######## block 1 ########
### src/rtl/cdb_arbiter_pkg.sv
// Shared CDB types and helpers used by the arbiter, reservation stations and ROB.
`ifndef CDB_DEPTH
`define CDB_DEPTH 2
`endif

package cdb_arbiter_pkg;

  localparam int DATA_W = 32;
  localparam int TAG_W  = 6;

  typedef logic [DATA_W-1:0] procyon_data_t;
  typedef logic [TAG_W-1:0]  procyon_tag_t;

  // One broadcast bus as seen by every tag-match consumer.
  typedef struct packed {
    logic          en;
    procyon_data_t data;
    procyon_tag_t  tag;
  } cdb_bus_t;

  // Index increment with wrap at n; n need not be a power of two.
  function automatic int wrap_inc(input int idx, input int n);
    return (idx + 1 >= n) ? 0 : idx + 1;
  endfunction

endpackage

### src/rtl/cdb_arbiter_rr_multi_picker.sv
// Combinational round-robin picker granting up to CDB_DEPTH requesters,
// scanning from i_rr_ptr upward with wrap. The j-th grant in scan order
// is assigned to bus j.
module cdb_arbiter_rr_multi_picker #(
  parameter int NUM_FU    = 4,
  parameter int CDB_DEPTH = 2,
  localparam int IDXW     = $clog2(NUM_FU)
) (
  input  logic [NUM_FU-1:0]    i_req,
  input  logic [IDXW-1:0]      i_rr_ptr,
  output logic [NUM_FU-1:0]    o_grant,
  output logic [CDB_DEPTH-1:0] o_bus_valid,
  output logic [IDXW-1:0]      o_bus_idx [0:CDB_DEPTH-1],
  output logic [IDXW-1:0]      o_last_idx
);

  // Walk the FUs in priority order and hand out busses until they run out.
  always_comb begin
    int cnt;
    int pos;
    o_grant     = '0;
    o_bus_valid = '0;
    for (int j = 0; j < CDB_DEPTH; j++) o_bus_idx[j] = '0;
    o_last_idx  = i_rr_ptr;
    cnt         = 0;
    pos         = 0;
    for (int k = 0; k < NUM_FU; k++) begin
      pos = int'(i_rr_ptr) + k;
      if (pos >= NUM_FU) pos = pos - NUM_FU;
      for (int i = 0; i < NUM_FU; i++) begin
        if (i == pos && i_req[i] && cnt < CDB_DEPTH) begin
          o_grant[i] = 1'b1;
          for (int j = 0; j < CDB_DEPTH; j++) begin
            if (j == cnt) begin
              o_bus_valid[j] = 1'b1;
              o_bus_idx[j]   = IDXW'(i);
            end
          end
          o_last_idx = IDXW'(i);
          cnt        = cnt + 1;
        end
      end
    end
  end

endmodule

### src/rtl/cdb_arbiter.sv
// Common data bus arbiter: one holding register per FU, round-robin grant
// of up to CDB_DEPTH holds per cycle, stall back to FUs that lost.
module cdb_arbiter
  import cdb_arbiter_pkg::*;
#(
  parameter int NUM_FU    = 4,
  parameter int CDB_DEPTH = `CDB_DEPTH
) (
  input  logic          clk,
  input  logic          rst,
  input  logic          i_flush,
  input  logic          i_fu_valid [0:NUM_FU-1],
  input  procyon_data_t i_fu_data  [0:NUM_FU-1],
  input  procyon_tag_t  i_fu_tag   [0:NUM_FU-1],
  output logic          o_fu_stall [0:NUM_FU-1],
  output logic          o_cdb_en   [0:CDB_DEPTH-1],
  output procyon_data_t o_cdb_data [0:CDB_DEPTH-1],
  output procyon_tag_t  o_cdb_tag  [0:CDB_DEPTH-1]
);

  localparam int IDXW = $clog2(NUM_FU);

  logic [NUM_FU-1:0]    r_hold_valid;
  procyon_data_t        r_hold_data [0:NUM_FU-1];
  procyon_tag_t         r_hold_tag  [0:NUM_FU-1];
  logic [IDXW-1:0]      r_rr_ptr;

  logic [NUM_FU-1:0]    w_grant;
  logic [CDB_DEPTH-1:0] w_bus_valid;
  logic [IDXW-1:0]      w_bus_idx [0:CDB_DEPTH-1];
  logic [IDXW-1:0]      w_last_idx;
  logic [NUM_FU-1:0]    w_stall;
  cdb_bus_t             w_bus [0:CDB_DEPTH-1];

  cdb_arbiter_rr_multi_picker #(
    .NUM_FU    (NUM_FU),
    .CDB_DEPTH (CDB_DEPTH)
  ) u_picker (
    .i_req       (r_hold_valid),
    .i_rr_ptr    (r_rr_ptr),
    .o_grant     (w_grant),
    .o_bus_valid (w_bus_valid),
    .o_bus_idx   (w_bus_idx),
    .o_last_idx  (w_last_idx)
  );

  // Route granted holds onto their busses; a flush silences every bus.
  always_comb begin
    for (int k = 0; k < CDB_DEPTH; k++) begin
      w_bus[k].en   = w_bus_valid[k] & ~i_flush;
      w_bus[k].data = r_hold_data[w_bus_idx[k]];
      w_bus[k].tag  = r_hold_tag[w_bus_idx[k]];
      o_cdb_en[k]   = w_bus[k].en;
      o_cdb_data[k] = w_bus[k].data;
      o_cdb_tag[k]  = w_bus[k].tag;
    end
  end

  // An FU stalls when its hold is occupied and did not win a bus.
  always_comb begin
    for (int i = 0; i < NUM_FU; i++) begin
      w_stall[i]    = r_hold_valid[i] & ~w_grant[i] & ~i_flush;
      o_fu_stall[i] = w_stall[i];
    end
  end

  // Hold occupancy: flush clears, unstalled holds reload from the FU.
  always_ff @(posedge clk or posedge rst) begin
    if (rst) begin
      r_hold_valid <= '0;
    end else begin
      for (int i = 0; i < NUM_FU; i++) begin
        if (i_flush)          r_hold_valid[i] <= 1'b0;
        else if (!w_stall[i]) r_hold_valid[i] <= i_fu_valid[i];
      end
    end
  end

  // Hold payload is only captured alongside a valid load; not reset.
  always_ff @(posedge clk) begin
    for (int i = 0; i < NUM_FU; i++) begin
      if (!i_flush && !w_stall[i] && i_fu_valid[i]) begin
        r_hold_data[i] <= i_fu_data[i];
        r_hold_tag[i]  <= i_fu_tag[i];
      end
    end
  end

  // Priority pointer moves just past the last FU granted this cycle.
  always_ff @(posedge clk or posedge rst) begin
    if (rst) begin
      r_rr_ptr <= '0;
    end else if (|w_grant && !i_flush) begin
      r_rr_ptr <= IDXW'(wrap_inc(32'(w_last_idx), NUM_FU));
    end
  end

endmodule

### config.mk
export PLATFORM = sky130hd
export DESIGN_NAME = cdb_arbiter
export DESIGN_NICKNAME = d
export VERILOG_FILES = /design/src/rtl/cdb_arbiter_pkg.sv /design/src/rtl/cdb_arbiter_rr_multi_picker.sv /design/src/rtl/cdb_arbiter.sv
export SDC_FILE = /design/constraint.sdc
export NUM_CORES = 1
export LEC_CHECK = 0
export CORE_MARGIN = 3
export CORE_UTILIZATION = 46
export DETAILED_ROUTE_END_ITERATION = 8
export GPL_TIMING_DRIVEN = 0
export PLACE_DENSITY = 0.75
export REMOVE_ABC_BUFFERS = 1
export SETUP_SLACK_MARGIN = 0.02
export SYNTH_ARGS = -nofsm -noshare
export SYNTH_HDL_FRONTEND = slang
export SYNTH_SLANG_ARGS = --single-unit
### constraint.sdc
create_clock -name clk -period 19.8 [get_ports clk]
set_input_delay 5.94 -clock clk [delete_from_list [all_inputs] [get_ports clk]]
set_output_delay 5.94 -clock clk [all_outputs]
set_load 0.01 [all_outputs]
######## block 2 ########
==> config.mk <==
export PLATFORM = sky130hd
export DESIGN_NAME = shift_arbiter
export DESIGN_NICKNAME = d
export VERILOG_FILES = /design/src/rtl/shift_arbiter.sv
export SDC_FILE = /design/constraint.sdc
export NUM_CORES = 1
export LEC_CHECK = 0
export CORE_ASPECT_RATIO = 0.8
export CORE_MARGIN = 3
export CORE_UTILIZATION = 30
export CTS_BUF_LIST = sky130_fd_sc_hd__clkbuf_4 sky130_fd_sc_hd__clkbuf_8
export DETAILED_ROUTE_END_ITERATION = 10
export HOLD_SLACK_MARGIN = 0.12
export PLACE_DENSITY = 0.6
export SLEW_MARGIN = 20
export SYNTH_ARGS = -nofsm -noshare
export SYNTH_HDL_FRONTEND = slang
export SYNTH_SLANG_ARGS = --single-unit
==> constraint.sdc <==
create_clock -name clk -period 5 [get_ports clk]
set_input_delay 0.5 -clock clk [delete_from_list [all_inputs] [get_ports clk]]
set_output_delay 0.5 -clock clk [all_outputs]
set_load 0.05 [all_outputs]
==> src/rtl/shift_arbiter.sv <==
// shift_arbiter: two requesters share one 32-bit barrel shifter under round-robin
// arbitration. The result is registered onto a single back-pressured response channel.
// Optional build macro SHIFT_ARB_STAT_EN adds saturating per-requester accept counters
// on the grant_cnt port. Without it, the port and the counter logic are absent.
module shift_arbiter #(
   parameter int DATA_W = 32,
   parameter int CNT_W  = 16
) (
   input  logic                  clk,
   input  logic                  rst_n,
   input  logic [1:0]            req_valid,
   output logic [1:0]            req_ready,
   input  logic [2*DATA_W-1:0]   req_din,
   input  logic [9:0]            req_shamt,
   input  logic [3:0]            req_op,
   output logic                  rsp_valid,
   input  logic                  rsp_ready,
   output logic [DATA_W-1:0]     rsp_dout,
   output logic                  rsp_id
`ifdef SHIFT_ARB_STAT_EN
   ,
   output logic [2*CNT_W-1:0]    grant_cnt
`endif
);

   localparam int SH_W = 5;

   localparam logic [0:0] ST_EMPTY = 1'b0;
   localparam logic [0:0] ST_FULL  = 1'b1;

   localparam logic [1:0] OP_SRA = 2'b00;
   localparam logic [1:0] OP_SRL = 2'b01;
   localparam logic [1:0] OP_SLL = 2'b10;

   genvar gi;

   logic [0:0]          state_reg, state_next;
   logic                last_grant_reg;
   logic [DATA_W-1:0]   rsp_dout_reg;
   logic                rsp_id_reg;

   logic [1:0]          grant;
   logic                slot_free;
   logic                accept;
   logic                sel;

   logic [DATA_W-1:0]   op_din;
   logic [SH_W-1:0]     op_sh;
   logic [1:0]          op_code;
   logic [2*DATA_W-1:0] rot_wide;
   logic [DATA_W-1:0]   shift_res;

   // Only DATA_W = 32 is meaningful (fixed 5-bit shift amounts). Other values
   // elaborate this empty marker block, so a misconfiguration is visible in the hierarchy.
   if (DATA_W != 32 || CNT_W < 1) begin : g_cfg_unsupported
   end

   // Round-robin: a lone requester always wins. On a tie, the side that did not win last time wins.
   for (gi = 0; gi < 2; gi++) begin : g_grant
      assign grant[gi] = req_valid[gi] &
                         (~req_valid[1-gi] | (last_grant_reg != 1'(gi)));
   end

   assign rsp_valid = (state_reg == ST_FULL);
   assign slot_free = (state_reg == ST_EMPTY) | (rsp_valid & rsp_ready);
   assign req_ready = grant & {2{slot_free}};
   assign accept    = |(req_valid & req_ready);
   assign sel       = req_ready[1];
   assign rsp_dout  = rsp_dout_reg;
   assign rsp_id    = rsp_id_reg;

   // Shared barrel shifter working on the granted requester's payload
   always_comb begin
      op_din    = sel ? req_din[2*DATA_W-1:DATA_W] : req_din[DATA_W-1:0];
      op_sh     = sel ? req_shamt[2*SH_W-1:SH_W]   : req_shamt[SH_W-1:0];
      op_code   = sel ? req_op[3:2]                : req_op[1:0];
      rot_wide  = {op_din, op_din} >> op_sh;
      shift_res = rot_wide[DATA_W-1:0];
      case (op_code)
         OP_SRA:  shift_res = $unsigned($signed(op_din) >>> op_sh);
         OP_SRL:  shift_res = op_din >> op_sh;
         OP_SLL:  shift_res = op_din << op_sh;
         default: shift_res = rot_wide[DATA_W-1:0];
      endcase
   end

   // Next-state logic: a new accept always (re)fills the slot. A drain without refill empties it.
   always_comb begin
      state_next = state_reg;
      if (accept)
         state_next = ST_FULL;
      else if (rsp_valid & rsp_ready)
         state_next = ST_EMPTY;
   end

   // Response register, FSM state and arbitration priority
   always_ff @(posedge clk or negedge rst_n) begin
      if (!rst_n) begin
         state_reg      <= ST_EMPTY;
         rsp_dout_reg   <= '0;
         rsp_id_reg     <= 1'b0;
         last_grant_reg <= 1'b1;
      end else begin
         state_reg <= state_next;
         if (accept) begin
            rsp_dout_reg   <= shift_res;
            rsp_id_reg     <= sel;
            last_grant_reg <= sel;
         end
      end
   end

`ifdef SHIFT_ARB_STAT_EN
   for (gi = 0; gi < 2; gi++) begin : g_cnt
      logic [CNT_W-1:0] cnt_reg;

      // Saturating count of operations accepted from this requester
      always_ff @(posedge clk or negedge rst_n) begin
         if (!rst_n)
            cnt_reg <= '0;
         else if (req_valid[gi] & req_ready[gi] & (cnt_reg != {CNT_W{1'b1}}))
            cnt_reg <= cnt_reg + 1'b1;
      end

      assign grant_cnt[gi*CNT_W +: CNT_W] = cnt_reg;
   end
`endif

endmodule


## Gallery

Track usage over the die.
Plate I
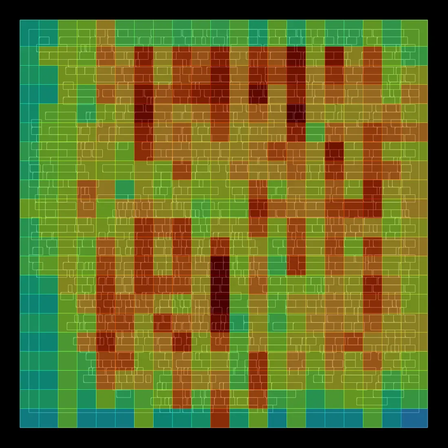
Plate II
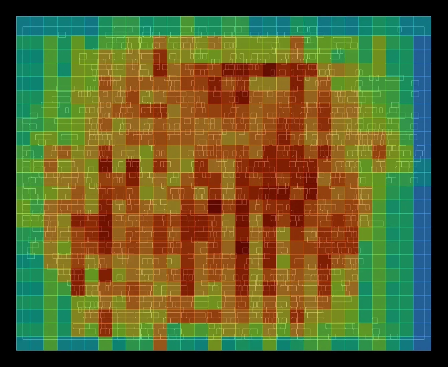
Block 2 is Plate II.
Block 1 is Plate I.
The one with the highest utilization is Plate I.
The one with the most wire per cell is Plate II.

**Block 1: sequential cells grouped by signal name**

Scale bar: 50 µm. Other sequential cells in the stronger grey, the rest of the logic in the fainter grey.
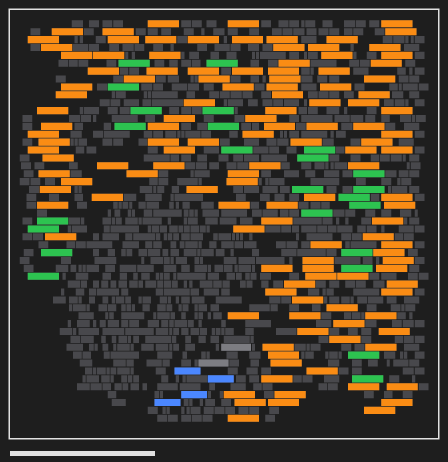
Key: green = r_hold_tag [sequential cells 24]; blue = r_hold_valid [sequential cells 4, where south]; orange = r_hold_data [sequential cells 128, where all over the die]
sequential cell area share: 0.362
Final Core Density: 0.666

**Block 1: metal layers overlaid**

Scale bar: 50 µm. Two of the layers only.
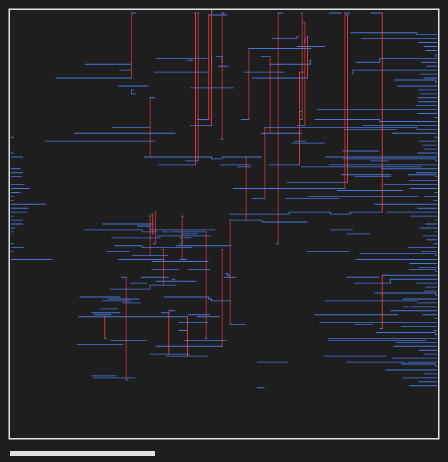
Key: red = met4 [wire length 1000 µm]; blue = met3 [wire length 2820 µm]
wire length per cell: 24.2 µm
gr usage total: 0.275
Routed WL: 30.7 mm
via count: 7491

==> results.yml, block 1 <==
# yosys + openroad results
run_status:
  outcome: "finished, final reports clean"
synth:
  simple_gate_share: 0.104
  flop_cell: "edfxtp_1"
  syn-mean-instance-area_um2: 12.5
  synth_cells: 735
  ys_sh_adder: 0.0516
clock_tree:
  numCtsBuffers: 17
  post_cts_buffers: 9
  clk_latency_ps: 420
  clk_path_buf_depth: 2
  clock_sinks: 158
  hold_buffers: 0
  path_clk_slew_ps: 60
  cts_tree: "yes"
detailed_routing:
  ant_nets: 0
  viasPerCell: 5.91
  drt_iter0_drc: 629
  dr.pass1.iters: 5
cells_and_area:
  area_growth_pct: 41.5
  design_area_um2: 13000
  antennaDiodeCount: 3
  comb_area_share: 0.313
  clockBufferCount: 18
  logic_gates: 451
  ff_count: 158
  clkCellAreaFrac: 0.0450
  buffers: 285
pwr:
  ir_drop_mv: 0.144
  power.density_nw_per_um2: 239
  cellInternalPower_uw: 1780
  pg_comb_uw: 2360
  top_power_group: "combinational logic"
  p_sw_uw: 1350
critical_path:
  path_buffers: 8
  r2r_setup_slack_ps: 7750
  reg2reg_from: "r_rr_ptr[0]$_DFFE_PP0P_"
  crit_type: "reg -> out"
  rr_worst_depth: 49
  critPathCaptureType: "output port"
  critical-path-top-delay-family: "simple AND/OR/NAND/NOR gates"
  cp_slowest_cell: "dfrtp_4"
  critPathMaxStageDelay_ps: 560
run:
  warnings: 51
die:
  coreArea_um2: 19600
  die_w_um: 148
grt:
  antenna_found_initial: 3
  grt_start_max_net_pins: 35
timing:
  skew_ps: 8.34
  final_hold_viol_count: 0
place:
  io_buffers: 240
[block 1: cell families (layout without fill, tap and decap cells)]
group	count (synthesis)	after routing
AOI/OAI and AO/OA	192	192
xor gates and xnor gates	13	13
adders and majority gates	38	38
buffers and inverters	126	391
DFF	158	158
muxes	40	40
other	0	3
and+or+nand+nor	168	168
[block 1: per-layer routing]
layer / track usage / share of wire / vias to the layer above
met1: 0.350 / 0.39 / 3674
met3: 0.0717 / 0.092 / 68
met2: 0.457 / 0.48 / 373
met5: 0 / 0 / -
met4: 0.0969 / 0.033 / 0
li1: - / - / 3376
[block 1: stage by stage]
step                worst slack (ps)  hold slack (ps)  setup TNS [ps]  cells  total power [µW]
global route                   -6.09              895           -9.93   1268              3280
finish                           698              873               0   1268              3120
CTS                             51.6              814               0   1254              3090
floorplan                      -1090              635          -34660    683              1600
global placement               -6150              790         -340020   1188              2540
detailed placement              -958              834          -60130   1213              2720
[block 1: sequential cells by signal (all words and copies together), names as in the netlist]
register	cells
r_hold_tag	24
r_hold_data	128
r_rr_ptr	2
r_hold_valid	4
**Block 2: logic cells by family**

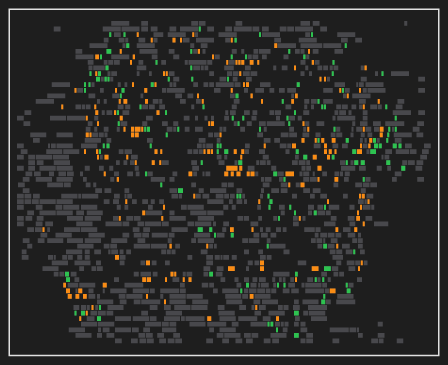
Key: green = NAND gates [cells 139, where all over the die]; orange = NOR gates [cells 180, where all over the die]
most numerous logic cell after layout: clkdlybuf4s50_1
Finished Layout Cells: 1625
combinational share of cell area: 0.707

==> results.yml, block 2 <==
# yosys + openroad results
timing:
  setup_tns_ps: 0
  whs_ps: 304
detailed_routing:
  dr.pass1.iters: 6
  viasPerCell: 7.20
  post_drt_wl_per_cell_um: 35.4
  wirelength_mm: 57.6
  drt_iter0_drc: 1923
run:
  maxCapViolCount: 0
cells_and_area:
  antennaDiodeCount: 0
  area_growth_pct: 16.9
  final_nets: 1287
place:
  place_congestion: 1.06
  placed_cell_area_um2: 11400
synth:
  yosys-top-cells-count: "nor2_1 (104), mux4_2 (100), nand2_1 (91)"
  flop_cell: "dfrtp_1"
  synth_top_cell_by_count: "nor2_1"
  postSynthSeqShare: 0.0887
clock_tree:
  post_cts_buffers: 0
run_status:
  outcome: "finished, final reports clean"
critical_path:
  arrival_ps: 4230
  r2r_setup_slack_ps: 1290
min_path:
  worstHoldPathType: "in -> async"
die:
  coreArea_um2: 31900
-- block 2: how the worst max path moves through the flow --
stage / start / end / cells after the start
after floorplan: rsp_valid$_DFFE_PN0P_ / rsp_dout[17]$_DFFE_PN0P_ / 10
after global placement: rsp_ready / rsp_dout[5]$_DFFE_PN0P_ / 10
after detailed placement: rsp_ready / rsp_dout[5]$_DFFE_PN0P_ / 10
after CTS: rsp_ready / rsp_dout[5]$_DFFE_PN0P_ / 10
after global routing: rsp_ready / rsp_dout[5]$_DFFE_PN0P_ / 10
final: rsp_ready / rsp_dout[5]$_DFFE_PN0P_ / 10
-- block 2: logic make-up after synthesis --
| family | share of synthesized area |
|---|---|
| flip-flops | 0.0887 |
| multiplexers | 0.368 |
| AND-OR/OR-AND | 0.288 |
| AND/OR/NAND/NOR | 0.169 |
| buffers and inverters | 0.0865 |
-- block 2: power by group --
part	switching [µW]	internal (µW)	total [µW]
clock	133	162	295
sequential	88.1	404	493
combinational	1790	924	2720
-- block 2: routing by layer --
metal  part of all wire  vias to the layer above  track usage
met5                  0                        -            0
met4              0.045                        0        0.111
met3               0.13                      125       0.0836
met2               0.40                      905        0.440
met1               0.43                     5894        0.468
li1                   -                     4776            -

######## block 3 ########
**Block 3: sequential cells grouped by signal name**

Scale bar: 20 µm. Other sequential cells in the stronger grey, the rest of the logic in the fainter grey.
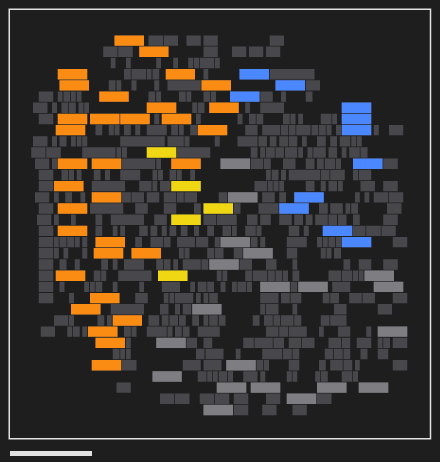

### src/rtl/ccff_pkg.sv
// Shared types and width helpers for the configuration-chain loader.
package ccff_pkg;

   typedef enum logic [1:0] {
      ST_IDLE  = 2'd0,
      ST_FETCH = 2'd1,
      ST_SHIFT = 2'd2,
      ST_DONE  = 2'd3
   } state_t;

   // Counter width able to hold the value n itself.
   function automatic int unsigned cnt_width(input int unsigned n);
      return $clog2(n + 1);
   endfunction

endpackage

### src/rtl/ccff_chain_loader_if.sv
// Bitstream word stream from the JTAG/SPI front end into the loader.
interface ccff_chain_loader_if #(
   parameter int unsigned WORD_W = 32
);
   logic [WORD_W-1:0] cfg_word;
   logic              cfg_valid;
   logic              cfg_ready;

   modport master (output cfg_word, output cfg_valid, input  cfg_ready);
   modport slave  (input  cfg_word, input  cfg_valid, output cfg_ready);
endinterface

### src/rtl/ccff_word_serializer.sv
// Parallel-load word register with a bit index walking MSB to LSB.
module ccff_word_serializer #(
   parameter int unsigned WORD_W = 32
) (
   input  logic              prog_clk,
   input  logic              pReset,
   input  logic              load,
   input  logic              advance,
   input  logic [WORD_W-1:0] word,
   output logic              next_bit_c,
   output logic              last_c
);
   localparam int unsigned IDX_W = (WORD_W > 1) ? $clog2(WORD_W) : 1;

   logic [WORD_W-1:0] sreg;
   logic [IDX_W-1:0]  bit_idx;

   always_ff @(posedge prog_clk) begin
      if (pReset) begin
         sreg    <= '0;
         bit_idx <= '0;
      end else if (load) begin
         sreg    <= word;
         bit_idx <= IDX_W'(WORD_W - 1);
      end else if (advance) begin
         bit_idx <= bit_idx - IDX_W'(1);
      end
   end

   // Bit that will sit on the chain input in the cycle after this one.
   always_comb begin
      next_bit_c = 1'b0;
      if (load) next_bit_c = word[WORD_W-1];
      else      next_bit_c = sreg[bit_idx - IDX_W'(1)];
   end

   assign last_c = (bit_idx == '0);

endmodule

### src/rtl/ccff_chain_loader.sv
// Shifts a word-streamed bitstream into the tile config chain, with optional tail verify.
module ccff_chain_loader
   import ccff_pkg::*;
#(
   parameter  int unsigned WORD_W    = 32,
   parameter  int unsigned CHAIN_LEN = 1024,
   localparam int unsigned CNT_W     = cnt_width(CHAIN_LEN)
) (
   input  logic                prog_clk,
   input  logic                pReset,
   input  logic                start,
   input  logic                verify,
   ccff_chain_loader_if.slave  cfg,
   output logic                ccff_head,
   output logic                ccff_shift_en,
   input  logic                ccff_tail,
   output logic                busy,
   output logic                done,
   output logic                err,
   output logic [CNT_W-1:0]    bit_cnt,
   output logic [CNT_W-1:0]    mismatch_cnt
);
   state_t           state, state_n;
   logic             verify_q, verify_n;
   logic [CNT_W-1:0] bit_cnt_n, mismatch_n;
   logic             err_n, ready_n, shift_en_n, head_n, busy_n, done_n;
   logic             load, advance, next_bit_c, last_c, mismatch_c;

   ccff_word_serializer #(.WORD_W(WORD_W)) u_ser (
      .prog_clk   (prog_clk),
      .pReset     (pReset),
      .load       (load),
      .advance    (advance),
      .word       (cfg.cfg_word),
      .next_bit_c (next_bit_c),
      .last_c     (last_c)
   );

   // Tail and head are compared in the same shift cycle.
   assign mismatch_c = verify_q && (ccff_head != ccff_tail);

   always_ff @(posedge prog_clk) begin
      if (pReset) begin
         state         <= ST_IDLE;
         verify_q      <= 1'b0;
         bit_cnt       <= '0;
         mismatch_cnt  <= '0;
         err           <= 1'b0;
         cfg.cfg_ready <= 1'b0;
         ccff_shift_en <= 1'b0;
         ccff_head     <= 1'b0;
         busy          <= 1'b0;
         done          <= 1'b0;
      end else begin
         state         <= state_n;
         verify_q      <= verify_n;
         bit_cnt       <= bit_cnt_n;
         mismatch_cnt  <= mismatch_n;
         err           <= err_n;
         cfg.cfg_ready <= ready_n;
         ccff_shift_en <= shift_en_n;
         ccff_head     <= head_n;
         busy          <= busy_n;
         done          <= done_n;
      end
   end

   always_comb begin
      state_n    = state;
      verify_n   = verify_q;
      bit_cnt_n  = bit_cnt;
      mismatch_n = mismatch_cnt;
      err_n      = err;
      load       = 1'b0;
      advance    = 1'b0;

      unique case (state)
         ST_IDLE, ST_DONE: begin
            if (start) begin
               bit_cnt_n  = '0;
               mismatch_n = '0;
               err_n      = 1'b0;
               verify_n   = verify;
               state_n    = ST_FETCH;
            end
         end
         ST_FETCH: begin
            if (cfg.cfg_valid && cfg.cfg_ready) begin
               load    = 1'b1;
               state_n = ST_SHIFT;
            end
         end
         ST_SHIFT: begin
            advance   = 1'b1;
            bit_cnt_n = bit_cnt + CNT_W'(1);
            if (mismatch_c) mismatch_n = mismatch_cnt + CNT_W'(1);
            // Chain full: leftover bits of the current word are dropped.
            if (bit_cnt_n == CNT_W'(CHAIN_LEN)) begin
               state_n = ST_DONE;
               err_n   = verify_q && (mismatch_n != '0);
            end else if (last_c) begin
               state_n = ST_FETCH;
            end
         end
         default: state_n = ST_IDLE;
      endcase

      ready_n    = (state_n == ST_FETCH);
      shift_en_n = (state_n == ST_SHIFT);
      head_n     = shift_en_n ? next_bit_c : 1'b0;
      busy_n     = (state_n == ST_FETCH) || (state_n == ST_SHIFT);
      done_n     = (state_n == ST_DONE);
   end

endmodule

### src/flat_wrapper.sv
// flat-port wrapper written by rule: the top's interface ports become plain ports
module ccff_chain_loader_flat import ccff_pkg::*;
#(
   parameter  int unsigned WORD_W    = 32,
   parameter  int unsigned CHAIN_LEN = 1024,
   localparam int unsigned CNT_W     = cnt_width(CHAIN_LEN)
)
  (prog_clk, pReset, start, verify, ccff_head, ccff_shift_en, ccff_tail, busy, done, err, bit_cnt, mismatch_cnt, cfg_cfg_word, cfg_cfg_valid, cfg_cfg_ready);
  ccff_chain_loader_if #(.WORD_W(WORD_W)) cfg_i ();
  input  logic prog_clk;
  input  logic pReset;
  input  logic start;
  input  logic verify;
  output logic ccff_head;
  output logic ccff_shift_en;
  input  logic ccff_tail;
  output logic busy;
  output logic done;
  output logic err;
  output logic [CNT_W-1:0] bit_cnt;
  output logic [CNT_W-1:0] mismatch_cnt;
  input wire logic [$bits(cfg_i.cfg_word)-1:0] cfg_cfg_word;
  input wire logic [$bits(cfg_i.cfg_valid)-1:0] cfg_cfg_valid;
  output wire logic [$bits(cfg_i.cfg_ready)-1:0] cfg_cfg_ready;
  assign cfg_i.cfg_word = cfg_cfg_word;
  assign cfg_i.cfg_valid = cfg_cfg_valid;
  assign cfg_cfg_ready = cfg_i.cfg_ready;
  ccff_chain_loader #(.WORD_W(WORD_W), .CHAIN_LEN(CHAIN_LEN)) u_core (.prog_clk(prog_clk), .pReset(pReset), .start(start), .verify(verify), .cfg(cfg_i), .ccff_head(ccff_head), .ccff_shift_en(ccff_shift_en), .ccff_tail(ccff_tail), .busy(busy), .done(done), .err(err), .bit_cnt(bit_cnt), .mismatch_cnt(mismatch_cnt));
endmodule
### config.mk
export PLATFORM = sky130hd
export DESIGN_NAME = ccff_chain_loader_flat
export DESIGN_NICKNAME = d
export VERILOG_FILES = /design/src/rtl/ccff_pkg.sv /design/src/rtl/ccff_chain_loader_if.sv /design/src/rtl/ccff_word_serializer.sv /design/src/rtl/ccff_chain_loader.sv /design/src/flat_wrapper.sv
export SDC_FILE = /design/constraint.sdc
export NUM_CORES = 1
export LEC_CHECK = 0
export CAP_MARGIN = 5
export CORE_AREA = 5 5 97 99
export CTS_CLUSTER_SIZE = 16
export DETAILED_ROUTE_END_ITERATION = 6
export DIE_AREA = 0 0 102 104
export GPL_TIMING_DRIVEN = 0
export PLACE_DENSITY = 0.67
export SLEW_MARGIN = 20
export SYNTH_ARGS = -nofsm -noshare
export SYNTH_HDL_FRONTEND = slang
export SYNTH_SLANG_ARGS = --single-unit
export TNS_END_PERCENT = 10
### constraint.sdc
create_clock -name prog_clk -period 3.1 [get_ports prog_clk]
set_input_delay 0.465 -clock prog_clk [delete_from_list [all_inputs] [get_ports prog_clk]]
set_output_delay 0.465 -clock prog_clk [all_outputs]
set_load 0.01 [all_outputs]
######## block 4 ########
`src/rtl/alu_share_pkg.sv`:
```
// alu_share_pkg: shared opcodes, FSM states and defaults
// for the two-requester ALU share controller.
package alu_share_pkg;

  localparam int DW_DEF = 32;

  localparam logic [2:0] OP_ADD = 3'b100;
  localparam logic [2:0] OP_SUB = 3'b101;
  localparam logic [2:0] OP_AND = 3'b110;
  localparam logic [2:0] OP_OR  = 3'b111;
  localparam logic [2:0] OP_SLL = 3'b000;
  localparam logic [2:0] OP_SRL = 3'b001;

  typedef enum logic [1:0] {
    S_IDLE = 2'd0,
    S_EXEC = 2'd1,
    S_RESP = 2'd2
  } state_t;

  function automatic logic op_illegal(
    input logic [2:0] op
  );
    return op[2:1] == 2'b01;
  endfunction

endpackage

```
`src/rtl/alu_share_ctrl_rr_arb2.sv`:
```
// rr_arb2: two-way round-robin grant. A lone requester
// wins outright; on contention the pointer decides.
module rr_arb2 (
  input  logic [1:0] i_valid,
  input  logic       i_ptr,
  output logic       o_gnt,
  output logic       o_any
);

  assign o_any = |i_valid;
  assign o_gnt = (&i_valid) ? i_ptr : i_valid[1];

endmodule

```
`src/rtl/alu_share_ctrl.sv`:
```
// alu_share_ctrl: time-shares one ALU between two requesters.
// Optional macro ALU_SHARE_OPCHK_EN adds illegal-op detection.
module alu_share_ctrl
  import alu_share_pkg::*;
#(
  parameter int DW      = DW_DEF,
  parameter int ALU_LAT = 1
) (
  input  logic          clk,
  input  logic          rst,
  input  logic          req0_valid,
  output logic          req0_ready,
  input  logic [DW-1:0] req0_a,
  input  logic [DW-1:0] req0_b,
  input  logic [2:0]    req0_op,
  input  logic          req1_valid,
  output logic          req1_ready,
  input  logic [DW-1:0] req1_a,
  input  logic [DW-1:0] req1_b,
  input  logic [2:0]    req1_op,
  output logic          rsp0_valid,
  input  logic          rsp0_ready,
  output logic [DW-1:0] rsp0_data,
  output logic          rsp1_valid,
  input  logic          rsp1_ready,
  output logic [DW-1:0] rsp1_data,
`ifdef ALU_SHARE_OPCHK_EN
  output logic          rsp0_err,
  output logic          rsp1_err,
`endif
  output logic [DW-1:0] alu_i1,
  output logic [DW-1:0] alu_i2,
  output logic [2:0]    alu_aluop,
  input  logic [DW-1:0] alu_o
);

  localparam logic [3:0] LAT_M1 = 4'(ALU_LAT - 1);

  state_t        r_state;
  state_t        w_next;
  logic          r_ptr;
  logic          r_gid;
  logic [3:0]    r_cnt;
  logic [DW-1:0] r_d0;
  logic [DW-1:0] r_d1;
  logic [DW-1:0] r_i1;
  logic [DW-1:0] r_i2;
  logic [2:0]    r_op;

  logic          w_gnt;
  logic          w_any;
  logic          w_acc;
  logic          w_hs;
  logic          w_ill;
  logic [DW-1:0] w_a;
  logic [DW-1:0] w_b;
  logic [2:0]    w_op;

  rr_arb2 u_arb (
    .i_valid ({req1_valid, req0_valid}),
    .i_ptr   (r_ptr),
    .o_gnt   (w_gnt),
    .o_any   (w_any)
  );

  assign w_a  = w_gnt ? req1_a  : req0_a;
  assign w_b  = w_gnt ? req1_b  : req0_b;
  assign w_op = w_gnt ? req1_op : req0_op;

`ifdef ALU_SHARE_OPCHK_EN
  assign w_ill = op_illegal(w_op);
`else
  assign w_ill = 1'b0;
`endif

  assign w_acc = (r_state == S_IDLE) & w_any & ~rst;
  assign w_hs  = (r_state == S_RESP) &
                 (r_gid ? rsp1_ready : rsp0_ready);

  assign req0_ready = w_acc & ~w_gnt;
  assign req1_ready = w_acc &  w_gnt;
  assign rsp0_valid = (r_state == S_RESP) & ~r_gid;
  assign rsp1_valid = (r_state == S_RESP) &  r_gid;
  assign rsp0_data  = r_d0;
  assign rsp1_data  = r_d1;
  assign alu_i1     = r_i1;
  assign alu_i2     = r_i2;
  assign alu_aluop  = r_op;

`ifdef ALU_SHARE_OPCHK_EN
  logic r_err;
  assign rsp0_err = r_err & rsp0_valid;
  assign rsp1_err = r_err & rsp1_valid;
`endif

  // FSM state register
  always_ff @(posedge clk) begin
    if (rst) r_state <= S_IDLE;
    else     r_state <= w_next;
  end

  // FSM next state: illegal ops skip EXEC entirely
  always_comb begin
    w_next = r_state;
    unique case (r_state)
      S_IDLE: if (w_acc) w_next = w_ill ? S_RESP : S_EXEC;
      S_EXEC: if (r_cnt == 4'd0) w_next = S_RESP;
      S_RESP: if (w_hs) w_next = S_IDLE;
      default: w_next = S_IDLE;
    endcase
  end

  // Operand launch, latency count, result capture, rr pointer
  always_ff @(posedge clk) begin
    if (rst) begin
      r_ptr <= 1'b0;
      r_gid <= 1'b0;
      r_cnt <= 4'd0;
      r_d0  <= '0;
      r_d1  <= '0;
      r_i1  <= '0;
      r_i2  <= '0;
      r_op  <= OP_ADD;
`ifdef ALU_SHARE_OPCHK_EN
      r_err <= 1'b0;
`endif
    end else begin
      if (w_acc) begin
        r_gid <= w_gnt;
        r_cnt <= LAT_M1;
        if (!w_ill) begin
          r_i1 <= w_a;
          r_i2 <= w_b;
          r_op <= w_op;
        end
`ifdef ALU_SHARE_OPCHK_EN
        r_err <= w_ill;
        if (w_ill) begin
          if (w_gnt) r_d1 <= '0;
          else       r_d0 <= '0;
        end
`endif
      end
      if (r_state == S_EXEC) begin
        if (r_cnt == 4'd0) begin
          if (r_gid) r_d1 <= alu_o;
          else       r_d0 <= alu_o;
        end else begin
          r_cnt <= r_cnt - 4'd1;
        end
      end
      if (w_hs) r_ptr <= ~r_gid;
    end
  end

endmodule

```
`config.mk`:
```
export PLATFORM = sky130hd
export DESIGN_NAME = alu_share_ctrl
export DESIGN_NICKNAME = d
export VERILOG_FILES = /design/src/rtl/alu_share_pkg.sv /design/src/rtl/alu_share_ctrl_rr_arb2.sv /design/src/rtl/alu_share_ctrl.sv
export SDC_FILE = /design/constraint.sdc
export NUM_CORES = 1
export LEC_CHECK = 0
export CAP_MARGIN = 40
export CORE_MARGIN = 1
export CORE_UTILIZATION = 36
export DETAILED_ROUTE_END_ITERATION = 6
export GPL_TIMING_DRIVEN = 0
export PLACE_DENSITY = 0.77
export SYNTH_ARGS = -nofsm -noshare
export SYNTH_HDL_FRONTEND = slang
export SYNTH_SLANG_ARGS = --single-unit
```
`constraint.sdc`:
```
create_clock -name clk -period 1.9 [get_ports clk]
set_input_delay 0.38 -clock clk [delete_from_list [all_inputs] [get_ports clk]]
set_output_delay 0.38 -clock clk [all_outputs]
set_load 0.02 [all_outputs]
```
**Block 3: track usage over the die**

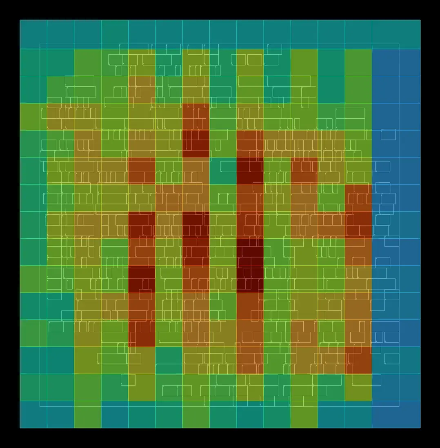
GR Layer Usage met3: 0.0382
Final Core Density: 0.539
gr busiest metal: met2
met2 Track Usage GR: 0.286

## Picture notes: 'sequential cells grouped by signal name' of block 3
Key: orange = u_core.u_ser.sreg [sequential cells 32]; blue = u_core.mismatch_cnt [sequential cells 11]; yellow = u_core.u_ser.bit_idx [sequential cells 5, where centre]
Flop area: 1360 µm²
Flop+latch power: 900 µW
sequential cell area share: 0.298

==> results.yml, block 3 <==
# yosys + openroad results
clock_tree:
  h-tree-depth: 3
  cts_resized: 0
critical_path:
  endpoint: "u_core.ccff_head$_SDFF_PP0_"
  critPathRequiredTime_ps: 3340
  rr_worst_depth: 9
  crit_type: "reg -> reg"
  path_max_fanout: 10
  reg2reg_from: "u_core.u_ser.bit_idx[0]$_SDFFE_PP0P_"
pwr:
  leakagePower_uw: 0.00157
  top_power_group: "sequential cells"
  p_clk_frac: 0.430
  p_clk_uw: 819
die:
  fp.dieH_um: 104
min_path:
  whs_path_depth: 2
detailed_routing:
  met2_length_mm: 4.42
  dr.pass1.iters: 4
synth:
  top_area_frac: 0.383
  numSynthFlops: 68
  flop_cell: "dfxtp_1"
timing:
  clock.fmax_ghz: 0.369
run_status:
  outcome: "finished, final reports clean"
cells_and_area:
  num-fill-cells: 803
-- block 3: logic make-up after synthesis --
logic type / Yosys count / share of synthesized area
AND/OR/NAND/NOR: 188 / 0.258
XOR/XNOR: 17 / 0.0440
adder cells (fa/ha/maj): 10 / 0.0352
AND-OR/OR-AND: 107 / 0.180
buffers and inverters: 34 / 0.0395
flip-flops: 68 / 0.383
multiplexers: 10 / 0.0599
-- block 3: through the flow --
stage	cell area (µm²)	worst slack (ps)	instances	hold WS (ps)
after floorplan	3550	706	434	433
after global placement	4340	426	607	441
after detailed placement	4340	395	607	447
after CTS	4560	370	623	458
after global routing	4560	99.1	623	483
final	4560	388	623	457
-- block 3: cell type report --
class                   instances  area share
clock buffers                   9      0.0272
multi-input cells             332       0.449
well taps                     108      0.0296
inverters                       6     0.00494
plain buffers                  28      0.0258
repair buffers                 65       0.143
clock inverters                 7      0.0219
flip-flops and latches         68       0.298
-- block 3: placed cells by master (no fill, tap or decap), types with 10 or more instances in the layout --
cell             Yosys  routed
ha_1                10      10
a21oi_1             52      52
xnor2_1             10      10
clkbuf_1            20      20
dfxtp_1             68      68
and2_1              10      10
nor2_1              33      33
o21ai_0             21      21
nand2_1             89      89
clkdlybuf4s50_1      0      65
**Block 4: track usage over the die**

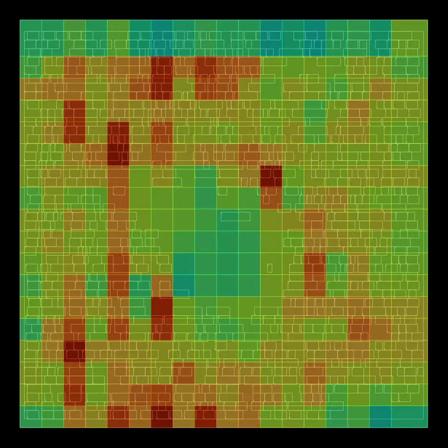
wire length per cell: 17.9 µm
gr busiest metal: met2
Final Core Density: 0.644

**Block 4: metal layers overlaid**

Scale bar: 50 µm. Two of the layers only.
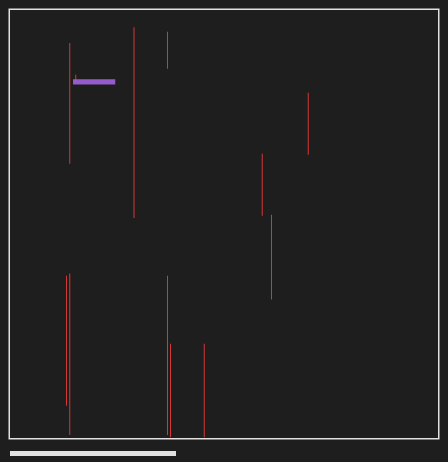
Key: red = met4 [wire length 358 µm]; purple = met5 [wire length 11.0 µm]
gr usage total: 0.240
via count: 5598
Routed WL: 19.9 mm

==> results.yml, block 4 <==
# yosys + openroad results
run_status:
  outcome: "finished, final reports clean"
grt:
  grt_start_max_net_pins: 18
  gr-usage-met2: 0.428
  globalRouteOverflowTotal: 0
pwr:
  ir_drop_mv: 0.577
  leakagePower_uw: 0.00403
clock_tree:
  numCtsBuffers: 17
  path_clk_slew_ps: 60
  cts_tree: "yes"
critical_path:
  path_buffers: 4
  crit_type: "in -> out"
  r2r_setup_slack_ps: 60
  reg2reg_from: "r_cnt[0]$_SDFF_PP0_"
  endpoint: "req0_ready"
  critPathCaptureType: "output port"
  arrival_ps: 1460
  path_max_fanout: 10
run:
  maxCapViolCount: 0
cells_and_area:
  antennaDiodeCount: 0
  design_area_um2: 9930
  clkCellAreaFrac: 0.0652
  mi_logic_area_um2: 2790
  buffer_area_frac: 0.345
  logic_gates: 365
min_path:
  whs_path_depth: 2
  holdPathEnd: "rsp0_data[30]$_SDFFE_PP0P_"
  hp-start: "rsp0_data[30]$_SDFFE_PP0P_"
  worstHoldPathType: "reg -> reg"
detailed_routing:
  top_layer: "met5"
  route.detailed.drc: 0
timing:
  clock.fmax_ghz: 0.542
  skew_ps: 10.0
  slew_headroom: 0.640
  setup_violations: 0
die:
  coreArea_um2: 15400
place:
  place_congestion: 0.877
  dp_hpwl_mm: 14.8
synth:
  flop_cell: "dfxtp_1"
  yosysTopAreaCell: "dfxtp_1"
  postSynthSeqShare: 0.481
## block 4: logic make-up after synthesis
family          share of synthesized area
fa+ha+maj                         0.00216
simple gates                        0.223
compound gates                      0.135
buf+inv                            0.0461
mux                                 0.113
flops                               0.481
## block 4: worst min-delay path, delay by kind of cell, from the launching register on
kind,cells,cell delay (ps)
flops,1,310
mux,1,50
simple gates,1,60
## block 4: through the flow
stage,instances,worst slack [ps],hold WS [ps]
final,1116,56.5,470
after global routing,1116,-24.6,483
after CTS,1115,-13.3,473
after detailed placement,1076,-1590,459
after global placement,1076,-1580,458
after floorplan,560,72.4,458
## block 4: cell usage after synthesis, types with 2 or more instances
cell / instances
a21oi_1: 6
a221o_1: 55
a31o_2: 2
a31oi_1: 11
and3_1: 57
and3b_1: 2
buf_1: 2
buf_2: 9
buf_4: 2
buf_6: 5
clkbuf_1: 35
dfxtp_1: 139
inv_1: 3
mux2i_1: 65
nand2_1: 4
nand2b_1: 98
nand3_1: 13
nand3b_1: 2
nand4_1: 12
nand4b_1: 2
nor2_1: 2
nor3_2: 2
nor3b_1: 2
o21ai_0: 12
o221ai_1: 2
or2_2: 2
or3_1: 2

######## block 5 ########
**Block 5: track usage over the die**

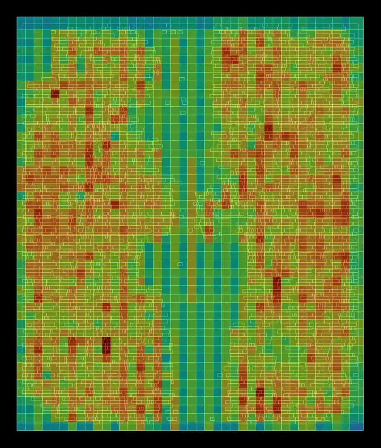

## src/rtl/std_lane_pkg.sv

```systemverilog
// rtl/std_lane_pkg.sv - shared encodings and types for the std lane stream buffer
package std_lane_pkg;

    localparam int LANE_DATA_W = 32;

    typedef enum logic [1:0] {
        CNTL_MOM     = 2'b00,
        CNTL_SOM     = 2'b01,
        CNTL_EOM     = 2'b10,
        CNTL_SOM_EOM = 2'b11
    } cntl_e;

    typedef enum logic {
        IDLE   = 1'b0,
        IN_MSG = 1'b1
    } framer_state_e;

    // Packing order {cntl, data, mask} is also the flat FIFO entry layout used by the top.
    typedef struct packed {
        cntl_e                  cntl;
        logic [LANE_DATA_W-1:0] data;
        logic [LANE_DATA_W-1:0] mask;
    } strm_entry_t;

endpackage

```

## src/rtl/std_lane_strm_fifo.sv

```systemverilog
// rtl/std_lane_strm_fifo.sv - first-word-fall-through FIFO holding one stream's entries
module std_lane_strm_fifo #(
    parameter int DEPTH   = 8,
    parameter int ENTRY_W = 66
) (
    input  logic                      clk,
    input  logic                      resetn,
    input  logic                      push,
    input  logic                      pop,
    input  logic [ENTRY_W-1:0]        wr_entry,
    output logic [ENTRY_W-1:0]        rd_entry,
    output logic [$clog2(DEPTH):0]    count,
    output logic                      empty,
    output logic                      full
);
    localparam int AW = $clog2(DEPTH);

    logic [AW:0]        wr_ptr_q, wr_ptr_d;
    logic [AW:0]        rd_ptr_q, rd_ptr_d;
    logic [ENTRY_W-1:0] mem_q [DEPTH];
    logic [ENTRY_W-1:0] mem_d [DEPTH];

    // A push at full with a pop lands in the slot being read out this same cycle.
    always_comb begin
        wr_ptr_d = wr_ptr_q;
        rd_ptr_d = rd_ptr_q;
        mem_d    = mem_q;
        if (push) begin
            mem_d[wr_ptr_q[AW-1:0]] = wr_entry;
            wr_ptr_d                = wr_ptr_q + {{AW{1'b0}}, 1'b1};
        end
        if (pop) begin
            rd_ptr_d = rd_ptr_q + {{AW{1'b0}}, 1'b1};
        end
    end

    always_ff @(posedge clk) begin
        if (!resetn) begin
            wr_ptr_q <= '0;
            rd_ptr_q <= '0;
        end else begin
            wr_ptr_q <= wr_ptr_d;
            rd_ptr_q <= rd_ptr_d;
        end
    end

    always_ff @(posedge clk) begin
        mem_q <= mem_d;
    end

    assign count    = wr_ptr_q - rd_ptr_q;
    assign empty    = (count == '0);
    assign full     = count[AW];
    assign rd_entry = mem_q[rd_ptr_q[AW-1:0]];

endmodule

```

## src/rtl/std_lane_strm_buffer.sv

```systemverilog
// rtl/std_lane_strm_buffer.sv - elastic multi-stream lane buffer with framing checks and lockstep pop
module std_lane_strm_buffer
    import std_lane_pkg::*;
#(
    parameter int NUM_STRM  = 2,
    parameter int DATA_W    = 32,
    parameter int DEPTH     = 8,
    parameter int SLACK     = 2,
    parameter int CNT_W     = 16,
    parameter int LOCK_MODE = 0
) (
    input  logic                         clk,
    input  logic                         reset_poweron,
    input  logic [1:0]                   std__pe__lane_type,
    input  logic [NUM_STRM-1:0]          std__pe__lane_strm_data_valid,
    input  logic [2*NUM_STRM-1:0]        std__pe__lane_strm_cntl,
    input  logic [DATA_W*NUM_STRM-1:0]   std__pe__lane_strm_data,
    input  logic [DATA_W*NUM_STRM-1:0]   std__pe__lane_strm_data_mask,
    output logic [NUM_STRM-1:0]          pe__std__lane_strm_ready,
    output logic [NUM_STRM-1:0]          sti__stOp__lane_strm_data_valid,
    output logic [2*NUM_STRM-1:0]        sti__stOp__lane_strm_cntl,
    output logic [DATA_W*NUM_STRM-1:0]   sti__stOp__lane_strm_data,
    output logic [DATA_W*NUM_STRM-1:0]   sti__stOp__lane_strm_data_mask,
    input  logic [NUM_STRM-1:0]          stOp__sti__lane_strm_ready,
    output logic [1:0]                   sti__stOp__lane_type,
    output logic [CNT_W*NUM_STRM-1:0]    strm_msg_count,
    output logic [NUM_STRM-1:0]          strm_frame_err,
    output logic [NUM_STRM-1:0]          strm_overflow_err
);
    localparam int AW      = $clog2(DEPTH);
    localparam int ENTRY_W = 2 + 2 * DATA_W;
    localparam logic [AW:0] READY_LIMIT = DEPTH[AW:0] - SLACK[AW:0];

    logic [NUM_STRM-1:0] empty, full, push, pop, out_valid;
    logic [AW:0]         count      [NUM_STRM];
    logic [AW:0]         count_next [NUM_STRM];
    logic [ENTRY_W-1:0]  wr_entry   [NUM_STRM];
    logic [ENTRY_W-1:0]  rd_entry   [NUM_STRM];

    logic [NUM_STRM-1:0] ready_q, ready_d;
    logic [NUM_STRM-1:0] frame_err_q, frame_err_d;
    logic [NUM_STRM-1:0] overflow_q, overflow_d;
    logic [1:0]          lane_type_q, lane_type_d;
    framer_state_e       fr_state_q [NUM_STRM];
    framer_state_e       fr_state_d [NUM_STRM];
    logic [CNT_W-1:0]    msg_cnt_q  [NUM_STRM];
    logic [CNT_W-1:0]    msg_cnt_d  [NUM_STRM];

    for (genvar s = 0; s < NUM_STRM; s++) begin : g_strm
        assign wr_entry[s] = {std__pe__lane_strm_cntl[2*s +: 2],
                              std__pe__lane_strm_data[DATA_W*s +: DATA_W],
                              std__pe__lane_strm_data_mask[DATA_W*s +: DATA_W]};

        std_lane_strm_fifo #(
            .DEPTH   (DEPTH),
            .ENTRY_W (ENTRY_W)
        ) u_fifo (
            .clk      (clk),
            .resetn   (reset_poweron),
            .push     (push[s]),
            .pop      (pop[s]),
            .wr_entry (wr_entry[s]),
            .rd_entry (rd_entry[s]),
            .count    (count[s]),
            .empty    (empty[s]),
            .full     (full[s])
        );

        assign sti__stOp__lane_strm_cntl[2*s +: 2]           = rd_entry[s][ENTRY_W-1 -: 2];
        assign sti__stOp__lane_strm_data[DATA_W*s +: DATA_W]      = rd_entry[s][2*DATA_W-1 -: DATA_W];
        assign sti__stOp__lane_strm_data_mask[DATA_W*s +: DATA_W] = rd_entry[s][DATA_W-1:0];
        assign strm_msg_count[CNT_W*s +: CNT_W]              = msg_cnt_q[s];
    end

    // Lockstep releases operands only when every stream has a head and every consumer is ready.
    always_comb begin
        for (int s = 0; s < NUM_STRM; s++) begin
            if (LOCK_MODE != 0) begin
                out_valid[s] = &(~empty);
                pop[s]       = (&(~empty)) & (&stOp__sti__lane_strm_ready);
            end else begin
                out_valid[s] = ~empty[s];
                pop[s]       = ~empty[s] & stOp__sti__lane_strm_ready[s];
            end
        end
    end

    always_comb begin
        lane_type_d = std__pe__lane_type;
        for (int s = 0; s < NUM_STRM; s++) begin
            push[s]       = std__pe__lane_strm_data_valid[s] & (~full[s] | pop[s]);
            overflow_d[s] = overflow_q[s] |
                            (std__pe__lane_strm_data_valid[s] & full[s] & ~pop[s]);
            count_next[s] = count[s] + {{AW{1'b0}}, push[s]} - {{AW{1'b0}}, pop[s]};
            ready_d[s]    = (count_next[s] < READY_LIMIT);
        end
    end

    // Framers only see entries that actually entered the FIFO.
    always_comb begin
        for (int s = 0; s < NUM_STRM; s++) begin
            fr_state_d[s]  = fr_state_q[s];
            msg_cnt_d[s]   = msg_cnt_q[s];
            frame_err_d[s] = frame_err_q[s];
            if (push[s]) begin
                case (cntl_e'(std__pe__lane_strm_cntl[2*s +: 2]))
                    CNTL_SOM: begin
                        if (fr_state_q[s] == IN_MSG) frame_err_d[s] = 1'b1;
                        fr_state_d[s] = IN_MSG;
                    end
                    CNTL_MOM: begin
                        if (fr_state_q[s] == IDLE) frame_err_d[s] = 1'b1;
                    end
                    CNTL_EOM: begin
                        if (fr_state_q[s] == IDLE) begin
                            frame_err_d[s] = 1'b1;
                        end else begin
                            fr_state_d[s] = IDLE;
                            msg_cnt_d[s]  = msg_cnt_q[s] + {{(CNT_W-1){1'b0}}, 1'b1};
                        end
                    end
                    CNTL_SOM_EOM: begin
                        if (fr_state_q[s] == IN_MSG) frame_err_d[s] = 1'b1;
                        fr_state_d[s] = IDLE;
                        msg_cnt_d[s]  = msg_cnt_q[s] + {{(CNT_W-1){1'b0}}, 1'b1};
                    end
                endcase
            end
        end
    end

    always_ff @(posedge clk) begin
        if (!reset_poweron) begin
            ready_q     <= '0;
            frame_err_q <= '0;
            overflow_q  <= '0;
            lane_type_q <= '0;
            for (int s = 0; s < NUM_STRM; s++) begin
                fr_state_q[s] <= IDLE;
                msg_cnt_q[s]  <= '0;
            end
        end else begin
            ready_q     <= ready_d;
            frame_err_q <= frame_err_d;
            overflow_q  <= overflow_d;
            lane_type_q <= lane_type_d;
            for (int s = 0; s < NUM_STRM; s++) begin
                fr_state_q[s] <= fr_state_d[s];
                msg_cnt_q[s]  <= msg_cnt_d[s];
            end
        end
    end

    assign pe__std__lane_strm_ready        = ready_q;
    assign sti__stOp__lane_strm_data_valid = out_valid;
    assign sti__stOp__lane_type            = lane_type_q;
    assign strm_frame_err                  = frame_err_q;
    assign strm_overflow_err               = overflow_q;

endmodule

```

## config.mk

```make
export PLATFORM = sky130hd
export DESIGN_NAME = std_lane_strm_buffer
export DESIGN_NICKNAME = d
export VERILOG_FILES = /design/src/rtl/std_lane_pkg.sv /design/src/rtl/std_lane_strm_fifo.sv /design/src/rtl/std_lane_strm_buffer.sv
export SDC_FILE = /design/constraint.sdc
export NUM_CORES = 1
export LEC_CHECK = 0
export CAP_MARGIN = 20
export CORE_ASPECT_RATIO = 1.2
export CORE_MARGIN = 4
export CORE_UTILIZATION = 48
export CTS_CLUSTER_DIAMETER = 100
export DETAILED_ROUTE_END_ITERATION = 10
export GPL_TIMING_DRIVEN = 1
export PLACE_DENSITY = 0.73
export SYNTH_ARGS = -nofsm -noshare
export SYNTH_HDL_FRONTEND = slang
export SYNTH_SLANG_ARGS = --single-unit
```

## constraint.sdc

```tcl
create_clock -name clk -period 18.5 [get_ports clk]
set_input_delay 2.775 -clock clk [delete_from_list [all_inputs] [get_ports clk]]
set_output_delay 2.775 -clock clk [all_outputs]
set_load 0.01 [all_outputs]
```

######## block 6 ########
<file path="src/rtl/instr_fetch_unit.sv">
// ---------------------------------------------------------------------------
// instr_fetch_unit
//   Instruction fetch stage. Owns the fetch PC and issues in-order word reads
//   to instruction memory. Returned words are buffered together with their PCs
//   and offered to decode over a valid/ready handshake. A redirect flushes the
//   buffer and arranges for the responses still in flight to be dropped. Once
//   decode reports HALT, no new reads are issued.
//
//   Each buffer entry moves EMPTY -> PENDING -> READY -> EMPTY. Three wrapping
//   pointers select the entries: alloc (next issue), fill (next response) and
//   read (head toward decode).
//
// Parameters
//   RESET_ADDR  PC after reset (4-byte aligned)
//   DEPTH       buffer entries, power of two, >= 2
//
// Ports
//   i_clk, i_rst              clock, asynchronous active-high reset
//   o_imem_req/o_imem_addr    read request toward instruction memory
//   i_imem_ready              memory accepts the request this cycle
//   i_imem_rvalid/rdata       in-order read response
//   o_instr_valid/o_instr/o_pc  head entry toward decode
//   i_instr_ready             decode consumes the head entry
//   i_redirect/i_redirect_pc  load a new PC and flush
//   i_halt                    decode has seen HALT
//   o_halted                  sticky: halt seen and nothing in flight
//   o_fetch_count/o_flush_count  performance counters
//
// Configuration
//   IFU_PERF_CNT_EN  when defined, o_fetch_count counts consumed instructions
//                    and o_flush_count counts accepted redirects (both wrap).
//                    When undefined both outputs are tied to zero.
// ---------------------------------------------------------------------------
module instr_fetch_unit #(
  parameter logic [31:0] RESET_ADDR = 32'h0000_0000,
  parameter int          DEPTH      = 2
) (
  input  logic        i_clk,
  input  logic        i_rst,
  output logic        o_imem_req,
  output logic [31:0] o_imem_addr,
  input  logic        i_imem_ready,
  input  logic        i_imem_rvalid,
  input  logic [31:0] i_imem_rdata,
  output logic        o_instr_valid,
  output logic [31:0] o_instr,
  output logic [31:0] o_pc,
  input  logic        i_instr_ready,
  input  logic        i_redirect,
  input  logic [31:0] i_redirect_pc,
  input  logic        i_halt,
  output logic        o_halted,
  output logic [31:0] o_fetch_count,
  output logic [31:0] o_flush_count
);

  localparam int PTR_W  = (DEPTH > 1) ? $clog2(DEPTH) : 1;
  localparam int CNT_W  = PTR_W + 1;
  // Reads dropped after a redirect are bounded by the memory pipeline depth,
  // not by DEPTH, since repeated redirects can stack them up.
  localparam int DISC_W = 16;

  typedef enum logic [1:0] {
    ST_EMPTY,
    ST_PENDING,
    ST_READY
  } entry_st_e;

  entry_st_e         st_q   [DEPTH];
  entry_st_e         st_d   [DEPTH];
  logic [31:0]       pc_q   [DEPTH];
  logic [31:0]       pc_d   [DEPTH];
  logic [31:0]       data_q [DEPTH];
  logic [31:0]       data_d [DEPTH];
  logic [PTR_W-1:0]  alloc_q, alloc_d;
  logic [PTR_W-1:0]  fill_q, fill_d;
  logic [PTR_W-1:0]  read_q, read_d;
  logic [31:0]       fetch_pc_q, fetch_pc_d;
  logic [DISC_W-1:0] discard_q, discard_d;
  logic              halt_seen_q, halt_seen_d;
  logic              halted_q, halted_d;

  logic             redirect_take;
  logic             halt_now;
  logic             issue;
  logic             resp_keep;
  logic             resp_drop;
  logic             consume;
  logic [CNT_W-1:0] pending_cnt;

  // Redirects stop mattering once the unit has halted.
  assign redirect_take = i_redirect && !halted_q;
  // A halt blocks issue in the very cycle it is reported.
  assign halt_now      = halt_seen_q || i_halt;

  assign o_imem_req    = !i_rst && !i_redirect && !halt_now && (st_q[alloc_q] == ST_EMPTY);
  assign o_imem_addr   = fetch_pc_q;
  assign issue         = o_imem_req && i_imem_ready;
  assign resp_drop     = i_imem_rvalid && (discard_q != '0);
  assign resp_keep     = i_imem_rvalid && (discard_q == '0);

  assign o_instr_valid = (st_q[read_q] == ST_READY);
  assign o_instr       = data_q[read_q];
  assign o_pc          = pc_q[read_q];
  assign o_halted      = halted_q;
  // A redirect wins over a handshake in the same cycle.
  assign consume       = o_instr_valid && i_instr_ready && !redirect_take;

  always_comb begin
    pending_cnt = '0;
    for (int i = 0; i < DEPTH; i++) begin
      if (st_q[i] == ST_PENDING) pending_cnt = pending_cnt + CNT_W'(1);
    end
  end

  always_comb begin
    // NOTE: every variable gets a default before any branch, so no path can
    // leave one unassigned and infer a latch.
    st_d        = st_q;
    pc_d        = pc_q;
    data_d      = data_q;
    alloc_d     = alloc_q;
    fill_d      = fill_q;
    read_d      = read_q;
    fetch_pc_d  = fetch_pc_q;
    discard_d   = discard_q;
    halt_seen_d = halt_seen_q || i_halt;
    halted_d    = halted_q || (halt_seen_q && (pending_cnt == '0) && (discard_q == '0));

    if (redirect_take) begin
      for (int i = 0; i < DEPTH; i++) st_d[i] = ST_EMPTY;
      alloc_d    = '0;
      fill_d     = '0;
      read_d     = '0;
      fetch_pc_d = i_redirect_pc & ~32'h3;
      // Every flushed PENDING read is still owed by memory, except the one
      // whose response lands right now; a dropped response this cycle also
      // retires one old discard. Both cases reduce to subtracting rvalid.
      discard_d  = discard_q + DISC_W'(pending_cnt) - DISC_W'(i_imem_rvalid);
    end else begin
      if (issue) begin
        st_d[alloc_q] = ST_PENDING;
        pc_d[alloc_q] = fetch_pc_q;
        alloc_d       = alloc_q + PTR_W'(1);
        fetch_pc_d    = fetch_pc_q + 32'd4;
      end
      if (resp_drop) begin
        discard_d = discard_q - DISC_W'(1);
      end
      if (resp_keep) begin
        st_d[fill_q]   = ST_READY;
        data_d[fill_q] = i_imem_rdata;
        fill_d         = fill_q + PTR_W'(1);
      end
      if (consume) begin
        st_d[read_q] = ST_EMPTY;
        read_d       = read_q + PTR_W'(1);
      end
    end
  end

  always_ff @(posedge i_clk or posedge i_rst) begin
    if (i_rst) begin
      // NOTE: the buffer arrays are reset too, so o_pc/o_instr show
      // RESET_ADDR/0 while reset is held instead of stale contents.
      for (int i = 0; i < DEPTH; i++) begin
        st_q[i]   <= ST_EMPTY;
        pc_q[i]   <= RESET_ADDR;
        data_q[i] <= '0;
      end
      alloc_q     <= '0;
      fill_q      <= '0;
      read_q      <= '0;
      fetch_pc_q  <= RESET_ADDR;
      discard_q   <= '0;
      halt_seen_q <= 1'b0;
      halted_q    <= 1'b0;
    end else begin
      // NOTE: non-blocking assignments so every flop samples the values
      // computed for this cycle, independent of statement order.
      st_q        <= st_d;
      pc_q        <= pc_d;
      data_q      <= data_d;
      alloc_q     <= alloc_d;
      fill_q      <= fill_d;
      read_q      <= read_d;
      fetch_pc_q  <= fetch_pc_d;
      discard_q   <= discard_d;
      halt_seen_q <= halt_seen_d;
      halted_q    <= halted_d;
    end
  end

`ifdef IFU_PERF_CNT_EN
  logic [31:0] fetch_cnt_q, fetch_cnt_d;
  logic [31:0] flush_cnt_q, flush_cnt_d;

  always_comb begin
    fetch_cnt_d = fetch_cnt_q + (consume ? 32'd1 : 32'd0);
    flush_cnt_d = flush_cnt_q + (redirect_take ? 32'd1 : 32'd0);
  end

  always_ff @(posedge i_clk or posedge i_rst) begin
    if (i_rst) begin
      fetch_cnt_q <= '0;
      flush_cnt_q <= '0;
    end else begin
      fetch_cnt_q <= fetch_cnt_d;
      flush_cnt_q <= flush_cnt_d;
    end
  end

  assign o_fetch_count = fetch_cnt_q;
  assign o_flush_count = flush_cnt_q;
`else
  assign o_fetch_count = 32'h0;
  assign o_flush_count = 32'h0;
`endif

endmodule

</file>
<file path="config.mk">
export PLATFORM = sky130hd
export DESIGN_NAME = instr_fetch_unit
export DESIGN_NICKNAME = d
export VERILOG_FILES = /design/src/rtl/instr_fetch_unit.sv
export SDC_FILE = /design/constraint.sdc
export NUM_CORES = 1
export LEC_CHECK = 0
export CAP_MARGIN = 25
export CORE_AREA = 2 2 180 147
export CTS_CLUSTER_SIZE = 20
export DETAILED_ROUTE_END_ITERATION = 6
export DIE_AREA = 0 0 182 149
export PLACE_DENSITY = 0.66
export SLEW_MARGIN = 20
export SYNTH_ARGS = -nofsm -noshare
export SYNTH_HDL_FRONTEND = slang
export SYNTH_SLANG_ARGS = --single-unit
</file>
<file path="constraint.sdc">
create_clock -name i_clk -period 16.07 [get_ports i_clk]
set_input_delay 1.607 -clock i_clk [delete_from_list [all_inputs] [get_ports i_clk]]
set_output_delay 1.607 -clock i_clk [all_outputs]
set_load 0.01 [all_outputs]
</file>
######## block 7 ########
[src/rtl/serial_subtractor.sv]
// rtl/serial_subtractor.sv - bit-serial two's-complement subtractor, LSB first
//
// Computes a_i - b_i one bit per clock through a single full-subtractor cell
// and a borrow flip-flop. An operation takes WIDTH SHIFT cycles after the
// accepting edge; results hold until the next operation completes.
//
// Ports:
//   clk_i    clock, rising edge
//   rst_i    asynchronous active-high reset
//   start_i  request a subtraction (sampled only in IDLE)
//   a_i      minuend, captured on the accepting edge
//   b_i      subtrahend, captured on the accepting edge
//   busy_o   high while shifting
//   done_o   one-cycle strobe; results valid from this cycle
//   diff_o   a - b modulo 2^WIDTH
//   bout_o   final borrow (a < b unsigned)
//   ovf_o    signed overflow of a - b
module serial_subtractor #(
    parameter int WIDTH = 8
) (
    input  logic             clk_i,
    input  logic             rst_i,
    input  logic             start_i,
    input  logic [WIDTH-1:0] a_i,
    input  logic [WIDTH-1:0] b_i,
    output logic             busy_o,
    output logic             done_o,
    output logic [WIDTH-1:0] diff_o,
    output logic             bout_o,
    output logic             ovf_o
);

    localparam int CNT_W = (WIDTH > 2) ? $clog2(WIDTH) : 1;
    localparam logic [CNT_W-1:0] LAST = CNT_W'(WIDTH - 1);

    typedef enum logic {
        IDLE,
        SHIFT
    } state_t;

    state_t             state_q, state_d;
    logic [WIDTH-1:0]   sa_q, sa_d;
    logic [WIDTH-1:0]   sb_q, sb_d;
    logic [WIDTH-1:0]   sr_q, sr_d;
    logic               br_q, br_d;
    logic [CNT_W-1:0]   cnt_q, cnt_d;
    logic               a_msb_q, a_msb_d;
    logic               b_msb_q, b_msb_d;
    logic [WIDTH-1:0]   diff_q, diff_d;
    logic               bout_q, bout_d;
    logic               ovf_q, ovf_d;
    logic               done_q, done_d;

    logic               d_bit;
    logic               br_nxt;

    always_ff @(posedge clk_i or posedge rst_i) begin
        if (rst_i) begin
            state_q <= IDLE;
            sa_q    <= '0;
            sb_q    <= '0;
            sr_q    <= '0;
            br_q    <= 1'b0;
            cnt_q   <= '0;
            a_msb_q <= 1'b0;
            b_msb_q <= 1'b0;
            diff_q  <= '0;
            bout_q  <= 1'b0;
            ovf_q   <= 1'b0;
            done_q  <= 1'b0;
        end else begin
            state_q <= state_d;
            sa_q    <= sa_d;
            sb_q    <= sb_d;
            sr_q    <= sr_d;
            br_q    <= br_d;
            cnt_q   <= cnt_d;
            a_msb_q <= a_msb_d;
            b_msb_q <= b_msb_d;
            diff_q  <= diff_d;
            bout_q  <= bout_d;
            ovf_q   <= ovf_d;
            done_q  <= done_d;
        end
    end

    always_comb begin
        state_d = state_q;
        sa_d    = sa_q;
        sb_d    = sb_q;
        sr_d    = sr_q;
        br_d    = br_q;
        cnt_d   = cnt_q;
        a_msb_d = a_msb_q;
        b_msb_d = b_msb_q;
        diff_d  = diff_q;
        bout_d  = bout_q;
        ovf_d   = ovf_q;
        done_d  = 1'b0;

        // Full-subtractor cell on the current LSBs.
        d_bit  = sa_q[0] ^ sb_q[0] ^ br_q;
        br_nxt = (~sa_q[0] & sb_q[0]) | (~(sa_q[0] ^ sb_q[0]) & br_q);

        case (state_q)
            IDLE: begin
                if (start_i) begin
                    sa_d    = a_i;
                    sb_d    = b_i;
                    br_d    = 1'b0;
                    cnt_d   = '0;
                    // MSBs kept separately since sa/sb are consumed by shifting.
                    a_msb_d = a_i[WIDTH-1];
                    b_msb_d = b_i[WIDTH-1];
                    state_d = SHIFT;
                end
            end
            SHIFT: begin
                sa_d  = sa_q >> 1;
                sb_d  = sb_q >> 1;
                sr_d  = {d_bit, sr_q[WIDTH-1:1]};
                br_d  = br_nxt;
                cnt_d = cnt_q + CNT_W'(1);
                if (cnt_q == LAST) begin
                    diff_d  = sr_d;
                    bout_d  = br_nxt;
                    // The result MSB is this edge's d_bit.
                    ovf_d   = (a_msb_q != b_msb_q) && (d_bit != a_msb_q);
                    done_d  = 1'b1;
                    state_d = IDLE;
                end
            end
            default: state_d = IDLE;
        endcase
    end

    assign busy_o = (state_q == SHIFT);
    assign done_o = done_q;
    assign diff_o = diff_q;
    assign bout_o = bout_q;
    assign ovf_o  = ovf_q;

endmodule

[config.mk]
export PLATFORM = sky130hd
export DESIGN_NAME = serial_subtractor
export DESIGN_NICKNAME = d
export VERILOG_FILES = /design/src/rtl/serial_subtractor.sv
export SDC_FILE = /design/constraint.sdc
export NUM_CORES = 1
export LEC_CHECK = 0
export CELL_PAD_IN_SITES_DETAIL_PLACEMENT = 0
export CELL_PAD_IN_SITES_GLOBAL_PLACEMENT = 1
export CORE_UTILIZATION = 35
export DETAILED_ROUTE_END_ITERATION = 12
export PLACE_DENSITY_LB_ADDON = 0.1
export SYNTH_ARGS = -nofsm -noshare
export SYNTH_HDL_FRONTEND = slang
export SYNTH_SLANG_ARGS = --single-unit
[constraint.sdc]
create_clock -name clk_i -period 2.2 [get_ports clk_i]
set_clock_uncertainty 0.1 [all_clocks]
set_input_delay 0.55 -clock clk_i [delete_from_list [all_inputs] [get_ports clk_i]]
set_output_delay 0.55 -clock clk_i [all_outputs]
set_load 0.05 [all_outputs]
######## block 8 ########
==> src/rtl/debug_cmd_sched.sv <==
// Command scheduler of the debugger unit: decodes UART command bytes and sequences
// the pipeline through fast-run, single-step and pipeline-reset modes.
module debug_cmd_sched #(
  parameter logic [7:0]  CMD_FAST   = 8'h46,
  parameter logic [7:0]  CMD_STEP   = 8'h53,
  parameter logic [7:0]  CMD_NEXT   = 8'h4E,
  parameter logic [7:0]  CMD_QUIT   = 8'h51,
  parameter logic [7:0]  CMD_RST    = 8'h52,
  parameter int unsigned RST_CYCLES = 4,
  parameter int unsigned NB_CNT     = 32
) (
  input  logic              clk,
  input  logic              rst,
  input  logic [7:0]        i_rx_data,
  input  logic              is_rx_done,
  input  logic              is_stop_pipe,
  input  logic              is_fast_step,
  input  logic              is_fast_start_send,
  input  logic              is_fast_done,
  input  logic              is_done_send,
  output logic              os_fast_start,
  output logic              os_fast_done_send,
  output logic              os_send_start,
  output logic              os_pipe_en,
  output logic              os_pipe_rst_n,
  output logic              os_cmd_err,
  output logic              os_step_mode,
  output logic [NB_CNT-1:0] o_step_count
);

  localparam int unsigned RCW = $clog2(RST_CYCLES + 1);

  typedef enum logic [2:0] {
    IDLE,
    RUN_FAST,
    STEP_IDLE,
    STEP_EXEC,
    STEP_SEND,
    STEP_WAIT,
    PIPE_RST
  } state_t;

  state_t            state, state_nxt;
  logic [RCW-1:0]    rst_cnt, rst_cnt_nxt;
  logic [NB_CNT-1:0] step_cnt_nxt;

  // NOTE: sequential state uses non-blocking assignments so every register samples
  // the pre-edge values, independent of block ordering in simulation.
  always_ff @(posedge clk) begin
    if (!rst) begin
      state        <= IDLE;
      rst_cnt      <= '0;
      o_step_count <= '0;
    end else begin
      state        <= state_nxt;
      rst_cnt      <= rst_cnt_nxt;
      o_step_count <= step_cnt_nxt;
    end
  end

  // NOTE: every signal driven here gets a default first, so no path can leave one
  // unassigned and infer a latch.
  always_comb begin
    state_nxt         = state;
    rst_cnt_nxt       = rst_cnt;
    step_cnt_nxt      = o_step_count;
    os_fast_start     = 1'b0;
    os_fast_done_send = 1'b0;
    os_send_start     = 1'b0;
    os_pipe_en        = 1'b0;
    os_pipe_rst_n     = 1'b1;
    os_cmd_err        = 1'b0;
    os_step_mode      = 1'b0;

    unique case (state)
      IDLE: begin
        if (is_rx_done) begin
          case (i_rx_data)
            CMD_FAST: begin
              os_fast_start = 1'b1;
              state_nxt     = RUN_FAST;
            end
            CMD_STEP: begin
              state_nxt    = STEP_IDLE;
              step_cnt_nxt = '0;
            end
            CMD_RST: begin
              state_nxt   = PIPE_RST;
              rst_cnt_nxt = RCW'(RST_CYCLES);
            end
            default: os_cmd_err = 1'b1;
          endcase
        end
      end

      RUN_FAST: begin
        os_pipe_en        = is_fast_step;
        os_send_start     = is_fast_start_send;
        os_fast_done_send = is_done_send;
        os_cmd_err        = is_rx_done;
        if (is_fast_done) state_nxt = IDLE;
      end

      STEP_IDLE: begin
        os_step_mode = 1'b1;
        if (is_rx_done) begin
          if (i_rx_data == CMD_NEXT && !is_stop_pipe) begin
            state_nxt = STEP_EXEC;
          end else if (i_rx_data == CMD_QUIT) begin
            state_nxt = IDLE;
          end else begin
            os_cmd_err = 1'b1;
          end
        end
      end

      STEP_EXEC: begin
        os_step_mode = 1'b1;
        os_pipe_en   = 1'b1;
        os_cmd_err   = is_rx_done;
        step_cnt_nxt = o_step_count + NB_CNT'(1);
        state_nxt    = STEP_SEND;
      end

      STEP_SEND: begin
        os_step_mode  = 1'b1;
        os_send_start = 1'b1;
        os_cmd_err    = is_rx_done;
        state_nxt     = STEP_WAIT;
      end

      STEP_WAIT: begin
        os_step_mode = 1'b1;
        os_cmd_err   = is_rx_done;
        if (is_done_send) state_nxt = is_stop_pipe ? IDLE : STEP_IDLE;
      end

      PIPE_RST: begin
        os_pipe_rst_n = 1'b0;
        os_cmd_err    = is_rx_done;
        // Counter holds the remaining low cycles including the current one.
        if (rst_cnt <= RCW'(1)) begin
          state_nxt   = IDLE;
          rst_cnt_nxt = '0;
        end else begin
          rst_cnt_nxt = rst_cnt - RCW'(1);
        end
      end

      default: state_nxt = IDLE;
    endcase
  end

endmodule
==> config.mk <==
export PLATFORM = sky130hd
export DESIGN_NAME = debug_cmd_sched
export DESIGN_NICKNAME = d
export VERILOG_FILES = /design/src/rtl/debug_cmd_sched.sv
export SDC_FILE = /design/constraint.sdc
export NUM_CORES = 1
export LEC_CHECK = 0
export CAP_MARGIN = 15
export CELL_PAD_IN_SITES_DETAIL_PLACEMENT = 2
export CELL_PAD_IN_SITES_GLOBAL_PLACEMENT = 2
export CORE_AREA = 8 8 114 95
export DETAILED_ROUTE_END_ITERATION = 8
export DIE_AREA = 0 0 122 103
export PLACE_DENSITY = 0.73
export SLEW_MARGIN = 10
export SYNTH_ARGS = -nofsm -noshare
export SYNTH_HDL_FRONTEND = slang
export SYNTH_SLANG_ARGS = --single-unit
export TNS_END_PERCENT = 30
==> constraint.sdc <==
create_clock -name clk -period 2.4 [get_ports clk]
set_input_delay 0.36 -clock clk [delete_from_list [all_inputs] [get_ports clk]]
set_output_delay 0.36 -clock clk [all_outputs]
set_load 0.01 [all_outputs]
**Block 8: cell classes on the final placement**

Scale bar: 20 µm.
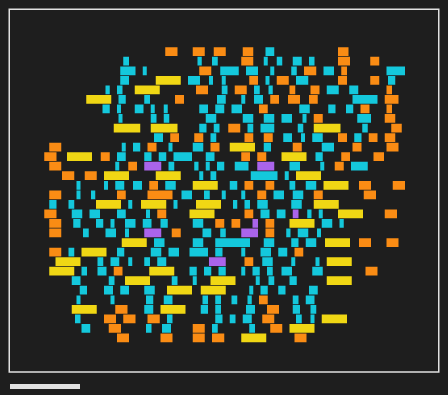
Key: yellow = flip-flops [cells 38, share of their area 24%]; purple = clock drivers and dummy loads [cells 7, share of their area 2.5%]; cyan = all other logic [cells 218, share of their area 46%]; orange = other buffers and delay cells [cells 100, share of their area 28%]
core area: 8880 µm²
sequential cell area share: 0.232
design area: 3300 µm²

==> results.yml, block 8 <==
# yosys + openroad results
die:
  die_w_um: 122
cells_and_area:
  largest_reg_flops: 32
  area_growth_pct: 50.1
min_path:
  hp-start: "o_step_count[14]$_SDFFE_PN0P_"
synth:
  synth_area_um2: 2200
  postSynthSeqShare: 0.346
  numSynthFlops: 38
critical_path:
  critical-path-top-delay-family: "simple AND/OR/NAND/NOR gates"
  path_buffers: 1
  arrival_ps: 2640
run_status:
  outcome: "finished, violations left"
  violations: "setup timing"
timing:
  worst_slack_ps: -5.74
  setup_violations: 1
  skew_ps: 10.2
detailed_routing:
  post_drt_wl_per_cell_um: 17.5
-- block 8: cell usage after synthesis (2+ instances only) --
cell type	count	area, µm²
or3b_2	2	17.5
dfxtp_1	38	761
and3_1	6	37.5
nand3b_1	3	22.5
o311a_1	2	20.0
clkbuf_1	11	41.3
o2111ai_1	4	35.0
and2_1	7	43.8
o31a_1	2	17.5
xor2_1	12	105
o41ai_1	3	26.3
nand2_1	18	67.6
nand4_1	6	37.5
a21boi_0	3	22.5
and4_1	3	26.3
or4_1	10	75.1
inv_1	11	41.3
ha_1	2	25.0
nor2_1	25	93.8
o211ai_1	7	52.6
nand3_1	13	65.1
nor3_1	5	25.0
a31o_1	2	17.5
o31ai_1	8	60.1
buf_2	2	10.0
o21ai_1	2	10.0
xnor2_1	3	26.3
or4bb_1	2	22.5
or3_1	7	43.8
nand2b_1	3	18.8
o21ai_0	11	55.1
a21oi_1	17	85.1
-- block 8: cell families after synthesis --
logic type / share of synthesized area
DFF: 0.346
AOI/OAI and AO/OA: 0.228
muxes: 0.00455
buffers and inverters: 0.0421
adders and majority gates: 0.0114
xor gates and xnor gates: 0.0598
and+or+nand+nor: 0.308
**Block 5: sequential cells grouped by signal name**

Scale bar: 100 µm. Other sequential cells in the stronger grey, the rest of the logic in the fainter grey.
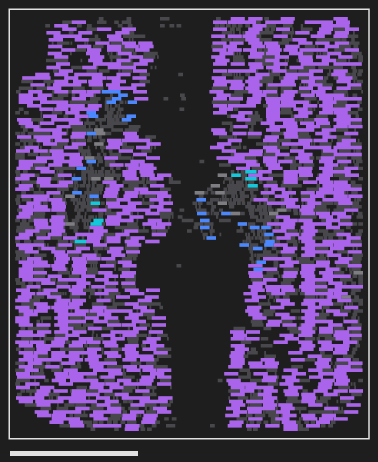
Key: blue = msg_cnt_q [sequential cells 32]; purple = g_strm.u_fifo.mem_q [sequential cells 1056, where all over the die]; cyan = g_strm.u_fifo.rd_ptr_q [sequential cells 8]
Final Core Density: 0.576
sequential cell area share: 0.649
Flop area: 32900 µm²
Flop+latch power: 3100 µW

**Block 5: cell classes on the final placement**

Scale bar: 100 µm.
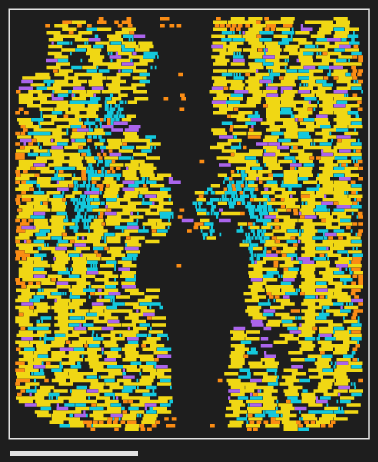
Key: purple = clock drivers and dummy loads [cells 193, share of their area 7.0%]; cyan = all other logic [cells 956, share of their area 19%]; yellow = flip-flops [cells 1114, share of their area 67%]; orange = other buffers and delay cells [cells 354, share of their area 7.0%]
design area: 50700 µm²
core area: 88000 µm²
standard-cell rows: 119

About 'track usage over the die' of block 5:
wire length per cell: 24.6 µm
GR Layer Usage met3: 0.0634
met2 Track Usage GR: 0.335
gr usage total: 0.198

==> results.yml, block 5 <==
# yosys + openroad results
run_status:
  outcome: "finished, final reports clean"
pwr:
  ir_drop_mv: 0.129
  power_uw: 6940
  leakagePower_uw: 0.0164
  p_sw_frac: 0.266
  seq_power_share: 0.447
  power.density_nw_per_um2: 137
  pg_comb_uw: 1710
  top_power_group: "sequential cells"
  p_sw_uw: 1850
  combPwrFrac: 0.246
critical_path:
  endpoint: "sti__stOp__lane_strm_data_valid[0]"
  worstSetupPathDepth: 9
  crit_type: "reg -> out"
  reg2reg_from: "g_strm[0].u_fifo.rd_ptr_q[0]$_SDFFE_PN0P_"
  critPathCaptureType: "output port"
  critPathMaxStageDelay_ps: 760
  path_max_fanout: 36
  r2r_setup_slack_ps: 12130
synth:
  postSynthSeqShare: 0.770
  synth_area_um2: 42700
  yosysChipArea_um2: 42700
  async_flop_share: 0
  syn-num-nets: 2339
  numSynthFlops: 1114
  syn-mean-instance-area_um2: 19.6
  enable_flop_cells: 1056
cells_and_area:
  comb_area_share: 0.184
  num-fill-cells: 6362
  mi_logic_area_um2: 9330
  max_flop_register: "g_strm.u_fifo.mem_q"
  dominant-cell-class: "sequential cells"
  drive_gt1_frac: 0.189
  largest_reg_flops: 1056
  clkCellAreaFrac: 0.0682
  lay_top_count: "edfxtp_1"
  buffers: 354
  clockBufferCount: 128
grt:
  antenna_found_initial: 17
  grt_pass1_wl_mm: 140
  grtUsageMet1: 0.255
  grt_pass1_vias: 22600
timing:
  skew_ps: 27.6
  min_period_over_period: 0.398
  worst_slack_ps: 11140
  slew_headroom: 0.269
place:
  place_congestion: 0.790
  placed_cell_area_um2: 47200
clock_tree:
  numCtsBuffers: 105
  cts_resized: 0
  h-tree-depth: 3
run:
  maxCapViolCount: 0
die:
  chipArea_um2: 93700
block 5: logic make-up after synthesis:
group                    synth area share
buffers and inverters              0.0130
AND-OR/OR-AND                     0.00844
AND/OR/NAND/NOR                    0.0530
XOR/XNOR                          0.00736
adder cells (fa/ha/maj)           0.00774
flip-flops                          0.770
multiplexers                        0.140
block 5: synthesized netlist by cell type (all sizes together) (3+ instances only):
library cell,n,area (µm²)
nor3,16,85.1
clkbuf,69,259
xnor2,20,175
and3,7,48.8
nand3,10,50.1
mux4,264,5950
a21oi,28,140
nand2,426,1600
nor4,4,25.0
ha,20,250
nand4,9,56.3
o21ai,12,60.1
xor2,15,139
o21a,4,30.0
dfxtp,58,1160
edfxtp,1056,31700
and2,9,56.3
a211oi,3,22.5
or3,9,56.3
mux2i,3,30.0
fa,4,80.1
nor2,37,141
or4,7,56.3
buf,36,199
inv,24,97.6
o31ai,6,45.0
block 5: per-layer routing:
metal | share of wire | vias to the layer above
met5 | 0.00086 | -
met4 | 0.016 | 12
met3 | 0.10 | 130
met2 | 0.51 | 779
met1 | 0.38 | 11100
li1 | - | 9320
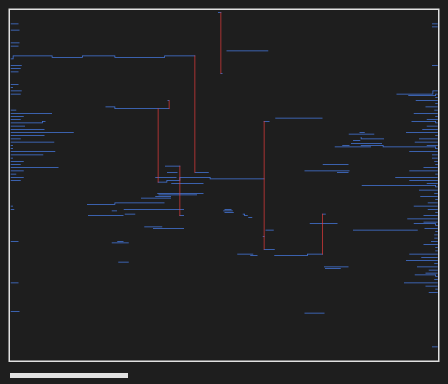
**Above:** block 6 (metal layers overlaid).
Scale bar: 50 µm. Two of the layers only.
Key: blue = met3 [wire length 1300 µm]; red = met4 [wire length 203 µm]
gr usage total: 0.177
Routed WL: 23.2 mm
via count: 7108
wire length per cell: 16.0 µm

==> results.yml, block 6 <==
# yosys + openroad results
critical_path:
  rr_endpoint: "discard_q[15]$_DFFE_PP0P_"
  r2r_setup_slack_ps: 12760
run_status:
  outcome: "finished, final reports clean"
timing:
  clock.fmax_ghz: 0.207
  tightest_slew_ps: 931
  setup_violations: 0
pwr:
  p_sw_frac: 0.353
  combPwrFrac: 0.354
  power_uw: 1440
  ir_drop_mv: 0.0762
cells_and_area:
  layout_top_cells: "dfrtp_1 (178), clkdlybuf4s50_1 (163), nand2_1 (161)"
  buffers: 173
  lay_top_count: "dfrtp_1"
  logic_gates: 698
  ff_count: 179
  buffer_area_frac: 0.139
synth:
  ys_top_logic_family: "multiplexers"
  postSynthSeqShare: 0.449
  simple_gate_share: 0.131
  mux_share: 0.180
  ys_types: 62
clock_tree:
  hold_buffers: 0
  path_clk_slew_ps: 70
detailed_routing:
  viasPerCell: 4.91
die:
  num_rows: 53
place:
  io_buffers: 163
-- block 6: per-layer routing --
| metal | routed length [µm] | GRT usage |
|---|---|---|
| met5 | 0 | 0 |
| met1 | 11000 | 0.242 |
| met2 | 10700 | 0.289 |
| met4 | 202 | 0.0411 |
| met3 | 1300 | 0.0386 |
-- block 6: logic make-up after synthesis --
| logic type | Yosys count |
|---|---|
| xor+xnor | 50 |
| flops | 179 |
| compound gates | 97 |
| other cells | 1 |
| fa+ha+maj | 42 |
| simple gates | 281 |
| mux | 160 |
| buf+inv | 139 |
-- block 6: power by group through the flow --
stage / Clock, µW / Sequential (µW) / Combinational [µW]
floorplan: 0 / 517 / 392
global placement: 0 / 523 / 497
detailed placement: 0 / 524 / 501
CTS: 431 / 515 / 507
global route: 449 / 520 / 574
finish: 418 / 515 / 510
-- block 6: worst max-delay path, cell delays in order --
cell             delay [ps]
clkdlybuf4s50_1         520
nor4_4                  370
o21a_1                  180
clkdlybuf4s50_1         540
-- block 6: through the flow --
stage / utilization / hold WS, ps
detailed placement: 0.457 / 459
floorplan: - / 442
global placement: 0.457 / 455
finish: 0.480 / 470
global route: 0.480 / 500
CTS: 0.480 / 476
**Block 7: logic cells by family**

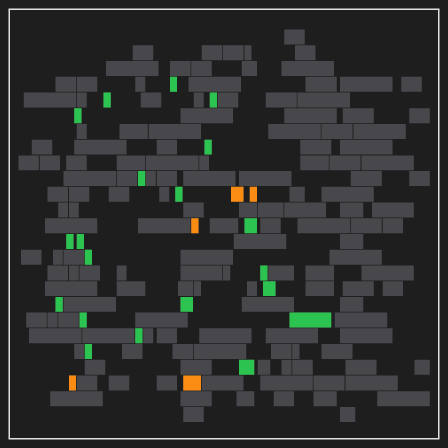
Key: green = NAND gates [cells 20]; orange = NOR gates [cells 5, where centre]
combinational share of cell area: 0.307
Finished Layout Cells: 238

**Block 7: sequential cells grouped by signal name**

Scale bar: 20 µm. Other sequential cells in the stronger grey, the rest of the logic in the fainter grey.
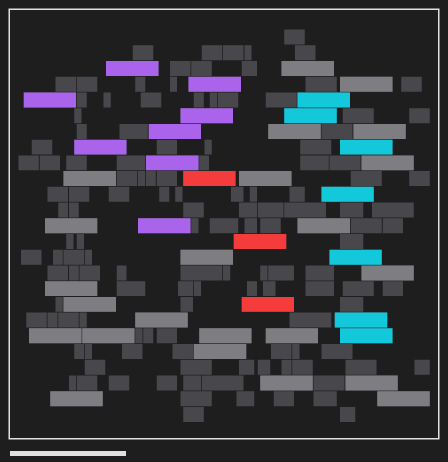
Key: purple = sa_q [sequential cells 8]; cyan = sr_q [sequential cells 7]; red = cnt_q [sequential cells 3]
Flop area: 1030 µm²
Final Core Density: 0.476

==> results.yml, block 7 <==
# yosys + openroad results
synth:
  yosys-top-cells-count: "dfrtp_1 (41), mux2i_1 (18), nand2_1 (15)"
  synth_top_cell_by_count: "dfrtp_1"
  synth_cells: 136
  xor_share: 0
cells_and_area:
  drive_gt1_frac: 0.211
  area_growth_pct: 27.0
  layout_top_cells: "dfrtp_1 (41), clkdlybuf4s50_1 (27), mux2i_1 (18)"
  antennaDiodeCount: 0
detailed_routing:
  met2_length_mm: 1.45
timing:
  min_period_over_period: 0.957
  setup_violations: 0
  rsz0062_at_grt: "no"
  clock.fmax_ghz: 0.475
min_path:
  whs_path_depth: 2
run:
  warnings: 26
pwr:
  seq_power_share: 0.373
  cellInternalPower_uw: 2160
  ir_drop_mv: 0.609
  p_clk_frac: 0.155
place:
  placed_cells: 230
  io_buffers: 30
critical_path:
  crit_type: "reg -> out"
  critPathRequiredTime_ps: 1550
  cp_slowest_cell: "clkdlybuf4s50_1"
  critPathCaptureType: "output port"
clock_tree:
  clk_latency_ps: 290
run_status:
  outcome: "finished, final reports clean"
==> block 7: routing by layer <==
metal,track usage,vias to the layer above
met2,0.213,22
met5,0,-
met1,0.151,530
li1,-,530
met4,0.0641,0
met3,0.0434,7
==> block 7: worst max path at each step <==
stage	cells past startpoint	slack, ps	to	from
CTS	1	70	diff_o[1]	diff_o[1]$_DFFE_PP0P_
finish	1	100	diff_o[1]	diff_o[1]$_DFFE_PP0P_
floorplan	1	600	a_msb_q$_DFFE_PP0P_	rst_i
detailed placement	3	370	b_msb_q$_DFFE_PP0P_	start_i
global route	1	40	diff_o[2]	diff_o[2]$_DFFE_PP0P_
global placement	3	390	b_msb_q$_DFFE_PP0P_	start_i
==> block 7: power by group through the flow <==
stage | sequential [µW] | clock (µW) | combinational [µW]
5_1_grt | 1330 | 586 | 1760
2_1_floorplan | 1630 | 0 | 882
6_report | 1290 | 535 | 1620
4_1_cts | 1290 | 560 | 1650
3_5_place_dp | 1300 | 0 | 1650
3_3_place_gp | 1290 | 0 | 1620


==> notes/layouts.md <==
Pictures saved along the way, in no particular order.

Track usage over the die.
panel A
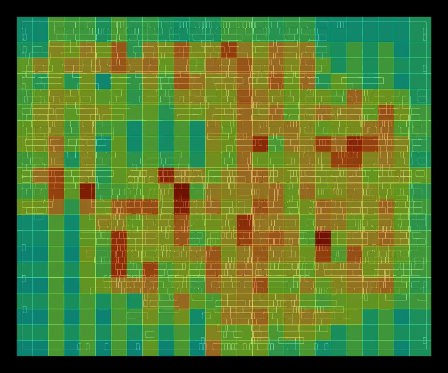
panel B
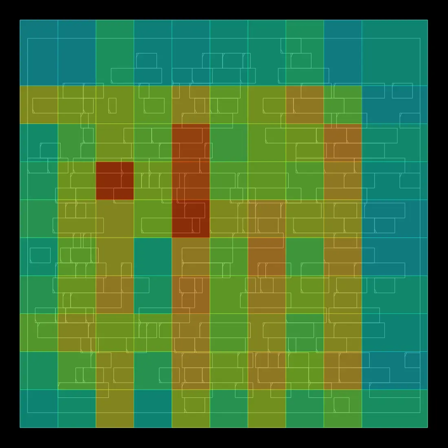
panel C
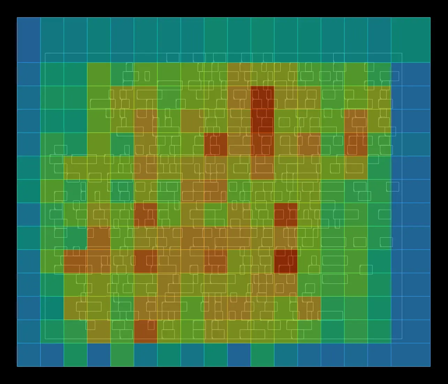
| from | picture |
|---|---|
| block 6 | panel A |
| block 8 | panel C |
| block 7 | panel B |
The one with the least wire per cell is panel B.
The one with the highest track usage is panel A.


## Gallery

Logic cells by family.
image #1
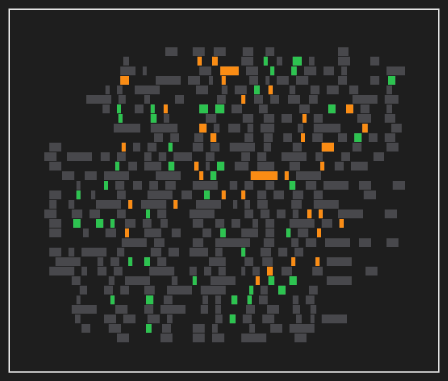
image #2
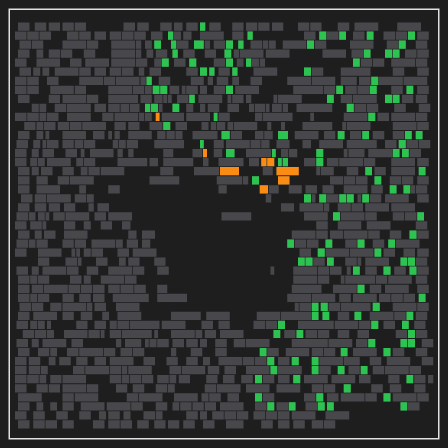
image #3
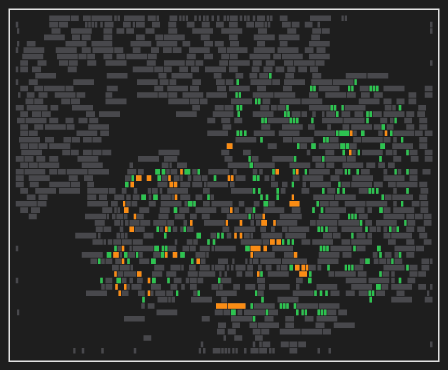
image #4
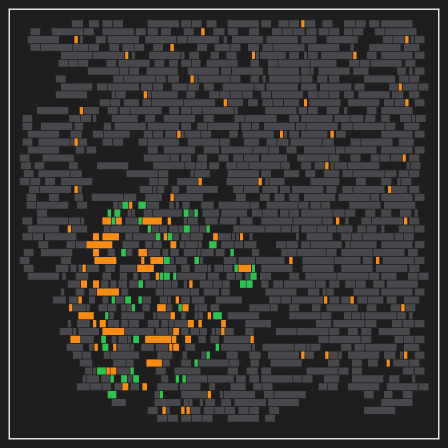
image #5
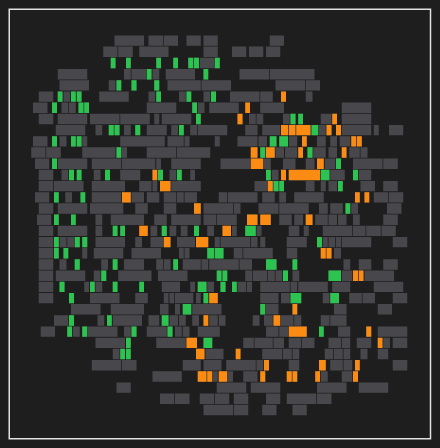
block 4: image #2
block 6: image #3
block 1: image #4
block 3: image #5
block 8: image #1

Key to image #3:
Key: orange = NOR gates [cells 58]; green = NAND gates [cells 197]

Power figures rest on the tool's default switching activity, not on a simulated workload.
